=== design 1 ===
==> design_1/registers.png <==
(4 px per um) Other cells in grey.
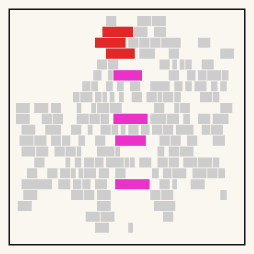

--- src/rtl/mc_ctrl_pkg.sv ---
// Shared encodings for the multi-cycle MIPS controller: opcodes, functs,
// datapath select codes, FSM states and instruction classes.
package mc_ctrl_pkg;

    localparam logic [5:0] OP_RTYPE = 6'b000000;
    localparam logic [5:0] OP_ORI   = 6'b001101;
    localparam logic [5:0] OP_LUI   = 6'b001111;
    localparam logic [5:0] OP_LW    = 6'b100011;
    localparam logic [5:0] OP_SW    = 6'b101011;
    localparam logic [5:0] OP_BEQ   = 6'b000100;
    localparam logic [5:0] OP_J     = 6'b000010;
    localparam logic [5:0] OP_JAL   = 6'b000011;

    localparam logic [5:0] FN_ADDU  = 6'b100001;
    localparam logic [5:0] FN_SUBU  = 6'b100011;
    localparam logic [5:0] FN_JR    = 6'b001000;

    // ALU operation codes, shared with the ALU.
    localparam logic [2:0] ALU_ADD  = 3'b000;
    localparam logic [2:0] ALU_SUB  = 3'b001;
    localparam logic [2:0] ALU_OR   = 3'b010;

    localparam logic [1:0] RD_RT    = 2'b00;
    localparam logic [1:0] RD_RD    = 2'b01;
    localparam logic [1:0] RD_RA    = 2'b10;

    localparam logic [1:0] EXT_ZERO = 2'b00;
    localparam logic [1:0] EXT_SIGN = 2'b01;
    localparam logic [1:0] EXT_LUI  = 2'b10;

    localparam logic [1:0] M2R_ALU  = 2'b00;
    localparam logic [1:0] M2R_DM   = 2'b01;
    localparam logic [1:0] M2R_PC   = 2'b10;

    localparam logic [1:0] NPC_PC4  = 2'b00;
    localparam logic [1:0] NPC_BR   = 2'b01;
    localparam logic [1:0] NPC_J    = 2'b10;
    localparam logic [1:0] NPC_JR   = 2'b11;

    typedef enum logic [2:0] {
        S_FETCH  = 3'd0,
        S_DECODE = 3'd1,
        S_EXE    = 3'd2,
        S_MEMRD  = 3'd3,
        S_MEMWR  = 3'd4,
        S_WB     = 3'd5,
        S_BR     = 3'd6,
        S_JMP    = 3'd7
    } state_e;

    typedef enum logic [3:0] {
        C_NOP  = 4'd0,
        C_ADDU = 4'd1,
        C_SUBU = 4'd2,
        C_ORI  = 4'd3,
        C_LUI  = 4'd4,
        C_LW   = 4'd5,
        C_SW   = 4'd6,
        C_BEQ  = 4'd7,
        C_J    = 4'd8,
        C_JAL  = 4'd9,
        C_JR   = 4'd10
    } cls_e;

    // Classes that travel DECODE -> EXE.
    function automatic logic is_exe_class(input cls_e c);
        return (c == C_ADDU) || (c == C_SUBU) || (c == C_ORI) ||
               (c == C_LUI)  || (c == C_LW)   || (c == C_SW);
    endfunction

endpackage

--- src/rtl/mc_ctrl_decode.sv ---
// Combinational opcode/funct classifier; unknown encodings map to NOP.
module mc_decode
    import mc_ctrl_pkg::*;
(
    input  logic [5:0] opcode,
    input  logic [5:0] funct,
    output cls_e       cls
);

    always_comb begin
        cls = C_NOP;
        unique case (opcode)
            OP_RTYPE: begin
                case (funct)
                    FN_ADDU: cls = C_ADDU;
                    FN_SUBU: cls = C_SUBU;
                    FN_JR:   cls = C_JR;
                    default: cls = C_NOP;
                endcase
            end
            OP_ORI:  cls = C_ORI;
            OP_LUI:  cls = C_LUI;
            OP_LW:   cls = C_LW;
            OP_SW:   cls = C_SW;
            OP_BEQ:  cls = C_BEQ;
            OP_J:    cls = C_J;
            OP_JAL:  cls = C_JAL;
            default: cls = C_NOP;
        endcase
    end

endmodule

--- src/rtl/mc_ctrl.sv ---
// Multi-cycle main controller: state register, latched instruction class
// and a Moore output decode (only the branch PCWr looks at zero).
module mc_ctrl
    import mc_ctrl_pkg::*;
(
    input  logic       clk,
    input  logic       reset,
    input  logic [5:0] opcode,
    input  logic [5:0] funct,
    input  logic       zero,
    output logic [2:0] ALUOp,
    output logic       PCWr,
    output logic       IRWr,
    output logic       RegWr,
    output logic       MemWr,
    output logic [1:0] RegDst,
    output logic       ALUSrcB,
    output logic [1:0] ExtOp,
    output logic [1:0] MemToReg,
    output logic [1:0] NPCOp,
    output logic [2:0] state
);

    state_e state_q, state_d;
    cls_e   cls_q, cls_d, dec_cls;

    mc_decode u_decode (
        .opcode (opcode),
        .funct  (funct),
        .cls    (dec_cls)
    );

    always_ff @(posedge clk) begin
        if (reset) begin
            state_q <= S_FETCH;
            cls_q   <= C_NOP;
        end else begin
            state_q <= state_d;
            cls_q   <= cls_d;
        end
    end

    // DECODE routes on the live classifier; later states use the latched class.
    always_comb begin
        state_d = S_FETCH;
        cls_d   = cls_q;
        case (state_q)
            S_FETCH:  state_d = S_DECODE;
            S_DECODE: begin
                cls_d = dec_cls;
                if (is_exe_class(dec_cls))
                    state_d = S_EXE;
                else if (dec_cls == C_BEQ)
                    state_d = S_BR;
                else if (dec_cls == C_J || dec_cls == C_JAL || dec_cls == C_JR)
                    state_d = S_JMP;
                else
                    state_d = S_FETCH;
            end
            S_EXE: begin
                if (cls_q == C_LW)
                    state_d = S_MEMRD;
                else if (cls_q == C_SW)
                    state_d = S_MEMWR;
                else
                    state_d = S_WB;
            end
            S_MEMRD:  state_d = S_WB;
            default:  state_d = S_FETCH;
        endcase
    end

    always_comb begin
        ALUOp    = ALU_ADD;
        PCWr     = 1'b0;
        IRWr     = 1'b0;
        RegWr    = 1'b0;
        MemWr    = 1'b0;
        RegDst   = RD_RT;
        ALUSrcB  = 1'b0;
        ExtOp    = EXT_ZERO;
        MemToReg = M2R_ALU;
        NPCOp    = NPC_PC4;
        case (state_q)
            S_FETCH: begin
                IRWr = 1'b1;
                PCWr = 1'b1;
            end
            S_EXE, S_MEMWR: begin
                MemWr = (state_q == S_MEMWR);
                case (cls_q)
                    C_SUBU: ALUOp = ALU_SUB;
                    C_ORI: begin
                        ALUOp   = ALU_OR;
                        ALUSrcB = 1'b1;
                    end
                    C_LUI: begin
                        ALUOp   = ALU_OR;
                        ALUSrcB = 1'b1;
                        ExtOp   = EXT_LUI;
                    end
                    C_LW, C_SW: begin
                        ALUSrcB = 1'b1;
                        ExtOp   = EXT_SIGN;
                    end
                    default: ;
                endcase
            end
            S_WB: begin
                case (cls_q)
                    C_ADDU, C_SUBU: begin
                        RegWr  = 1'b1;
                        RegDst = RD_RD;
                    end
                    C_ORI, C_LUI: RegWr = 1'b1;
                    C_LW: begin
                        RegWr    = 1'b1;
                        MemToReg = M2R_DM;
                    end
                    default: ;
                endcase
            end
            S_BR: begin
                ALUOp = ALU_SUB;
                NPCOp = NPC_BR;
                PCWr  = zero;
            end
            S_JMP: begin
                case (cls_q)
                    C_J: begin
                        PCWr  = 1'b1;
                        NPCOp = NPC_J;
                    end
                    C_JAL: begin
                        PCWr     = 1'b1;
                        NPCOp    = NPC_J;
                        RegWr    = 1'b1;
                        RegDst   = RD_RA;
                        MemToReg = M2R_PC;
                    end
                    C_JR: begin
                        PCWr  = 1'b1;
                        NPCOp = NPC_JR;
                    end
                    default: ;
                endcase
            end
            default: ;
        endcase
        // Reset aborts any write in flight, whatever the state.
        if (reset) begin
            PCWr  = 1'b0;
            IRWr  = 1'b0;
            RegWr = 1'b0;
            MemWr = 1'b0;
        end
    end

    assign state = state_q;

endmodule

--- config.mk ---
export PLATFORM = sky130hd
export DESIGN_NAME = mc_ctrl
export DESIGN_NICKNAME = d
export VERILOG_FILES = /design/src/rtl/mc_ctrl_pkg.sv /design/src/rtl/mc_ctrl_decode.sv /design/src/rtl/mc_ctrl.sv
export SDC_FILE = /design/constraint.sdc
export NUM_CORES = 1
export LEC_CHECK = 0
export CAP_MARGIN = 5
export CORE_UTILIZATION = 25
export CTS_CLUSTER_SIZE = 25
export DETAILED_ROUTE_END_ITERATION = 10
export MAX_ROUTING_LAYER = met4
export SYNTH_ARGS = -nofsm -noshare
export SYNTH_HDL_FRONTEND = slang
export SYNTH_SLANG_ARGS = --single-unit
--- constraint.sdc ---
create_clock -name clk -period 2 [get_ports clk]
set_input_delay 0.4 -clock clk [delete_from_list [all_inputs] [get_ports clk]]
set_output_delay 0.4 -clock clk [all_outputs]
set_load 0.02 [all_outputs]
=== design 2 ===
File: src/rtl/alu_pkg.sv
// Shared definitions for the sequential ALU: opcodes, flag bit positions,
// control FSM states and the flag-packing helper.
package alu_pkg;

   localparam logic [2:0] OP_ADD = 3'b000;
   localparam logic [2:0] OP_SUB = 3'b001;
   localparam logic [2:0] OP_AND = 3'b010;
   localparam logic [2:0] OP_OR  = 3'b011;
   localparam logic [2:0] OP_XOR = 3'b100;
   localparam logic [2:0] OP_SHL = 3'b101;
   localparam logic [2:0] OP_SHR = 3'b110;
   localparam logic [2:0] OP_MUL = 3'b111;

   localparam int BAND_Z = 0;
   localparam int BAND_C = 1;
   localparam int BAND_N = 2;

   typedef enum logic [1:0] {
      REPOSO = 2'd0,
      MULT   = 2'd1,
      FIN    = 2'd2
   } estado_t;

   // Places the Z/C/N bits at their fixed positions in the flag vector.
   function automatic logic [2:0] empaqueta_banderas(input logic z, input logic c, input logic n);
      logic [2:0] b;
      b         = 3'b000;
      b[BAND_Z] = z;
      b[BAND_C] = c;
      b[BAND_N] = n;
      return b;
   endfunction

endpackage

File: src/rtl/alu_multiplicador.sv
// Serial shift-add unsigned multiplier: one partial product per clock,
// WIDTH iterations after the load edge.
module alu_multiplicador
   import alu_pkg::*;
#(
   parameter int WIDTH = 8
) (
   input  logic                 clk,
   input  logic                 rst_n,
   input  logic                 start,
   input  logic [WIDTH-1:0]     X,
   input  logic [WIDTH-1:0]     Y,
   output logic                 busy,
   output logic                 done,
   output logic [2*WIDTH-1:0]   product
);

   localparam int CW = $clog2(WIDTH + 1);
   localparam logic [CW-1:0] CNT_INI = CW'(WIDTH);
   localparam logic [CW-1:0] CNT_UNO = CW'(1);

   logic [2*WIDTH-1:0] acc_r;
   logic [WIDTH-1:0]   mcand_r;
   logic [CW-1:0]      cnt_r;
   logic [WIDTH:0]     suma_s;
   logic [2*WIDTH-1:0] acc_sig_s;

   // Next accumulator: add multiplicand into the high half when the LSB is set, then shift right.
   always_comb begin
      suma_s    = {1'b0, acc_r[2*WIDTH-1:WIDTH]} + (acc_r[0] ? {1'b0, mcand_r} : {(WIDTH+1){1'b0}});
      acc_sig_s = {suma_s, acc_r[WIDTH-1:1]};
   end

   // done/product are combinational so the caller can register the result on the final iteration edge.
   assign done    = busy && (cnt_r == CNT_UNO);
   assign product = acc_sig_s;

   // Operand load on start, one iteration per clock while busy.
   always_ff @(posedge clk or negedge rst_n) begin
      if (!rst_n) begin
         acc_r   <= {(2*WIDTH){1'b0}};
         mcand_r <= {WIDTH{1'b0}};
         cnt_r   <= {CW{1'b0}};
         busy    <= 1'b0;
      end else if (start) begin
         acc_r   <= {{WIDTH{1'b0}}, Y};
         mcand_r <= X;
         cnt_r   <= CNT_INI;
         busy    <= 1'b1;
      end else if (busy) begin
         acc_r <= acc_sig_s;
         cnt_r <= cnt_r - CNT_UNO;
         if (cnt_r == CNT_UNO) begin
            busy <= 1'b0;
         end
      end
   end

endmodule

File: src/rtl/alu_secuencial.sv
// Registered ALU with start/busy/done handshake: single-cycle add/sub/logic/shift
// and a WIDTH-cycle serial multiplier sequenced by a small control FSM.
module alu_secuencial
   import alu_pkg::*;
#(
   parameter int WIDTH = 8,
   parameter int SHW   = $clog2(WIDTH)
) (
   input  logic              i_Clk,
   input  logic              i_Rst_n,
   input  logic              i_Hab,
   input  logic [2:0]        i_Inst_decodificada,
   input  logic [WIDTH-1:0]  i_RX,
   input  logic [WIDTH-1:0]  i_RY,
   output logic [WIDTH-1:0]  o_Resultado,
   output logic [WIDTH-1:0]  o_Resultado_Alto,
   output logic [2:0]        o_Bandera,
   output logic              o_Ocupado,
   output logic              o_Listo
);

   estado_t            estado_r;
   logic [SHW-1:0]     sh_s;
   logic [WIDTH:0]     suma_s;
   logic [WIDTH:0]     resta_s;
   logic [WIDTH:0]     shl_s;
   logic [WIDTH:0]     shr_s;
   logic [WIDTH-1:0]   res_s;
   logic               carry_s;
   logic               start_s;
   logic               mul_busy_s;
   logic               mul_done_s;
   logic [2*WIDTH-1:0] mul_prod_s;

   assign sh_s    = i_RY[SHW-1:0];
   assign start_s = (estado_r == REPOSO) && i_Hab && (i_Inst_decodificada == OP_MUL);

   // Single-cycle datapath; the extra top/bottom bit of each shift captures the last bit shifted out.
   always_comb begin
      suma_s  = {1'b0, i_RX} + {1'b0, i_RY};
      resta_s = {1'b0, i_RX} - {1'b0, i_RY};
      shl_s   = {1'b0, i_RX} << sh_s;
      shr_s   = {i_RX, 1'b0} >> sh_s;
      res_s   = {WIDTH{1'b0}};
      carry_s = 1'b0;
      case (i_Inst_decodificada)
         OP_ADD: begin
            res_s   = suma_s[WIDTH-1:0];
            carry_s = suma_s[WIDTH];
         end
         OP_SUB: begin
            res_s   = resta_s[WIDTH-1:0];
            carry_s = resta_s[WIDTH];
         end
         OP_AND: res_s = i_RX & i_RY;
         OP_OR:  res_s = i_RX | i_RY;
         OP_XOR: res_s = i_RX ^ i_RY;
         OP_SHL: begin
            res_s   = shl_s[WIDTH-1:0];
            carry_s = (sh_s != {SHW{1'b0}}) ? shl_s[WIDTH] : 1'b0;
         end
         OP_SHR: begin
            res_s   = shr_s[WIDTH:1];
            carry_s = (sh_s != {SHW{1'b0}}) ? shr_s[0] : 1'b0;
         end
         default: begin
            res_s   = {WIDTH{1'b0}};
            carry_s = 1'b0;
         end
      endcase
   end

   alu_multiplicador #(
      .WIDTH (WIDTH)
   ) u_mult (
      .clk     (i_Clk),
      .rst_n   (i_Rst_n),
      .start   (start_s),
      .X       (i_RX),
      .Y       (i_RY),
      .busy    (mul_busy_s),
      .done    (mul_done_s),
      .product (mul_prod_s)
   );

   // Control FSM with registered results, flags and handshake outputs.
   always_ff @(posedge i_Clk or negedge i_Rst_n) begin
      if (!i_Rst_n) begin
         estado_r         <= REPOSO;
         o_Resultado      <= {WIDTH{1'b0}};
         o_Resultado_Alto <= {WIDTH{1'b0}};
         o_Bandera        <= 3'b000;
         o_Ocupado        <= 1'b0;
         o_Listo          <= 1'b0;
      end else begin
         case (estado_r)
            REPOSO: begin
               o_Listo <= 1'b0;
               if (i_Hab) begin
                  if (i_Inst_decodificada == OP_MUL) begin
                     o_Ocupado <= 1'b1;
                     estado_r  <= MULT;
                  end else begin
                     o_Resultado      <= res_s;
                     o_Resultado_Alto <= {WIDTH{1'b0}};
                     o_Bandera        <= empaqueta_banderas(res_s == {WIDTH{1'b0}}, carry_s,
                                                            res_s[WIDTH-1]);
                     o_Listo          <= 1'b1;
                     estado_r         <= FIN;
                  end
               end
            end
            MULT: begin
               if (mul_done_s) begin
                  o_Resultado      <= mul_prod_s[WIDTH-1:0];
                  o_Resultado_Alto <= mul_prod_s[2*WIDTH-1:WIDTH];
                  o_Bandera        <= empaqueta_banderas(mul_prod_s == {(2*WIDTH){1'b0}},
                                                         mul_prod_s[2*WIDTH-1:WIDTH] != {WIDTH{1'b0}},
                                                         mul_prod_s[WIDTH-1]);
                  o_Ocupado        <= 1'b0;
                  o_Listo          <= 1'b1;
                  estado_r         <= FIN;
               end else if (!mul_busy_s) begin
                  // Engine idle without finishing: abandon the operation rather than wait forever.
                  o_Ocupado <= 1'b0;
                  estado_r  <= REPOSO;
               end
            end
            FIN: begin
               o_Listo  <= 1'b0;
               estado_r <= REPOSO;
            end
            default: begin
               o_Ocupado <= 1'b0;
               o_Listo   <= 1'b0;
               estado_r  <= REPOSO;
            end
         endcase
      end
   end

endmodule

File: config.mk
export PLATFORM = sky130hd
export DESIGN_NAME = alu_secuencial
export DESIGN_NICKNAME = d
export VERILOG_FILES = /design/src/rtl/alu_pkg.sv /design/src/rtl/alu_multiplicador.sv /design/src/rtl/alu_secuencial.sv
export SDC_FILE = /design/constraint.sdc
export NUM_CORES = 1
export LEC_CHECK = 0
export ABC_AREA = 0
export CAP_MARGIN = 5
export CORE_MARGIN = 2
export CORE_UTILIZATION = 30
export CTS_BUF_LIST = sky130_fd_sc_hd__clkbuf_2
export DETAILED_ROUTE_END_ITERATION = 8
export GPL_TIMING_DRIVEN = 0
export PLACE_DENSITY = 0.48
export SKIP_LAST_GASP = 1
export SLEW_MARGIN = 20
export SYNTH_ARGS = -nofsm -noshare
export SYNTH_HDL_FRONTEND = slang
export SYNTH_HIERARCHICAL = 1
export SYNTH_SLANG_ARGS = --single-unit
File: constraint.sdc
create_clock -name i_Clk -period 3.86 [get_ports i_Clk]
set_clock_uncertainty 0.05 [all_clocks]
set_input_delay 0.965 -clock i_Clk [delete_from_list [all_inputs] [get_ports i_Clk]]
set_output_delay 0.965 -clock i_Clk [all_outputs]
set_load 0.01 [all_outputs]
=== design 3 ===
==> config.mk <==
export PLATFORM = sky130hd
export DESIGN_NAME = cash_entry
export DESIGN_NICKNAME = d
export VERILOG_FILES = /design/src/rtl/cash_entry.sv
export SDC_FILE = /design/constraint.sdc
export NUM_CORES = 1
export LEC_CHECK = 0
export ABC_CLOCK_PERIOD_IN_PS = 4500
export CAP_MARGIN = 40
export CORE_MARGIN = 1.5
export CORE_UTILIZATION = 50
export CTS_CLUSTER_SIZE = 12
export DETAILED_ROUTE_END_ITERATION = 10
export PLACE_DENSITY = 0.75
export SYNTH_ARGS = -nofsm -noshare
export SYNTH_HDL_FRONTEND = slang
export SYNTH_SLANG_ARGS = --single-unit
==> constraint.sdc <==
create_clock -name clk -period 4.5 [get_ports clk]
set_input_delay 1.35 -clock clk [delete_from_list [all_inputs] [get_ports clk]]
set_output_delay 1.35 -clock clk [all_outputs]
set_load 0.01 [all_outputs]
==> src/rtl/cash_entry.sv <==
`default_nettype none
// ============================================================================
//  Module   : cash_entry
//  Purpose  : Digit-serial decimal amount entry. Accepts BCD digits one at a
//             time over a valid/ready handshake, accumulates them into a
//             binary cash amount and flags the result as final or invalid.
//             This is the inverse of the payout decode path (binary sum to
//             hundreds/tens/units).
//  Ports    : clk          - system clock, rising edge
//             reset        - synchronous active-high reset
//             clear        - abort/finish entry, return to IDLE
//             digit_in     - BCD digit
//             digit_valid  - digit_in presented this cycle
//             digit_ready  - block can take a digit this cycle
//             enter        - operator confirms the entry
//             sum          - accumulated binary amount
//             sum_valid    - amount final and legal (DONE)
//             err          - entry invalid (ERROR)
//             ndigits      - digits accepted so far
//             echo100/echo010/echo001 - digit echo (CASH_ENTRY_ECHO_EN only)
//  Options  : CASH_ENTRY_ECHO_EN adds the right-aligned digit echo outputs.
//  Revision : 1.0 - initial release
// ============================================================================
module cash_entry #(
   parameter int unsigned MAX_DIGITS = 3,
   parameter int unsigned MAX_SUM    = 799
) (
   input  logic       clk,
   input  logic       reset,
   input  logic       clear,
   input  logic [3:0] digit_in,
   input  logic       digit_valid,
   output logic       digit_ready,
   input  logic       enter,
   output logic [9:0] sum,
   output logic       sum_valid,
   output logic       err,
`ifdef CASH_ENTRY_ECHO_EN
   output logic [2:0] echo100,
   output logic [3:0] echo010,
   output logic [3:0] echo001,
`endif
   output logic [1:0] ndigits
);

   localparam logic [1:0]  c_MAX_DIGITS = MAX_DIGITS[1:0];
   localparam logic [13:0] c_MAX_SUM    = MAX_SUM[13:0];

   typedef enum logic [1:0] {
      S_IDLE  = 2'd0,
      S_ENTRY = 2'd1,
      S_DONE  = 2'd2,
      S_ERROR = 2'd3
   } state_t;

   state_t      r_state;
   state_t      w_state_nxt;
   logic [9:0]  r_sum;
   logic [9:0]  w_sum_nxt;
   logic [1:0]  r_ndigits;
   logic [1:0]  w_ndigits_nxt;
   logic [13:0] w_calc;
   logic        w_accept;
   logic        w_bad;

`ifdef CASH_ENTRY_ECHO_EN
   logic [2:0]  r_echo100;
   logic [3:0]  r_echo010;
   logic [3:0]  r_echo001;
   logic [2:0]  w_echo100_nxt;
   logic [3:0]  w_echo010_nxt;
   logic [3:0]  w_echo001_nxt;
`endif

   // Ready is decoded from state and digit count; held low while reset is
   // asserted so nothing is handshaken during the reset cycle.
   always_comb begin
      digit_ready = 1'b0;
      if (!reset) begin
         if (r_state == S_IDLE)
            digit_ready = 1'b1;
         else if (r_state == S_ENTRY && r_ndigits < c_MAX_DIGITS)
            digit_ready = 1'b1;
      end
   end

   assign w_accept = digit_valid & digit_ready;

   // sum*10 + digit as two shifts and an add, wide enough never to wrap.
   assign w_calc = ({4'd0, r_sum} << 3) + ({4'd0, r_sum} << 1) + {10'd0, digit_in};
   assign w_bad  = (digit_in > 4'd9) || (w_calc > c_MAX_SUM);

   always_comb begin
      w_state_nxt   = r_state;
      w_sum_nxt     = r_sum;
      w_ndigits_nxt = r_ndigits;
`ifdef CASH_ENTRY_ECHO_EN
      w_echo100_nxt = r_echo100;
      w_echo010_nxt = r_echo010;
      w_echo001_nxt = r_echo001;
`endif
      if (clear) begin
         w_state_nxt   = S_IDLE;
         w_sum_nxt     = 10'd0;
         w_ndigits_nxt = 2'd0;
`ifdef CASH_ENTRY_ECHO_EN
         w_echo100_nxt = 3'd0;
         w_echo010_nxt = 4'd0;
         w_echo001_nxt = 4'd0;
`endif
      end else begin
         case (r_state)
            S_IDLE, S_ENTRY: begin
               if (w_accept) begin
                  if (w_bad) begin
                     // Sum keeps its last legal value.
                     w_state_nxt = S_ERROR;
                  end else begin
                     w_sum_nxt     = w_calc[9:0];
                     w_ndigits_nxt = r_ndigits + 2'd1;
`ifdef CASH_ENTRY_ECHO_EN
                     w_echo100_nxt = r_echo010[2:0];
                     w_echo010_nxt = r_echo001;
                     w_echo001_nxt = digit_in;
`endif
                     // A digit arriving with enter is folded in first.
                     w_state_nxt   = enter ? S_DONE : S_ENTRY;
                  end
               end else if (enter) begin
                  w_state_nxt = S_DONE;
               end
            end
            S_DONE, S_ERROR: begin
               // Frozen until clear.
            end
            default: w_state_nxt = S_IDLE;
         endcase
      end
   end

   always_ff @(posedge clk) begin
      if (reset) begin
         r_state   <= S_IDLE;
         r_sum     <= 10'd0;
         r_ndigits <= 2'd0;
`ifdef CASH_ENTRY_ECHO_EN
         r_echo100 <= 3'd0;
         r_echo010 <= 4'd0;
         r_echo001 <= 4'd0;
`endif
      end else begin
         r_state   <= w_state_nxt;
         r_sum     <= w_sum_nxt;
         r_ndigits <= w_ndigits_nxt;
`ifdef CASH_ENTRY_ECHO_EN
         r_echo100 <= w_echo100_nxt;
         r_echo010 <= w_echo010_nxt;
         r_echo001 <= w_echo001_nxt;
`endif
      end
   end

   assign sum       = r_sum;
   assign ndigits   = r_ndigits;
   assign sum_valid = (r_state == S_DONE);
   assign err       = (r_state == S_ERROR);
`ifdef CASH_ENTRY_ECHO_EN
   assign echo100   = r_echo100;
   assign echo010   = r_echo010;
   assign echo001   = r_echo001;
`endif

endmodule
`default_nettype wire
=== design 4 ===
==> config.mk <==
export PLATFORM = sky130hd
export DESIGN_NAME = mem_arbiter
export DESIGN_NICKNAME = d
export VERILOG_FILES = /design/src/rtl/mem_arbiter.sv
export SDC_FILE = /design/constraint.sdc
export NUM_CORES = 1
export LEC_CHECK = 0
export CORE_AREA = 4 4 271 273
export CTS_CLUSTER_SIZE = 30
export DETAILED_ROUTE_END_ITERATION = 16
export DIE_AREA = 0 0 275 277
export PLACE_DENSITY = 0.44
export SYNTH_ARGS = -nofsm -noshare
export SYNTH_HDL_FRONTEND = slang
export SYNTH_SLANG_ARGS = --single-unit
==> constraint.sdc <==
create_clock -name clk -period 4 [get_ports clk]
set_input_delay 0.4 -clock clk [delete_from_list [all_inputs] [get_ports clk]]
set_output_delay 0.4 -clock clk [all_outputs]
set_load 0.01 [all_outputs]
==> src/rtl/mem_arbiter.sv <==
// Two-port line arbiter: shares one physical-memory port between the I-cache and
// D-cache miss paths, one transaction at a time, alternating grants on ties.
module mem_arbiter #(
  parameter int ADDR_W = 16,
  parameter int LINE_W = 128
) (
  input  logic              clk,
  input  logic              rst_n,
  input  logic              i_read,
  input  logic [ADDR_W-1:0] i_address,
  output logic [LINE_W-1:0] i_rdata,
  output logic              i_resp,
  input  logic              d_read,
  input  logic              d_write,
  input  logic [ADDR_W-1:0] d_address,
  input  logic [LINE_W-1:0] d_wdata,
  output logic [LINE_W-1:0] d_rdata,
  output logic              d_resp,
  output logic              pmem_read,
  output logic              pmem_write,
  output logic [ADDR_W-1:0] pmem_address,
  output logic [LINE_W-1:0] pmem_wdata,
  input  logic [LINE_W-1:0] pmem_rdata,
  input  logic              pmem_resp
);

  typedef enum logic [1:0] {
    IDLE    = 2'd0,
    SERVE_I = 2'd1,
    SERVE_D = 2'd2
  } state_e;

  state_e              state_q, state_d;
  logic                last_grant_q, last_grant_d;  // 0 = I, 1 = D
  logic [ADDR_W-1:0]   addr_q, addr_d;
  logic [LINE_W-1:0]   wdata_q, wdata_d;
  logic                write_q, write_d;

  logic i_req, d_req, grant_i, grant_d, serving;

  assign i_req = i_read;
  assign d_req = d_read | d_write;
  // On a tie the port that did not win last time goes next.
  assign grant_i = i_req & (~d_req | last_grant_q);
  assign grant_d = d_req & ~grant_i;

  // NOTE: sequential state uses non-blocking assignments so every register
  // samples the pre-edge value of its peers; blocking here would create ordering bugs.
  always_ff @(posedge clk) begin
    if (!rst_n) begin
      state_q      <= IDLE;
      last_grant_q <= 1'b1;
      addr_q       <= '0;
      wdata_q      <= '0;
      write_q      <= 1'b0;
    end else begin
      state_q      <= state_d;
      last_grant_q <= last_grant_d;
      addr_q       <= addr_d;
      wdata_q      <= wdata_d;
      write_q      <= write_d;
    end
  end

  // NOTE: every variable gets a default first so no path leaves it unassigned,
  // which would otherwise infer a latch.
  always_comb begin
    state_d      = state_q;
    last_grant_d = last_grant_q;
    addr_d       = addr_q;
    wdata_d      = wdata_q;
    write_d      = write_q;
    unique case (state_q)
      IDLE: begin
        if (grant_i) begin
          state_d      = SERVE_I;
          last_grant_d = 1'b0;
          addr_d       = i_address;
          wdata_d      = '0;
          write_d      = 1'b0;
        end else if (grant_d) begin
          state_d      = SERVE_D;
          last_grant_d = 1'b1;
          addr_d       = d_address;
          wdata_d      = d_wdata;
          write_d      = d_write;  // write wins when read and write are both high
        end
      end
      SERVE_I, SERVE_D: begin
        if (pmem_resp) state_d = IDLE;
      end
      default: state_d = IDLE;
    endcase
  end

  assign serving      = (state_q == SERVE_I) || (state_q == SERVE_D);
  assign pmem_read    = serving & ~write_q;
  assign pmem_write   = serving & write_q;
  assign pmem_address = addr_q;
  assign pmem_wdata   = wdata_q;

  assign i_resp  = (state_q == SERVE_I) & pmem_resp;
  assign d_resp  = (state_q == SERVE_D) & pmem_resp;
  assign i_rdata = pmem_rdata;
  assign d_rdata = pmem_rdata;

endmodule

==> design_2/zoom.png <==
Window x 52 to 77, y 26 to 51 um. Cells in grey, sequential cells in the stronger grey; small squares are vias.
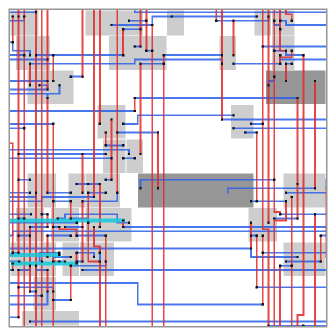
met1 -> blue
met3 -> cyan
met2 -> red
sequential cells in the window = 2
most frequent = nand2_1 (4), mux2i_1 (3), o21ai_0 (3)
cells with their middle in the window = 30
netlist names of flops here include = `o_Bandera` (1), `u_mult/acc_r` (1)

==> results.yml, design 2 <==
# implementation run metrics
status:
  status: "finished clean"
logic_synthesis:
  synth_seq_share_pct: 27.5
  synth.most_common_cell: "dfrtp_1"
  ys_sh_mux_pct: 12.1
  ys.flops: 51
  edf_count: 0
final_layout:
  reg_top3: "u_mult/acc_r: 16 flops, o_Resultado_Alto: 8 flops, u_mult/mcand_r: 8 flops"
  sh_seq_area_pct: 23.9
setup_path:
  cp_num_buf_inv: 2
  crit_path_cell_trace: "clkdlybuf4s50_1 > inv_1 > ha_1 > fa_1 > o21bai_1 > nor4b_1 > o31a_1 > a2111oi_0 > a211oi_2 > nand4_1 > a31oi_1"
  cp_top_family: "AND-OR/OR-AND gates"
detailed_routing:
  met3WireLength_um: 527
  drtIter0Drc: 259
floorplanning:
  die_w_um: 128
pwr:
  ir_drop_uv: 163
  fin_total_pwr_uw: 2310
cts:
  cts_hold_buf: 0
  cts_root_buf: "clkbuf_2"
  clock_path_buffers: 2
global_route:
  grtUsageMet2_pct: 28.0
==> design 2: final timing paths <==
kind,startpoint,endpoint,slack [ns]
worst max-delay path,i_RX[0],o_Bandera[0],0.19
worst min register to register,o_Resultado_Alto[0],o_Resultado_Alto[0],0.46
worst min-delay path,i_Rst_n,o_Resultado_Alto[4],0.39
max in group asynchronous,i_Rst_n,o_Bandera[0],2.85
min in group i_Clk,o_Resultado_Alto[0],o_Resultado_Alto[0],0.46
worst max register to register,u_mult/acc_r[0],o_Bandera[1],0.48
==> design 2: report_power, final <==
| part | switching [uW] | internal (uW) | total, uW |
|---|---|---|---|
| Combinational | 678 | 585 | 1260 |
| Sequential | 121 | 704 | 826 |
| Clock | 181 | 41.7 | 223 |
==> design 2: logic make-up (layout without fill, tap and decap cells) <==
logic type               count (synthesis)  in the layout
multiplexers                            41             41
other                                    0              1
flip-flops                              51             51
AND-OR/OR-AND                          125            125
XOR/XNOR                                 9              9
adder cells (fa/ha/maj)                 38             38
AND/OR/NAND/NOR                        181            181
buffers and inverters                   67            116
==> design 2: timing repair <==
action,in CTS,in global routing
setup endpoints to repair,0,1
gates resized,0,1
hold endpoints to repair,0,0
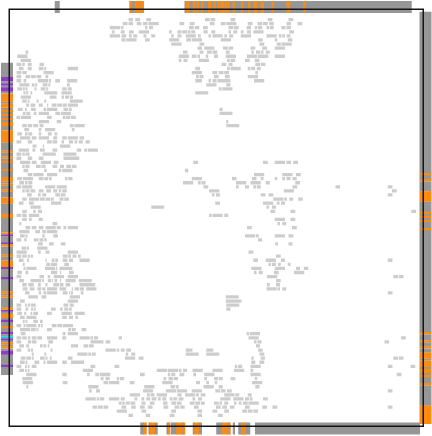
(design_4/pins.png)
(1.5 px per um) Pins as bars across the die edge, other pins in grey.
`d_write` -> cyan  # pins 1, direction input, edge west
`d_wdata` -> orange  # pins 128, direction input, edge 44 west, 33 east, 30 north, 21 south
`pmem_address` -> purple  # pins 16, direction output, edge west

==> design_4/cell_classes.png <==
(1.5 px per um)
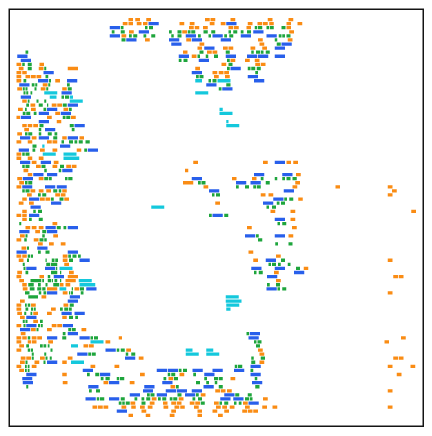
clock drivers and dummy loads -> cyan  # cells 31, share of their area 6.7%
all other logic -> green  # cells 350, share of their area 27%
other buffers and delay cells -> orange  # cells 322, share of their area 35%
flip-flops -> blue  # cells 148, share of their area 32%

==> results.yml, design 4 <==
# implementation run metrics
status:
  status: "finished clean"
final_layout:
  lay_top_cells: "clkdlybuf4s50_1, dfxtp_1, nor2b_1"
  comb_cells: 347
  synthToLayoutAreaGrowth_pct: 35.0
  seq_cells: 148
  diodes: 1
  comb_share_pct: 23.5
cts:
  cts_root_buf: "clkbuf_16"
  htreeDepth: 4
logic_synthesis:
  ys_sh_mux_pct: 0
  synth.most_common_cell: "buf_4"
  synthTopLogicFamily: "buffers and inverters"
  syn-num-nets: 1118
detailed_routing:
  vias: 6133
global_route:
  grt_antenna_before_repair: 8
  overflow: 0
floorplanning:
  core_mm2: 0.0711
design 4: flip-flops by register name, summed over array words and instances, names as in the netlist:
register	flops
write_q	1
state_q	2
pmem_wdata	128
pmem_address	16
last_grant_q	1
design 4: final timing paths:
check	from	endpoint	slack (ns)	cells past startpoint
setup / recovery	state_q[0]	pmem_read	1.61	4
hold / removal	state_q[0]	state_q[0]	0.49	2
setup reg to reg	state_q[0]	pmem_wdata[51]	1.73	6
hold reg to reg	state_q[0]	state_q[0]	0.49	2
design 4: per-stage QoR:
step / total power (uW) / util, % / setup slack (ns)
floorplan: 2710 / - / 2.52
global placement: 3180 / 13.9 / 1.47
detailed placement: 3180 / 13.9 / 1.47
CTS: 5030 / 14.8 / 1.54
global route: 5180 / 14.8 / 1.51
finish: 4920 / 14.8 / 1.61
design 4: critical path, stage by stage (launching register included):
cell             delay, ns
dfxtp_1               0.36
inv_1                 0.07
ha_1                  0.31
nor2b_1               0.21
clkdlybuf4s50_1       0.59
design 4: where the power goes:
part	switching, uW	internal [uW]
Sequential	97.4	1640
Combinational	722	677
Clock	699	1080
Total	1520	3400
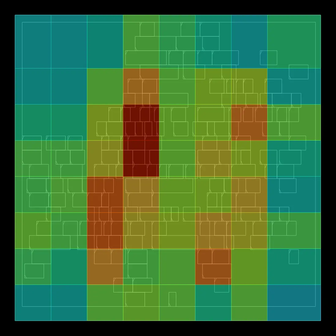
(design_1/final_congestion.png)
met1 Use GR: 14.2%
Global Route Usage Sum: 13.8%
GR Util met2: 25.6%
GRT busiest layer: met2

==> design_1/pins.png <==
(8 px per um) Pins as bars across the die edge, other pins in grey.
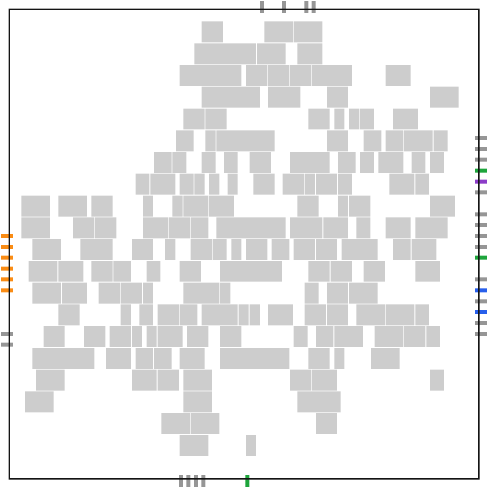
`opcode` -> orange  # pins 6, direction input, edge west
`PCWr` -> purple  # pins 1, direction output, edge east
`RegDst` -> blue  # pins 2, direction output, edge east
`ALUOp` -> green  # pins 3, direction output, edge 2 east, 1 south
all pins by edge = 17 east, 8 west, 5 south, 4 north

About design_1/registers.png:
`cls_q` -> magenta  # flops 4, where centre
`state` -> red  # flops 3

==> results.yml, design 1 <==
# implementation run metrics
hold_path:
  hold_class: "flip-flop to flip-flop"
floorplanning:
  die_h_um: 58.5
  io_pins: 34
detailed_routing:
  vias_per_cell: 4.73
setup_path:
  timing.critical_path.arrival_ns: 1.57
  path_class: "flip-flop to output pin"
  slowest_stage: "dlygate4sd2_1"
  cp.required_ns: 1.60
pwr:
  p_sw_share_pct: 30.8
  p_sw_uw: 142
final_layout:
  final_area_mm2: 0.00140
logic_synthesis:
  aoi_share_pct: 26.0
  yosys_area_um2: 798
  flop_cell: "dfxtp_1"
  synth_area_um2: 798
status:
  status: "finished clean"
placed_design:
  dp_cells: 203
  port_buffers: 32
timing:
  drv_slew: 0
## design 1: cells in the mapped netlist, types with 2 or more instances
library cell	number
a211oi_1	3
a211oi_2	2
a21boi_0	2
a21oi_1	11
a31oi_1	2
and3b_1	2
buf_4	2
clkbuf_1	3
dfxtp_1	7
nand2_1	8
nand2b_1	4
nand3_1	2
nand3b_1	4
nor2_1	10
nor2b_1	2
nor3_1	3
nor4_1	2
nor4b_1	3
nor4bb_1	2
o21ai_0	2
o21ba_2	2
or2_2	3
or3b_2	2
xor2_1	2
## design 1: cell type report
class	instances	area, um2	share of cell area (%)
clock buffer	4	26.3	1.88
inverter	1	3.75	0.269
multi-input combinational	89	628	45.0
sequential	7	151	10.8
tap	44	55.1	3.94
timing repair buffer	64	532	38.1
## design 1: stage by stage
stage	total power, uW	TNS, ns
finish	461	0
CTS	459	0
detailed placement	328	-0.982
floorplan	241	0
global route	479	-0.0189
global placement	324	-0.810
## design 1: layer usage
layer	wire length, um	vias up	track usage [%]
met5	0	-	-
met4	64	0	8.16
met3	112	5	1.10
met2	1160	30	25.6
met1	949	444	14.2
li1	-	510	-
## design 1: sequential cells by signal, summed over array words and instances (netlist names)
register	count
cls_q	4
state	3
==> design_3/pins.png <==
(8 px per um) Pins as bars across the die edge, other pins in grey.
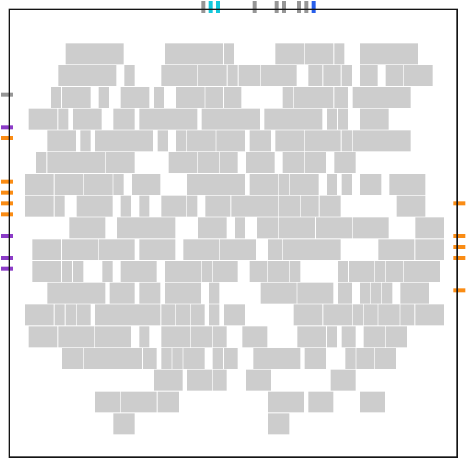
`digit_in` -> purple  # pins 4, direction input, edge west
`ndigits` -> cyan  # pins 2, direction output, edge north
`sum_valid` -> blue  # pins 1, direction output, edge north
`sum` -> orange  # pins 10, direction output, edge 5 west, 5 east
all pins by edge = 10 west, 9 north, 5 east

==> results.yml, design 3 <==
# implementation run metrics
detailed_routing:
  wl_per_cell_um: 14.0
  wl_met1_um: 1400
  routed_wl_um: 3130
logic_synthesis:
  yosys_cells: 159
  async_reset_ff_share_pct: 0
  synth_area_mm2: 0.00139
status:
  status: "finished clean"
cts:
  ctsResizeCount: 0
setup_path:
  reg2reg_from: "sum[0]"
  crit_cells: 13
  cp_num_buf_inv: 4
placed_design:
  dp_cells: 219
final_layout:
  instances_no_fill: 223
  clock_area_share_pct: 2.09
  largest_class: "combinational gates"
pwr:
  internal_power_uw: 197
global_route:
  grt_first_pass_wirelength_um: 5350
==> design 3: Yosys cell counts, types with 2 or more instances <==
library cell | n | share of area, %
inv_1 | 8 | 2.2
o21a_1 | 2 | 1.1
fa_1 | 2 | 2.9
mux2i_1 | 13 | 9.3
a21oi_1 | 8 | 2.9
a211oi_2 | 2 | 1.8
nand2_1 | 26 | 7.0
a31oi_1 | 2 | 0.90
nor2_1 | 13 | 3.5
dfxtp_1 | 14 | 20
xor2_1 | 3 | 1.9
o211ai_1 | 2 | 1.1
or3_1 | 3 | 1.3
xnor2_1 | 3 | 1.9
ha_1 | 20 | 18
and2_1 | 2 | 0.90
o21ai_0 | 2 | 0.72
o31ai_2 | 2 | 1.8
buf_6 | 3 | 2.4
o21ai_1 | 4 | 1.4
nor2b_2 | 2 | 1.3
clkbuf_1 | 2 | 0.54
==> design 3: cell families after synthesis <==
| family | share of synthesized area [%] |
|---|---|
| and+or+nand+nor | 17.0 |
| AOI/OAI and AO/OA | 22.4 |
| adders and majority gates | 20.8 |
| buffers and inverters | 6.55 |
| DFF | 20.1 |
| muxes | 9.34 |
| xor gates and xnor gates | 3.77 |

==> gallery <==
Register map, names as in the netlist.
shot_01.png
(2 px per um) Other sequential cells in the stronger grey, the rest of the logic in the fainter grey.
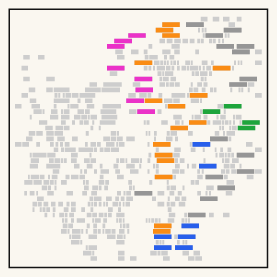
shot_02.png
(1 px per um) Other sequential cells in the stronger grey, the rest of the logic in the fainter grey.
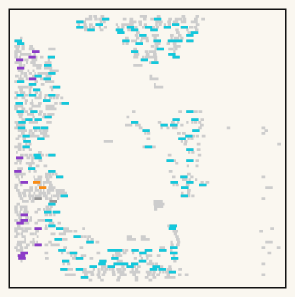
shot_03.png
(4 px per um) Other sequential cells in the stronger grey, the rest of the logic in the fainter grey.
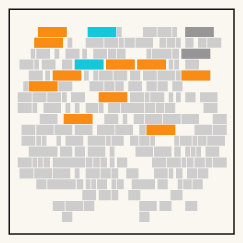
shot_03.png -> design 3
shot_01.png -> design 2
shot_02.png -> design 4


=== design 5 ===
==> design_5/pins.png <==
(2 px per um) Pins as bars across the die edge, other pins in grey.
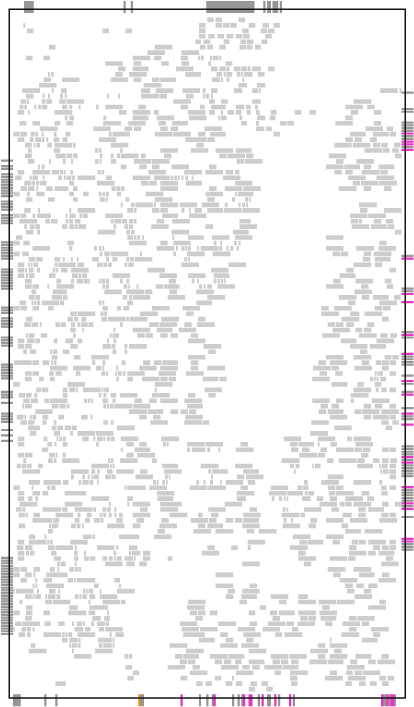

[src/rtl/rv_prefetch_fetch_stage.sv]
// -----------------------------------------------------------------------------
// rv_prefetch_fetch_stage
//
// Instruction fetch stage with an in-order prefetch buffer for the 5-stage
// RV32IM pipeline. Up to MAX_OUTSTANDING requests may be in flight. Returned
// words are queued with their PCs in a DEPTH-entry FIFO that decode consumes
// from the head, so memory latency is hidden behind decode stalls.
//
// Ports
//   clk_i, arstn_i    clock, asynchronous active-low reset
//   boot_addr_i       first fetch address after reset (low two bits ignored)
//   cu_kill_f_i       mask f_valid_o this cycle (no pop, FIFO retained)
//   cu_stall_f_i      decode not accepting; hold the FIFO head
//   cu_force_f_i      redirect: flush FIFO, drop in-flight responses,
//                     restart fetching at cu_force_pc_i
//   cu_force_pc_i     redirect target (low two bits ignored)
//   f_stall_req_o     FIFO empty, no instruction available
//   instr_req_o       request; memory accepts every asserted cycle
//   instr_addr_o      request address, word aligned
//   instr_rvalid_i    in-order response valid (latency >= 1, never unsolicited)
//   instr_rdata_i     response word
//   f_instr_o         FIFO head instruction
//   f_current_pc_o    PC of the head instruction
//   f_next_pc_o       f_current_pc_o + 4
//   f_valid_o         head valid to decode
//
// Handshake: the memory side has no ready; a request is taken in every cycle
// instr_req_o is high. Towards decode, an instruction is consumed in a cycle
// where f_valid_o is high and cu_stall_f_i is low.
// -----------------------------------------------------------------------------
module rv_prefetch_fetch_stage #(
  parameter int XLEN            = 32,
  parameter int DEPTH           = 4,
  parameter int MAX_OUTSTANDING = 2
) (
  input  logic            clk_i,
  input  logic            arstn_i,
  input  logic [XLEN-1:0] boot_addr_i,
  input  logic            cu_kill_f_i,
  input  logic            cu_stall_f_i,
  input  logic            cu_force_f_i,
  input  logic [XLEN-1:0] cu_force_pc_i,
  output logic            f_stall_req_o,
  input  logic            instr_rvalid_i,
  input  logic [XLEN-1:0] instr_rdata_i,
  output logic            instr_req_o,
  output logic [XLEN-1:0] instr_addr_o,
  output logic [XLEN-1:0] f_instr_o,
  output logic [XLEN-1:0] f_current_pc_o,
  output logic [XLEN-1:0] f_next_pc_o,
  output logic            f_valid_o
);

  localparam int AW = $clog2(DEPTH);
  localparam int NW = AW + 1;                      // FIFO occupancy 0..DEPTH
  localparam int CW = $clog2(MAX_OUTSTANDING + 1); // in-flight counters
  localparam int SW = NW + 1;                      // occupancy + in-flight sum

  logic [XLEN-1:0] data_q [DEPTH];
  logic [XLEN-1:0] pc_q   [DEPTH];
  logic [AW-1:0]   rd_ptr;
  logic [AW-1:0]   wr_ptr;
  logic [NW-1:0]   count;
  logic [CW-1:0]   outstanding;
  logic [CW-1:0]   discard;
  logic            booted;
  logic [XLEN-1:0] req_pc;
  logic [XLEN-1:0] resp_pc;

  logic            empty;
  logic            issue;
  logic            push;
  logic            pop;
  logic [SW-1:0]   credit_used;
  logic [XLEN-1:0] boot_pc;
  logic [XLEN-1:0] force_pc;

  assign boot_pc  = boot_addr_i   & ~XLEN'(3);
  assign force_pc = cu_force_pc_i & ~XLEN'(3);

  assign empty = (count == '0);

  // Every in-flight request reserves a FIFO slot, so a response always has
  // room even if decode never pops.
  assign credit_used = SW'(count) + SW'(outstanding);
  assign issue = !cu_force_f_i
              && (outstanding < CW'(MAX_OUTSTANDING))
              && (credit_used < SW'(DEPTH));

  assign instr_req_o  = issue;
  assign instr_addr_o = booted ? req_pc : boot_pc;

  assign f_valid_o      = !empty && !cu_kill_f_i && !cu_force_f_i;
  assign f_stall_req_o  = empty;
  assign f_instr_o      = data_q[rd_ptr];
  assign f_current_pc_o = pc_q[rd_ptr];
  assign f_next_pc_o    = pc_q[rd_ptr] + XLEN'(4);

  assign pop  = f_valid_o && !cu_stall_f_i;
  // Responses in the redirect cycle, or while stale ones remain, are dropped.
  assign push = instr_rvalid_i && !cu_force_f_i && (discard == '0);

  always_ff @(posedge clk_i or negedge arstn_i) begin
    if (!arstn_i) begin
      outstanding <= '0;
      discard     <= '0;
      booted      <= 1'b0;
      req_pc      <= '0;
      resp_pc     <= '0;
      rd_ptr      <= '0;
      wr_ptr      <= '0;
      count       <= '0;
      for (int i = 0; i < DEPTH; i++) begin
        data_q[i] <= '0;
        pc_q[i]   <= '0;
      end
    end else begin
      outstanding <= outstanding + CW'(issue) - CW'(instr_rvalid_i);
      if (cu_force_f_i) begin
        // Every request still in flight, stale or not, becomes stale; the
        // response landing this cycle is already being dropped.
        discard <= outstanding - CW'(instr_rvalid_i);
        req_pc  <= force_pc;
        resp_pc <= force_pc;
        booted  <= 1'b1;
        rd_ptr  <= '0;
        wr_ptr  <= '0;
        count   <= '0;
      end else begin
        if (instr_rvalid_i && (discard != '0)) begin
          discard <= discard - CW'(1);
        end
        if (issue) begin
          req_pc <= instr_addr_o + XLEN'(4);
          booted <= 1'b1;
          // First request after reset: responses start at the boot PC.
          // Nothing can be in flight yet, so no push competes for resp_pc.
          if (!booted) begin
            resp_pc <= boot_pc;
          end
        end
        if (push) begin
          data_q[wr_ptr] <= instr_rdata_i;
          pc_q[wr_ptr]   <= resp_pc;
          wr_ptr         <= wr_ptr + AW'(1);
          resp_pc        <= resp_pc + XLEN'(4);
        end
        if (pop) begin
          rd_ptr <= rd_ptr + AW'(1);
        end
        count <= count + NW'(push) - NW'(pop);
      end
    end
  end

endmodule

[config.mk]
export PLATFORM = sky130hd
export DESIGN_NAME = rv_prefetch_fetch_stage
export DESIGN_NICKNAME = d
export VERILOG_FILES = /design/src/rtl/rv_prefetch_fetch_stage.sv
export SDC_FILE = /design/constraint.sdc
export NUM_CORES = 1
export LEC_CHECK = 0
export CAP_MARGIN = 20
export CORE_ASPECT_RATIO = 1.75
export CORE_UTILIZATION = 25
export CTS_BUF_LIST = sky130_fd_sc_hd__clkbuf_8 sky130_fd_sc_hd__clkbuf_16
export DETAILED_ROUTE_END_ITERATION = 8
export PLACE_DENSITY = 0.41
export SYNTH_ARGS = -nofsm -noshare
export SYNTH_HDL_FRONTEND = slang
export SYNTH_SLANG_ARGS = --single-unit
[constraint.sdc]
create_clock -name clk_i -period 8.87 [get_ports clk_i]
set_clock_uncertainty 0.2 [all_clocks]
set_input_delay 2.661 -clock clk_i [delete_from_list [all_inputs] [get_ports clk_i]]
set_output_delay 2.661 -clock clk_i [all_outputs]
set_load 0.01 [all_outputs]
=== design 6 ===
--- config.mk ---
export PLATFORM = sky130hd
export DESIGN_NAME = mem_line_requester_flat
export DESIGN_NICKNAME = d
export VERILOG_FILES = /design/src/rtl/mem_line_requester_if.sv /design/src/rtl/mem_line_requester.sv /design/src/flat_wrapper.sv
export SDC_FILE = /design/constraint.sdc
export NUM_CORES = 1
export LEC_CHECK = 0
export CORE_AREA = 2 2 293 295
export DETAILED_ROUTE_END_ITERATION = 6
export DIE_AREA = 0 0 295 297
export PLACE_DENSITY = 0.48
export SLEW_MARGIN = 10
export SYNTH_ARGS = -nofsm -noshare
export SYNTH_HDL_FRONTEND = slang
export SYNTH_SLANG_ARGS = --single-unit
--- constraint.sdc ---
create_clock -name clk -period 2 [get_ports clk]
set_input_delay 0.4 -clock clk [delete_from_list [all_inputs] [get_ports clk]]
set_output_delay 0.4 -clock clk [all_outputs]
set_load 0.03 [all_outputs]
--- src/rtl/mem_line_requester_if.sv ---
// Bundle of I-cache, D-cache and memory-port signals for the line requester.
// Latency: none, wires only.
// Backpressure: requests are levels held until the matching one-cycle ready pulse.
interface mem_line_requester_if #(
    parameter int ADDR_W = 26,
    parameter int LINE_W = 128
);
    logic              ic_req;
    logic [ADDR_W-1:0] ic_addr;
    logic              ic_ready;
    logic [LINE_W-1:0] ic_rdata;

    logic              dc_req;
    logic              dc_we;
    logic [ADDR_W-1:0] dc_addr;
    logic [LINE_W-1:0] dc_wdata;
    logic              dc_ready;
    logic [LINE_W-1:0] dc_rdata;

    logic [ADDR_W-1:0] mem_rd_addr;
    logic [ADDR_W-1:0] mem_wr_addr;
    logic [LINE_W-1:0] mem_wdata;
    logic              mem_we;
    logic [LINE_W-1:0] mem_rdata;

    // Requester view: serves the caches, initiates memory accesses.
    modport master (
        input  ic_req, ic_addr,
        output ic_ready, ic_rdata,
        input  dc_req, dc_we, dc_addr, dc_wdata,
        output dc_ready, dc_rdata,
        output mem_rd_addr, mem_wr_addr, mem_wdata, mem_we,
        input  mem_rdata
    );

    // Environment view: caches and memory.
    modport slave (
        output ic_req, ic_addr,
        input  ic_ready, ic_rdata,
        output dc_req, dc_we, dc_addr, dc_wdata,
        input  dc_ready, dc_rdata,
        input  mem_rd_addr, mem_wr_addr, mem_wdata, mem_we,
        output mem_rdata
    );
endinterface

--- src/rtl/mem_line_requester.sv ---
// Arbitrates I-cache/D-cache line requests onto a fixed-latency 128-bit memory port.
// Latency: request seen in IDLE -> ready pulse MEM_LATENCY+1 cycles later; one access in flight.
// Backpressure: requests are held levels, served one at a time; MEMREQ_ROUND_ROBIN_EN selects round-robin.
module mem_line_requester #(
    parameter int ADDR_W      = 26,
    parameter int LINE_W      = 128,
    parameter int MEM_LATENCY = 5
) (
    input  logic                 clk,
    input  logic                 reset,
    mem_line_requester_if.master bus,
    output logic                 busy
);

    typedef enum logic [1:0] {
        S_IDLE   = 2'd0,
        S_ACCESS = 2'd1,
        S_DONE   = 2'd2
    } state_t;

    localparam logic [3:0] CNT_INIT = 4'(MEM_LATENCY - 1);

    state_t            state;
    state_t            state_nxt;
    logic [3:0]        cnt;
    logic [ADDR_W-1:0] lat_addr;
    logic [LINE_W-1:0] lat_wdata;
    logic              lat_we;
    logic              lat_dc;
    logic [LINE_W-1:0] ic_rdata_q;
    logic [LINE_W-1:0] dc_rdata_q;
    logic              any_req;
    logic              grant_dc;
    logic              in_access;
`ifdef MEMREQ_ROUND_ROBIN_EN
    logic              hist_dc;
`endif

    // Choose which requester wins when leaving IDLE.
    always_comb begin
        any_req = bus.ic_req | bus.dc_req;
`ifdef MEMREQ_ROUND_ROBIN_EN
        // On contention the requester not served last wins.
        grant_dc = bus.dc_req & (~bus.ic_req | ~hist_dc);
`else
        grant_dc = bus.dc_req;
`endif
    end

    // State register.
    always_ff @(posedge clk) begin
        if (reset) state <= S_IDLE;
        else       state <= state_nxt;
    end

    // Next-state logic: DONE always returns to IDLE, so grants are never back-to-back.
    always_comb begin
        state_nxt = state;
        case (state)
            S_IDLE:   if (any_req) state_nxt = S_ACCESS;
            S_ACCESS: if (cnt == 4'd0) state_nxt = S_DONE;
            S_DONE:   state_nxt = S_IDLE;
            default:  state_nxt = S_IDLE;
        endcase
    end

    // Latch the granted request, run the latency counter, capture read data.
    always_ff @(posedge clk) begin
        if (reset) begin
            cnt        <= 4'd0;
            lat_addr   <= '0;
            lat_wdata  <= '0;
            lat_we     <= 1'b0;
            lat_dc     <= 1'b0;
            ic_rdata_q <= '0;
            dc_rdata_q <= '0;
`ifdef MEMREQ_ROUND_ROBIN_EN
            hist_dc    <= 1'b0;
`endif
        end else begin
            case (state)
                S_IDLE: begin
                    if (any_req) begin
                        lat_dc    <= grant_dc;
                        lat_addr  <= grant_dc ? bus.dc_addr : bus.ic_addr;
                        lat_we    <= grant_dc & bus.dc_we;
                        lat_wdata <= (grant_dc & bus.dc_we) ? bus.dc_wdata : '0;
                        cnt       <= CNT_INIT;
`ifdef MEMREQ_ROUND_ROBIN_EN
                        hist_dc   <= grant_dc;
`endif
                    end
                end
                S_ACCESS: begin
                    if (cnt == 4'd0) begin
                        // Writes leave the requester's rdata untouched.
                        if (!lat_we) begin
                            if (lat_dc) dc_rdata_q <= bus.mem_rdata;
                            else        ic_rdata_q <= bus.mem_rdata;
                        end
                    end else begin
                        cnt <= cnt - 4'd1;
                    end
                end
                default: ;
            endcase
        end
    end

    // Outputs decoded from state; memory port is zero outside ACCESS.
    always_comb begin
        in_access       = (state == S_ACCESS);
        busy            = (state != S_IDLE);
        bus.mem_rd_addr = in_access ? lat_addr : '0;
        bus.mem_wr_addr = in_access ? lat_addr : '0;
        bus.mem_wdata   = in_access ? lat_wdata : '0;
        bus.mem_we      = in_access && (cnt == 4'd0) && lat_we;
        bus.ic_ready    = (state == S_DONE) && !lat_dc;
        bus.dc_ready    = (state == S_DONE) && lat_dc;
        bus.ic_rdata    = ic_rdata_q;
        bus.dc_rdata    = dc_rdata_q;
    end

endmodule

--- src/flat_wrapper.sv ---
// flat-port wrapper written by rule: the top's interface ports become plain ports
module mem_line_requester_flat 
#(
    parameter int ADDR_W      = 26,
    parameter int LINE_W      = 128,
    parameter int MEM_LATENCY = 5
)
  (clk, reset, busy, bus_ic_req, bus_ic_addr, bus_ic_ready, bus_ic_rdata, bus_dc_req, bus_dc_we, bus_dc_addr, bus_dc_wdata, bus_dc_ready, bus_dc_rdata, bus_mem_rd_addr, bus_mem_wr_addr, bus_mem_wdata, bus_mem_we, bus_mem_rdata);
  mem_line_requester_if #(.ADDR_W(ADDR_W), .LINE_W(LINE_W)) bus_i ();
  input  logic clk;
  input  logic reset;
  output logic busy;
  input wire logic [$bits(bus_i.ic_req)-1:0] bus_ic_req;
  input wire logic [$bits(bus_i.ic_addr)-1:0] bus_ic_addr;
  output wire logic [$bits(bus_i.ic_ready)-1:0] bus_ic_ready;
  output wire logic [$bits(bus_i.ic_rdata)-1:0] bus_ic_rdata;
  input wire logic [$bits(bus_i.dc_req)-1:0] bus_dc_req;
  input wire logic [$bits(bus_i.dc_we)-1:0] bus_dc_we;
  input wire logic [$bits(bus_i.dc_addr)-1:0] bus_dc_addr;
  input wire logic [$bits(bus_i.dc_wdata)-1:0] bus_dc_wdata;
  output wire logic [$bits(bus_i.dc_ready)-1:0] bus_dc_ready;
  output wire logic [$bits(bus_i.dc_rdata)-1:0] bus_dc_rdata;
  output wire logic [$bits(bus_i.mem_rd_addr)-1:0] bus_mem_rd_addr;
  output wire logic [$bits(bus_i.mem_wr_addr)-1:0] bus_mem_wr_addr;
  output wire logic [$bits(bus_i.mem_wdata)-1:0] bus_mem_wdata;
  output wire logic [$bits(bus_i.mem_we)-1:0] bus_mem_we;
  input wire logic [$bits(bus_i.mem_rdata)-1:0] bus_mem_rdata;
  assign bus_i.ic_req = bus_ic_req;
  assign bus_i.ic_addr = bus_ic_addr;
  assign bus_ic_ready = bus_i.ic_ready;
  assign bus_ic_rdata = bus_i.ic_rdata;
  assign bus_i.dc_req = bus_dc_req;
  assign bus_i.dc_we = bus_dc_we;
  assign bus_i.dc_addr = bus_dc_addr;
  assign bus_i.dc_wdata = bus_dc_wdata;
  assign bus_dc_ready = bus_i.dc_ready;
  assign bus_dc_rdata = bus_i.dc_rdata;
  assign bus_mem_rd_addr = bus_i.mem_rd_addr;
  assign bus_mem_wr_addr = bus_i.mem_wr_addr;
  assign bus_mem_wdata = bus_i.mem_wdata;
  assign bus_mem_we = bus_i.mem_we;
  assign bus_i.mem_rdata = bus_mem_rdata;
  mem_line_requester #(.ADDR_W(ADDR_W), .LINE_W(LINE_W), .MEM_LATENCY(MEM_LATENCY)) u_core (.clk(clk), .reset(reset), .bus(bus_i), .busy(busy));
endmodule
=== design 7 ===
File: config.mk
export PLATFORM = sky130hd
export DESIGN_NAME = lnrv_ifu_algn
export DESIGN_NICKNAME = d
export VERILOG_FILES = /design/src/rtl/lnrv_ifu_algn.sv
export SDC_FILE = /design/constraint.sdc
export NUM_CORES = 1
export LEC_CHECK = 0
export ABC_AREA = 0
export CAP_MARGIN = 0
export CORE_MARGIN = 5
export CORE_UTILIZATION = 48
export CTS_CLUSTER_SIZE = 20
export DETAILED_ROUTE_END_ITERATION = 7
export GPL_TIMING_DRIVEN = 0
export PLACE_DENSITY = 0.81
export SYNTH_ARGS = -nofsm -noshare
export SYNTH_HDL_FRONTEND = slang
export SYNTH_SLANG_ARGS = --single-unit
export TNS_END_PERCENT = 5
File: constraint.sdc
create_clock -name clk -period 3.05 [get_ports clk]
set_clock_uncertainty 0.1 [all_clocks]
set_input_delay 0.61 -clock clk [delete_from_list [all_inputs] [get_ports clk]]
set_output_delay 0.61 -clock clk [all_outputs]
set_load 0.02 [all_outputs]
File: src/rtl/lnrv_ifu_algn.sv
// Instruction aligner: splits word-aligned fetch responses into RV32/RV16 instructions for the IDU,
// carrying a leftover upper halfword across words and handling flush, misalignment and bus errors.
module lnrv_ifu_algn #(
    parameter logic [31:0] RESET_PC = 32'h0000_0000
) (
    input  logic        clk,
    input  logic        reset,
    input  logic        fch_rsp_vld,
    output logic        fch_rsp_rdy,
    input  logic [31:0] fch_rsp_data,
    input  logic [31:0] fch_rsp_addr,
    input  logic        fch_rsp_err,
    input  logic        pipe_flush_req,
    output logic        pipe_flush_ack,
    input  logic [31:0] flush_pc,
    output logic        ifu_ir_vld,
    input  logic        ifu_ir_rdy,
    output logic [31:0] ifu_ir,
    output logic [31:0] ifu_pc,
    output logic        ifu_misalgn,
    output logic        ifu_buserr
);

    typedef enum logic [1:0] {StRun, StSkip, StMis, StErrh} state_e;

    state_e      r_st,       w_st_nxt;
    logic        r_hw_vld,   w_hw_vld_nxt;
    logic [15:0] r_hw_data,  w_hw_data_nxt;
    logic [31:0] r_hw_pc,    w_hw_pc_nxt;
    logic [29:0] r_exp_wpc,  w_exp_wpc_nxt;

    logic        w_match;
    logic        w_stale;
    logic        w_hw16;
    logic        w_lo16;
    logic [31:0] w_wpc;
    logic [31:0] w_upc;
    logic        w_unused_addr;

    assign w_match       = fch_rsp_vld && (fch_rsp_addr[31:2] == r_exp_wpc);
    assign w_stale       = fch_rsp_vld && !w_match;
    assign w_hw16        = r_hw_vld && (r_hw_data[1:0] != 2'b11);
    assign w_lo16        = fch_rsp_data[1:0] != 2'b11;
    assign w_wpc         = {fch_rsp_addr[31:2], 2'b00};
    assign w_upc         = {fch_rsp_addr[31:2], 2'b10};
    assign w_unused_addr = ^fch_rsp_addr[1:0];

    assign pipe_flush_ack = pipe_flush_req;

    always_comb begin
        fch_rsp_rdy    = w_stale;
        ifu_ir_vld     = 1'b0;
        ifu_ir         = 32'h0;
        ifu_pc         = 32'h0;
        ifu_misalgn    = 1'b0;
        ifu_buserr     = 1'b0;
        w_st_nxt       = r_st;
        w_hw_vld_nxt   = r_hw_vld;
        w_hw_data_nxt  = r_hw_data;
        w_hw_pc_nxt    = r_hw_pc;
        w_exp_wpc_nxt  = r_exp_wpc;

        if (pipe_flush_req) begin
            fch_rsp_rdy   = 1'b1;
            w_hw_vld_nxt  = 1'b0;
            w_hw_pc_nxt   = flush_pc;
            w_exp_wpc_nxt = flush_pc[31:2];
            w_st_nxt      = flush_pc[0] ? StMis : (flush_pc[1] ? StSkip : StRun);
        end else begin
            unique case (r_st)
                StRun: begin
                    if (w_hw16) begin
                        // Pending RV16 goes out before anything from the next word, even an error.
                        ifu_ir_vld = 1'b1;
                        ifu_ir     = {16'h0, r_hw_data};
                        ifu_pc     = r_hw_pc;
                        if (ifu_ir_rdy) w_hw_vld_nxt = 1'b0;
                    end else if (w_match) begin
                        ifu_ir_vld  = 1'b1;
                        fch_rsp_rdy = ifu_ir_rdy;
                        if (ifu_ir_rdy) w_exp_wpc_nxt = r_exp_wpc + 30'd1;
                        if (fch_rsp_err) begin
                            ifu_buserr = 1'b1;
                            ifu_pc     = r_hw_vld ? r_hw_pc : w_wpc;
                            if (ifu_ir_rdy) begin
                                w_hw_vld_nxt = 1'b0;
                                w_st_nxt     = StErrh;
                            end
                        end else if (r_hw_vld) begin
                            ifu_ir = {fch_rsp_data[15:0], r_hw_data};
                            ifu_pc = r_hw_pc;
                            if (ifu_ir_rdy) begin
                                w_hw_data_nxt = fch_rsp_data[31:16];
                                w_hw_pc_nxt   = w_upc;
                            end
                        end else if (w_lo16) begin
                            ifu_ir = {16'h0, fch_rsp_data[15:0]};
                            ifu_pc = w_wpc;
                            if (ifu_ir_rdy) begin
                                w_hw_vld_nxt  = 1'b1;
                                w_hw_data_nxt = fch_rsp_data[31:16];
                                w_hw_pc_nxt   = w_upc;
                            end
                        end else begin
                            ifu_ir = fch_rsp_data;
                            ifu_pc = w_wpc;
                        end
                    end
                end
                StSkip: begin
                    if (w_match) begin
                        if (fch_rsp_err) begin
                            ifu_ir_vld  = 1'b1;
                            ifu_buserr  = 1'b1;
                            ifu_pc      = w_upc;
                            fch_rsp_rdy = ifu_ir_rdy;
                            if (ifu_ir_rdy) begin
                                w_exp_wpc_nxt = r_exp_wpc + 30'd1;
                                w_st_nxt      = StErrh;
                            end
                        end else begin
                            fch_rsp_rdy   = 1'b1;
                            w_hw_vld_nxt  = 1'b1;
                            w_hw_data_nxt = fch_rsp_data[31:16];
                            w_hw_pc_nxt   = w_upc;
                            w_exp_wpc_nxt = r_exp_wpc + 30'd1;
                            w_st_nxt      = StRun;
                        end
                    end
                end
                StMis: begin
                    // r_hw_pc holds the faulting flush target while in this state.
                    ifu_ir_vld  = 1'b1;
                    ifu_misalgn = 1'b1;
                    ifu_pc      = r_hw_pc;
                    fch_rsp_rdy = 1'b1;
                    if (ifu_ir_rdy) w_st_nxt = StErrh;
                end
                StErrh: begin
                    fch_rsp_rdy = 1'b1;
                end
                default: begin
                    fch_rsp_rdy = 1'b1;
                end
            endcase
        end
    end

    always_ff @(posedge clk or posedge reset) begin
        if (reset) begin
            r_st      <= RESET_PC[1] ? StSkip : StRun;
            r_hw_vld  <= 1'b0;
            r_hw_data <= 16'h0;
            r_hw_pc   <= 32'h0;
            r_exp_wpc <= RESET_PC[31:2];
        end else begin
            r_st      <= w_st_nxt;
            r_hw_vld  <= w_hw_vld_nxt;
            r_hw_data <= w_hw_data_nxt;
            r_hw_pc   <= w_hw_pc_nxt;
            r_exp_wpc <= w_exp_wpc_nxt;
        end
    end

endmodule

=== design 8 ===
**src/rtl/pipeline_elastic.sv**
```systemverilog
// Elastic valid/ready register pipeline with NUM_STAGES stages and a combinational
// enable chain, so a full pipe can accept and emit on the same edge.
module pipeline_elastic #(
  parameter int unsigned NUM_BITS   = 16,
  parameter int unsigned NUM_STAGES = 1,
  parameter bit          EN_RESET   = 1'b0,
  localparam int unsigned OCC_W     = (NUM_STAGES == 0) ? 1 : $clog2(NUM_STAGES + 1)
) (
  input  logic                clk,
  input  logic                rstn,
  input  logic [NUM_BITS-1:0] data_in,
  input  logic                data_in_valid,
  output logic                data_in_ready,
  output logic [NUM_BITS-1:0] data_out,
  output logic                data_out_valid,
  input  logic                data_out_ready,
  output logic [OCC_W-1:0]    occupancy
);

  if (NUM_STAGES == 0) begin : g_bypass
    logic w_unused;
    assign w_unused       = ^{clk, rstn};
    assign data_out       = data_in;
    assign data_out_valid = data_in_valid;
    assign data_in_ready  = data_out_ready;
    assign occupancy      = '0;
  end else begin : g_pipe
    logic [NUM_STAGES:0]   w_en;
    logic [NUM_STAGES-1:0] w_vin;
    logic [NUM_BITS-1:0]   w_din [NUM_STAGES];
    logic [NUM_STAGES-1:0] r_valid;
    logic [NUM_BITS-1:0]   r_data [NUM_STAGES];
    logic [OCC_W-1:0]      w_occ;

    // A stage may advance if it is empty or the stage ahead of it advances.
    always_comb begin
      w_en             = '0;
      w_en[NUM_STAGES] = data_out_ready;
      for (int k = int'(NUM_STAGES) - 1; k >= 0; k--) begin
        w_en[k] = ~r_valid[k] | w_en[k+1];
      end
    end

    always_comb begin
      w_vin    = '0;
      w_vin[0] = data_in_valid;
      w_din[0] = data_in;
      for (int k = 1; k < int'(NUM_STAGES); k++) begin
        w_vin[k] = r_valid[k-1];
        w_din[k] = r_data[k-1];
      end
    end

    always_ff @(posedge clk or negedge rstn) begin
      if (!rstn) begin
        r_valid <= '0;
      end else begin
        for (int k = 0; k < int'(NUM_STAGES); k++) begin
          if (w_en[k]) r_valid[k] <= w_vin[k];
        end
      end
    end

    // Payload only loads for real items, so bubbles leave the contents untouched.
    if (EN_RESET) begin : g_data_rst
      always_ff @(posedge clk or negedge rstn) begin
        if (!rstn) begin
          for (int k = 0; k < int'(NUM_STAGES); k++) r_data[k] <= '0;
        end else begin
          for (int k = 0; k < int'(NUM_STAGES); k++) begin
            if (w_en[k] && w_vin[k]) r_data[k] <= w_din[k];
          end
        end
      end
    end else begin : g_data_nrst
      always_ff @(posedge clk) begin
        for (int k = 0; k < int'(NUM_STAGES); k++) begin
          if (w_en[k] && w_vin[k]) r_data[k] <= w_din[k];
        end
      end
    end

    always_comb begin
      w_occ = '0;
      for (int k = 0; k < int'(NUM_STAGES); k++) begin
        w_occ = w_occ + OCC_W'(r_valid[k]);
      end
    end

    assign data_in_ready  = w_en[0];
    assign data_out       = r_data[NUM_STAGES-1];
    assign data_out_valid = r_valid[NUM_STAGES-1];
    assign occupancy      = w_occ;
  end

endmodule

```
**config.mk**
```make
export PLATFORM = sky130hd
export DESIGN_NAME = pipeline_elastic
export DESIGN_NICKNAME = d
export VERILOG_FILES = /design/src/rtl/pipeline_elastic.sv
export SDC_FILE = /design/constraint.sdc
export NUM_CORES = 1
export LEC_CHECK = 0
export ABC_CLOCK_PERIOD_IN_PS = 1200
export CELL_PAD_IN_SITES_DETAIL_PLACEMENT = 0
export CELL_PAD_IN_SITES_GLOBAL_PLACEMENT = 1
export CORE_ASPECT_RATIO = 1.4
export CORE_MARGIN = 4
export CORE_UTILIZATION = 25
export CTS_CLUSTER_SIZE = 8
export DETAILED_ROUTE_END_ITERATION = 16
export GPL_ROUTABILITY_DRIVEN = 0
export PLACE_DENSITY = 0.79
export SYNTH_ARGS = -nofsm -noshare
export SYNTH_HDL_FRONTEND = slang
export SYNTH_SLANG_ARGS = --single-unit
```
**constraint.sdc**
```tcl
create_clock -name clk -period 1.2 [get_ports clk]
set_input_delay 0.12 -clock clk [delete_from_list [all_inputs] [get_ports clk]]
set_output_delay 0.12 -clock clk [all_outputs]
set_load 0.01 [all_outputs]
```
==> design_7/zoom.png <==
Window x 47 to 72, y 23 to 48 um. Cells in grey, sequential cells in the stronger grey; small squares are vias.
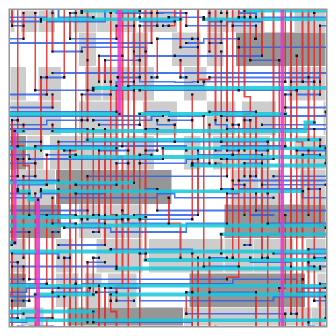
met4 -> magenta
met2 -> red
met1 -> blue
met3 -> cyan
sequential cells in the window = 5
most frequent = nor3_1 (8), nor2_1 (5), dfrtp_1 (5)
netlist names of flops here include = `r_exp_wpc` (3), `r_hw_pc` (2)
cells with their middle in the window = 54

==> results.yml, design 7 <==
# implementation run metrics
status:
  status: "finished, violations left"
  failed_checks: "setup timing"
cts:
  cts_buffers: 9
  cts_root_buf: "clkbuf_16"
  htreeDepth: 3
  cts_sinks: 81
  worstSkewPairLatency_ns: 0.35
logic_synthesis:
  yosys_area_mm2: 0.00569
  ys_types: 63
  synth.avg_cell_area_um2: 9.10
global_route:
  grt_antenna_before_repair: 0
pwr:
  ir_drop_uv: 294
  pwr-share-seq_pct: 38.2
  fin_total_pwr_uw: 3270
  p_per_area_mw_per_mm2: 367
  p_sw_uw: 1030
final_layout:
  nNetsFinal: 956
  drive_gt1_share_pct: 31.2
  num-clock-buffers: 10
timing:
  hold_viol: 0
  setup_viol: 93
  setup_ws_ns: -0.564
setup_path:
  cp.required_ns: 2.34
  r2r_cells: 11
  path_class: "flip-flop to output pin"
detailed_routing:
  routed_wl_um: 24200
## design 7: state kept, by name (all words and copies together) (netlist names)
| name | count |
|---|---|
| r_hw_data | 16 |
| r_st | 2 |
| r_hw_pc | 32 |
| r_hw_vld | 1 |
| r_exp_wpc | 30 |
## design 7: power groups by stage
stage	clock network, uW	logic (uW)	registers, uW
CTS	1110	857	1240
finish	1120	903	1250
floorplan	0	405	1230
global placement	0	738	1250
detailed placement	0	755	1250
global route	1170	954	1260
## design 7: per-layer routing
layer	share of wire [%]	track usage (%)	up-vias
met5	0	0	-
met4	3.1	13.3	0
met3	10	7.73	64
met2	47	53.1	441
met1	39	43.7	3221
li1	-	-	2845
## design 7: cell families after synthesis
group	Yosys count	share of synthesized area (%)
xor+xnor	33	5.21
mux	52	10.2
fa+ha+maj	1	0.220
buf+inv	67	5.69
flops	81	35.6
compound gates	157	20.2
simple gates	235	22.9
## design 7: metrics by stage
step / setup slack (ns) / std cells / area, um2
after global placement: -2.28 / 935 / 7530
final: -0.564 / 1001 / 8920
after detailed placement: -2.32 / 936 / 7560
after global routing: -0.659 / 1001 / 8920
after floorplan: -0.142 / 626 / 5690
after CTS: -0.603 / 993 / 8680
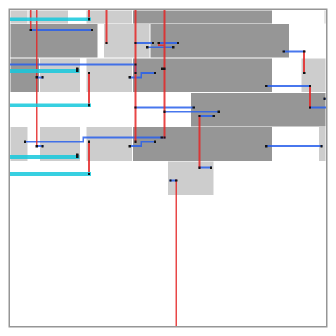
(design_8/zoom.png)
Window x 11 to 36, y 6 to 31 um. Cells in grey, sequential cells in the stronger grey; small squares are vias.
met2 -> red
met3 -> cyan
met1 -> blue
sequential cells in the window = 5
netlist names of flops here include = `g_pipe.r_data` (5)
most frequent = edfxtp_1 (5), clkdlybuf4s50_1 (4), dlygate4sd2_1 (3)
cells with their middle in the window = 12

==> results.yml, design 8 <==
# implementation run metrics
final_layout:
  seq_cells: 17
  comb_share_pct: 3.03
  final_area_um2: 950
  mi_logic_area_um2: 28.8
  comb_cells: 3
setup_path:
  path_class: "flip-flop to output pin"
  slowest_stage: "dfrtp_1"
  r2r-end: "g_pipe.r_data[0][0]"
  crit_path_start_kind: "flip-flop"
  critPathCapture: "data_out_valid"
  cp.required_ns: 1.08
  cp_slowest_stage_delay_ns: 0.42
  cp_num_buf_inv: 1
timing:
  setup_viol: 0
hold_path:
  min_from: "data_in[3]"
  hold_end: "g_pipe.r_data[0][3]"
pwr:
  p_leak_uw: 0.000369
  fin_total_pwr_uw: 1130
  p_sw_uw: 217
  power.group.top: "sequential cells"
logic_synthesis:
  syn_inst: 21
  async_reset_ff_share_pct: 5.88
  synth_seq_share_pct: 93.3
  synth_area_um2: 542
status:
  status: "finished clean"
placed_design:
  dp_cells: 79
cts:
  postCtsSetupBuffers: 0
==> design 8: layout by cell type, fill, tap and decap left out <==
cell | netlist | final
and2_4 | 1 | 1
clkbuf_1 | 0 | 1
clkbuf_2 | 0 | 1
clkbuf_4 | 0 | 3
clkdlybuf4s50_1 | 0 | 19
dfrtp_1 | 1 | 1
dlygate4sd2_1 | 0 | 18
dlygate4sd3_1 | 0 | 1
edfxtp_1 | 16 | 16
nand2b_1 | 1 | 1
nand2b_4 | 1 | 1
==> design 8: layer usage <==
metal | share of wire [%] | vias up | global-route usage (%) | wire (um)
met5 | 0 | - | 0 | 0
met4 | 2.1 | 0 | 4.15 | 21
li1 | - | 162 | - | -
met3 | 28 | 3 | 7.69 | 289
met2 | 43 | 34 | 10.7 | 443
met1 | 26 | 135 | 5.93 | 266
==> design 8: kinds of logic (layout without fill, tap and decap cells) <==
family / Yosys count / after routing / synth area share [%]
flip-flops: 17 / 17 / 93.3
AND/OR/NAND/NOR: 3 / 3 / 5.31
buffers and inverters: 1 / 43 / 1.39
==> design 8: sequential cells by signal, summed over array words and instances, names as in the netlist <==
signal and count:
data_out_valid 1, g_pipe.r_data 16
==> design_5/registers.png <==
(1 px per um) Other sequential cells in the stronger grey, the rest of the logic in the fainter grey.
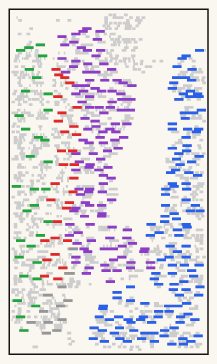
`pc_q` -> purple  # flops 120
`resp_pc` -> red  # flops 30
`req_pc` -> green  # flops 32, where a vertical strip on the left
`data_q` -> blue  # flops 128
not coloured = 12

==> design_5/zoom.png <==
Window x 86 to 111, y 91 to 116 um. Cells in grey, sequential cells in the stronger grey; small squares are vias.
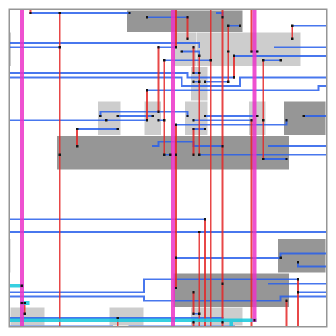
met2 -> red
met3 -> cyan
met1 -> blue
met4 -> magenta
sequential cells in the window = 4
netlist names of flops here include = `pc_q` (4)
cells with their middle in the window = 13
most frequent = dfrtp_1 (4), nand2_1 (3), o21ai_0 (3)

About design_5/pins.png:
`instr_rdata_i` -> magenta  # pins 32, direction input, edge 20 east, 12 south
`cu_stall_f_i` -> orange  # pins 1, direction input, edge south

==> results.yml, design 5 <==
# implementation run metrics
final_layout:
  num-nonclk-inverters: 42
  lay_top_cells: "dfrtp_1, mux2_2, clkdlybuf4s50_1"
  largest_class: "sequential cells"
  nNetsFinal: 1661
  final_area_mm2: 0.0211
status:
  status: "finished clean"
placed_design:
  place_ws_ns: 1.61
  dp_cells: 2387
timing:
  setup_viol: 0
  setup_ws_ns: 1.62
  worst_pin_slew_ns: 1.11
logic_synthesis:
  edf_count: 0
  synth_area_mm2: 0.0167
  synthAdderAreaFrac_pct: 1.10
cts:
  cts_root_buf: "clkbuf_16"
  tritoncts: "yes"
setup_path:
  reg2reg_from: "booted"
  cp_top_family: "simple AND/OR/NAND/NOR gates"
  cp.required_ns: 6.01
floorplanning:
  die_h_um: 344
detailed_routing:
  vias_per_cell: 4.84
  dr.pass1.iters: 5
## design 5: registers in the layout (all words and copies together), names as in the netlist, 2 cells and up
name and flops:
data_q 128, pc_q 120, req_pc 32, resp_pc 30, count 3, discard 2
outstanding 2, rd_ptr 2, wr_ptr 2
## design 5: where the power goes
| part | leakage [uW] | switching, uW | internal, uW |
|---|---|---|---|
| clock network | 0.000657 | 675 | 993 |
| registers | 0.00423 | 285 | 1840 |
| logic | 0.00421 | 988 | 1120 |
## design 5: final timing paths
path	endpoint	slack (ns)	cells past startpoint
max	f_next_pc_o[18]	1.62	6
min	pc_q[89]	0.28	2
max reg2reg	req_pc[22]	4.95	9
min in group asynchronous	req_pc[0]	1.95	1
max in group asynchronous	pc_q[114]	5.00	2
min reg2reg	pc_q[89]	0.28	2
## design 5: per-layer routing
metal,track usage [%],vias up,share of wire [%]
li1,-,5410,-
met1,18.0,6089,40
met2,29.4,311,54
met3,2.13,63,3.7
met4,4.83,0,2.4
met5,0,-,0
## design 5: worst reg2reg max path: cells and delay by family (launching register included)
family,cells,cell delay [ns]
compound gates,3,1.41
buf+inv,3,0.95
simple gates,1,0.39
mux,1,0.36
flops,1,0.34
fa+ha+maj,1,0.19
==> design_6/pins.png <==
(1.5 px per um) Pins as bars across the die edge, other pins in grey.
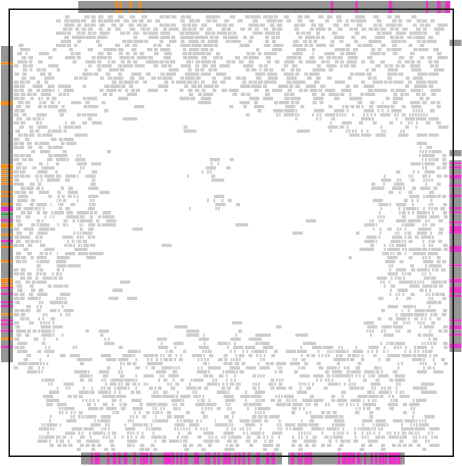
`bus_mem_rdata` -> magenta  # pins 128, direction input, edge 77 south, 29 east, 12 west, 10 north
`bus_mem_wr_addr` -> orange  # pins 26, direction output, edge 22 west, 4 north
`bus_ic_req` -> green  # pins 1, direction input, edge west
all pins by edge = 269 north, 229 south, 155 west, 100 east

==> results.yml, design 6 <==
# implementation run metrics
status:
  failed_checks: "setup timing"
  status: "finished, violations left"
timing:
  setup_viol: 181
  setup_ws_ns: -0.280
pwr:
  p_comb_share_pct: 25.5
  pwr-share-seq_pct: 36.7
  p_seq_uw: 9090
  p_per_area_mw_per_mm2: 874
  power.group.top: "the clock network"
final_layout:
  seq_cells: 418
  instances_no_fill: 3717
  comb_share_pct: 25.7
logic_synthesis:
  syn-num-nets: 2133
  yosys.area.top_type: "dfxtp_1"
  synth.avg_cell_area_um2: 8.99
  synth.area.top_cells: "dfxtp_1, a21oi_1, nand3_1"
  ys_types: 39
floorplanning:
  core_mm2: 0.0845
  tap_cells: 1144
detailed_routing:
  vias_per_cell: 4.57
setup_path:
  end_kind: "output pin"
  crit_cells: 6
  cp_num_buf_inv: 4
  critPathCapture: "bus_mem_wdata[61]"
global_route:
  grtUsageMet2_pct: 29.1
cts:
  cts.clk_slew.worst_paths_ns: 0.06
## design 6: worst reg2reg max path: stages, from the launching register on
cell     delay [ns]
dfxtp_4        0.35
buf_4          0.16
buf_4          0.15
nor4b_4        0.32
buf_12         0.24
buf_12         0.26
nand3_1        0.22
a21oi_1        0.18
## design 6: cell usage after synthesis, types with 2 or more instances
master	count
a211oi_1	26
buf_1	12
a22o_1	128
a21oi_1	288
or3_1	2
dfxtp_1	418
nand3_1	257
a21o_1	2
buf_6	13
nor3b_1	2
nor2_1	2
buf_2	89
nand2_1	3
o21ai_1	127
and2_1	154
mux2i_1	26
inv_1	5
o21ai_0	133
clkbuf_1	84
buf_4	29
## design 6: kinds of logic after synthesis
group / Yosys count / synth area share (%)
flops: 418 / 51.2
buf+inv: 233 / 7.30
simple gates: 435 / 14.8
fa+ha+maj: 1 / 0.0765
compound gates: 706 / 25.0
mux: 26 / 1.59
## design 6: timing repair
| action | CTS | global route |
|---|---|---|
| gates cloned | 9 | 13 |
| setup endpoints to repair | 444 | 242 |
| gates resized | 515 | 114 |
| buffers inserted | 17 | 7 |
| pin swaps | 28 | 26 |

## Gallery

Routing congestion map.
Plate I
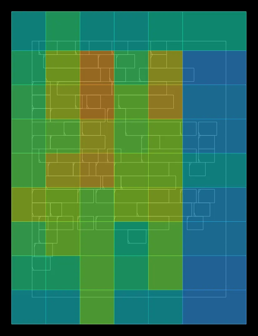
Plate II
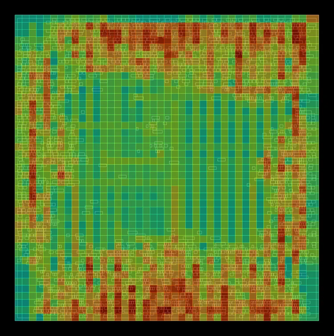
Plate III
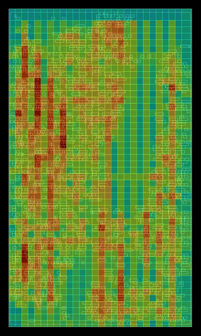
Plate IV
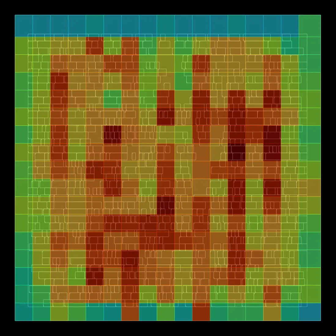
Plate II: design 6
Plate I: design 8
Plate III: design 5
Plate IV: design 7
Of these, highest track usage: Plate IV
Of these, least wire per cell: Plate I



## Gallery

Routing congestion map.
picture 1
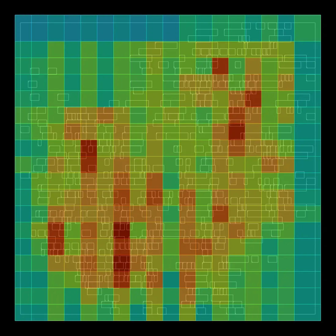
picture 2
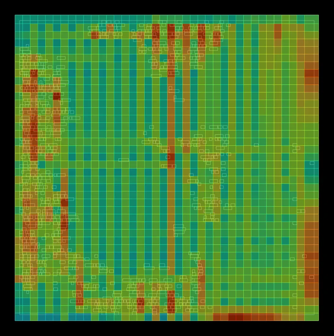
picture 3
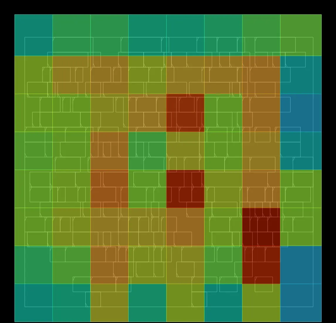
| picture | from |
|---|---|
| picture 2 | design 4 |
| picture 3 | design 3 |
| picture 1 | design 2 |


==> notes/layouts.md <==
Pictures saved along the way, in no particular order.

Selected gate families.
panel A
(2 px per um)
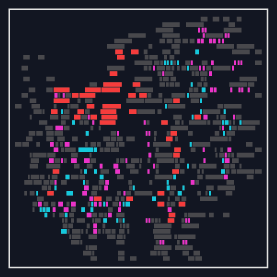
panel B
(2 px per um)
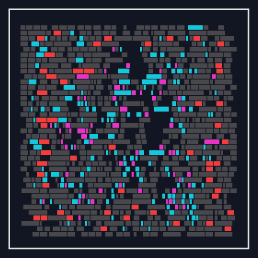
panel C
(4 px per um)
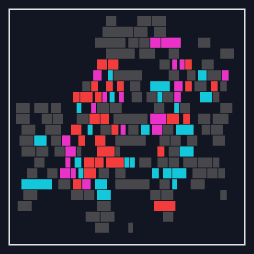
panel D
(4 px per um)
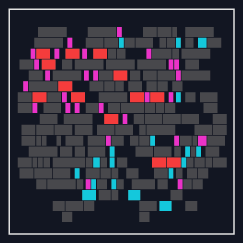
design 2: panel A
design 7: panel B
design 1: panel C
design 3: panel D
The one with the largest die is panel A.
The one with the most cells is panel B.

Power is estimated from default activity; no workload was simulated.
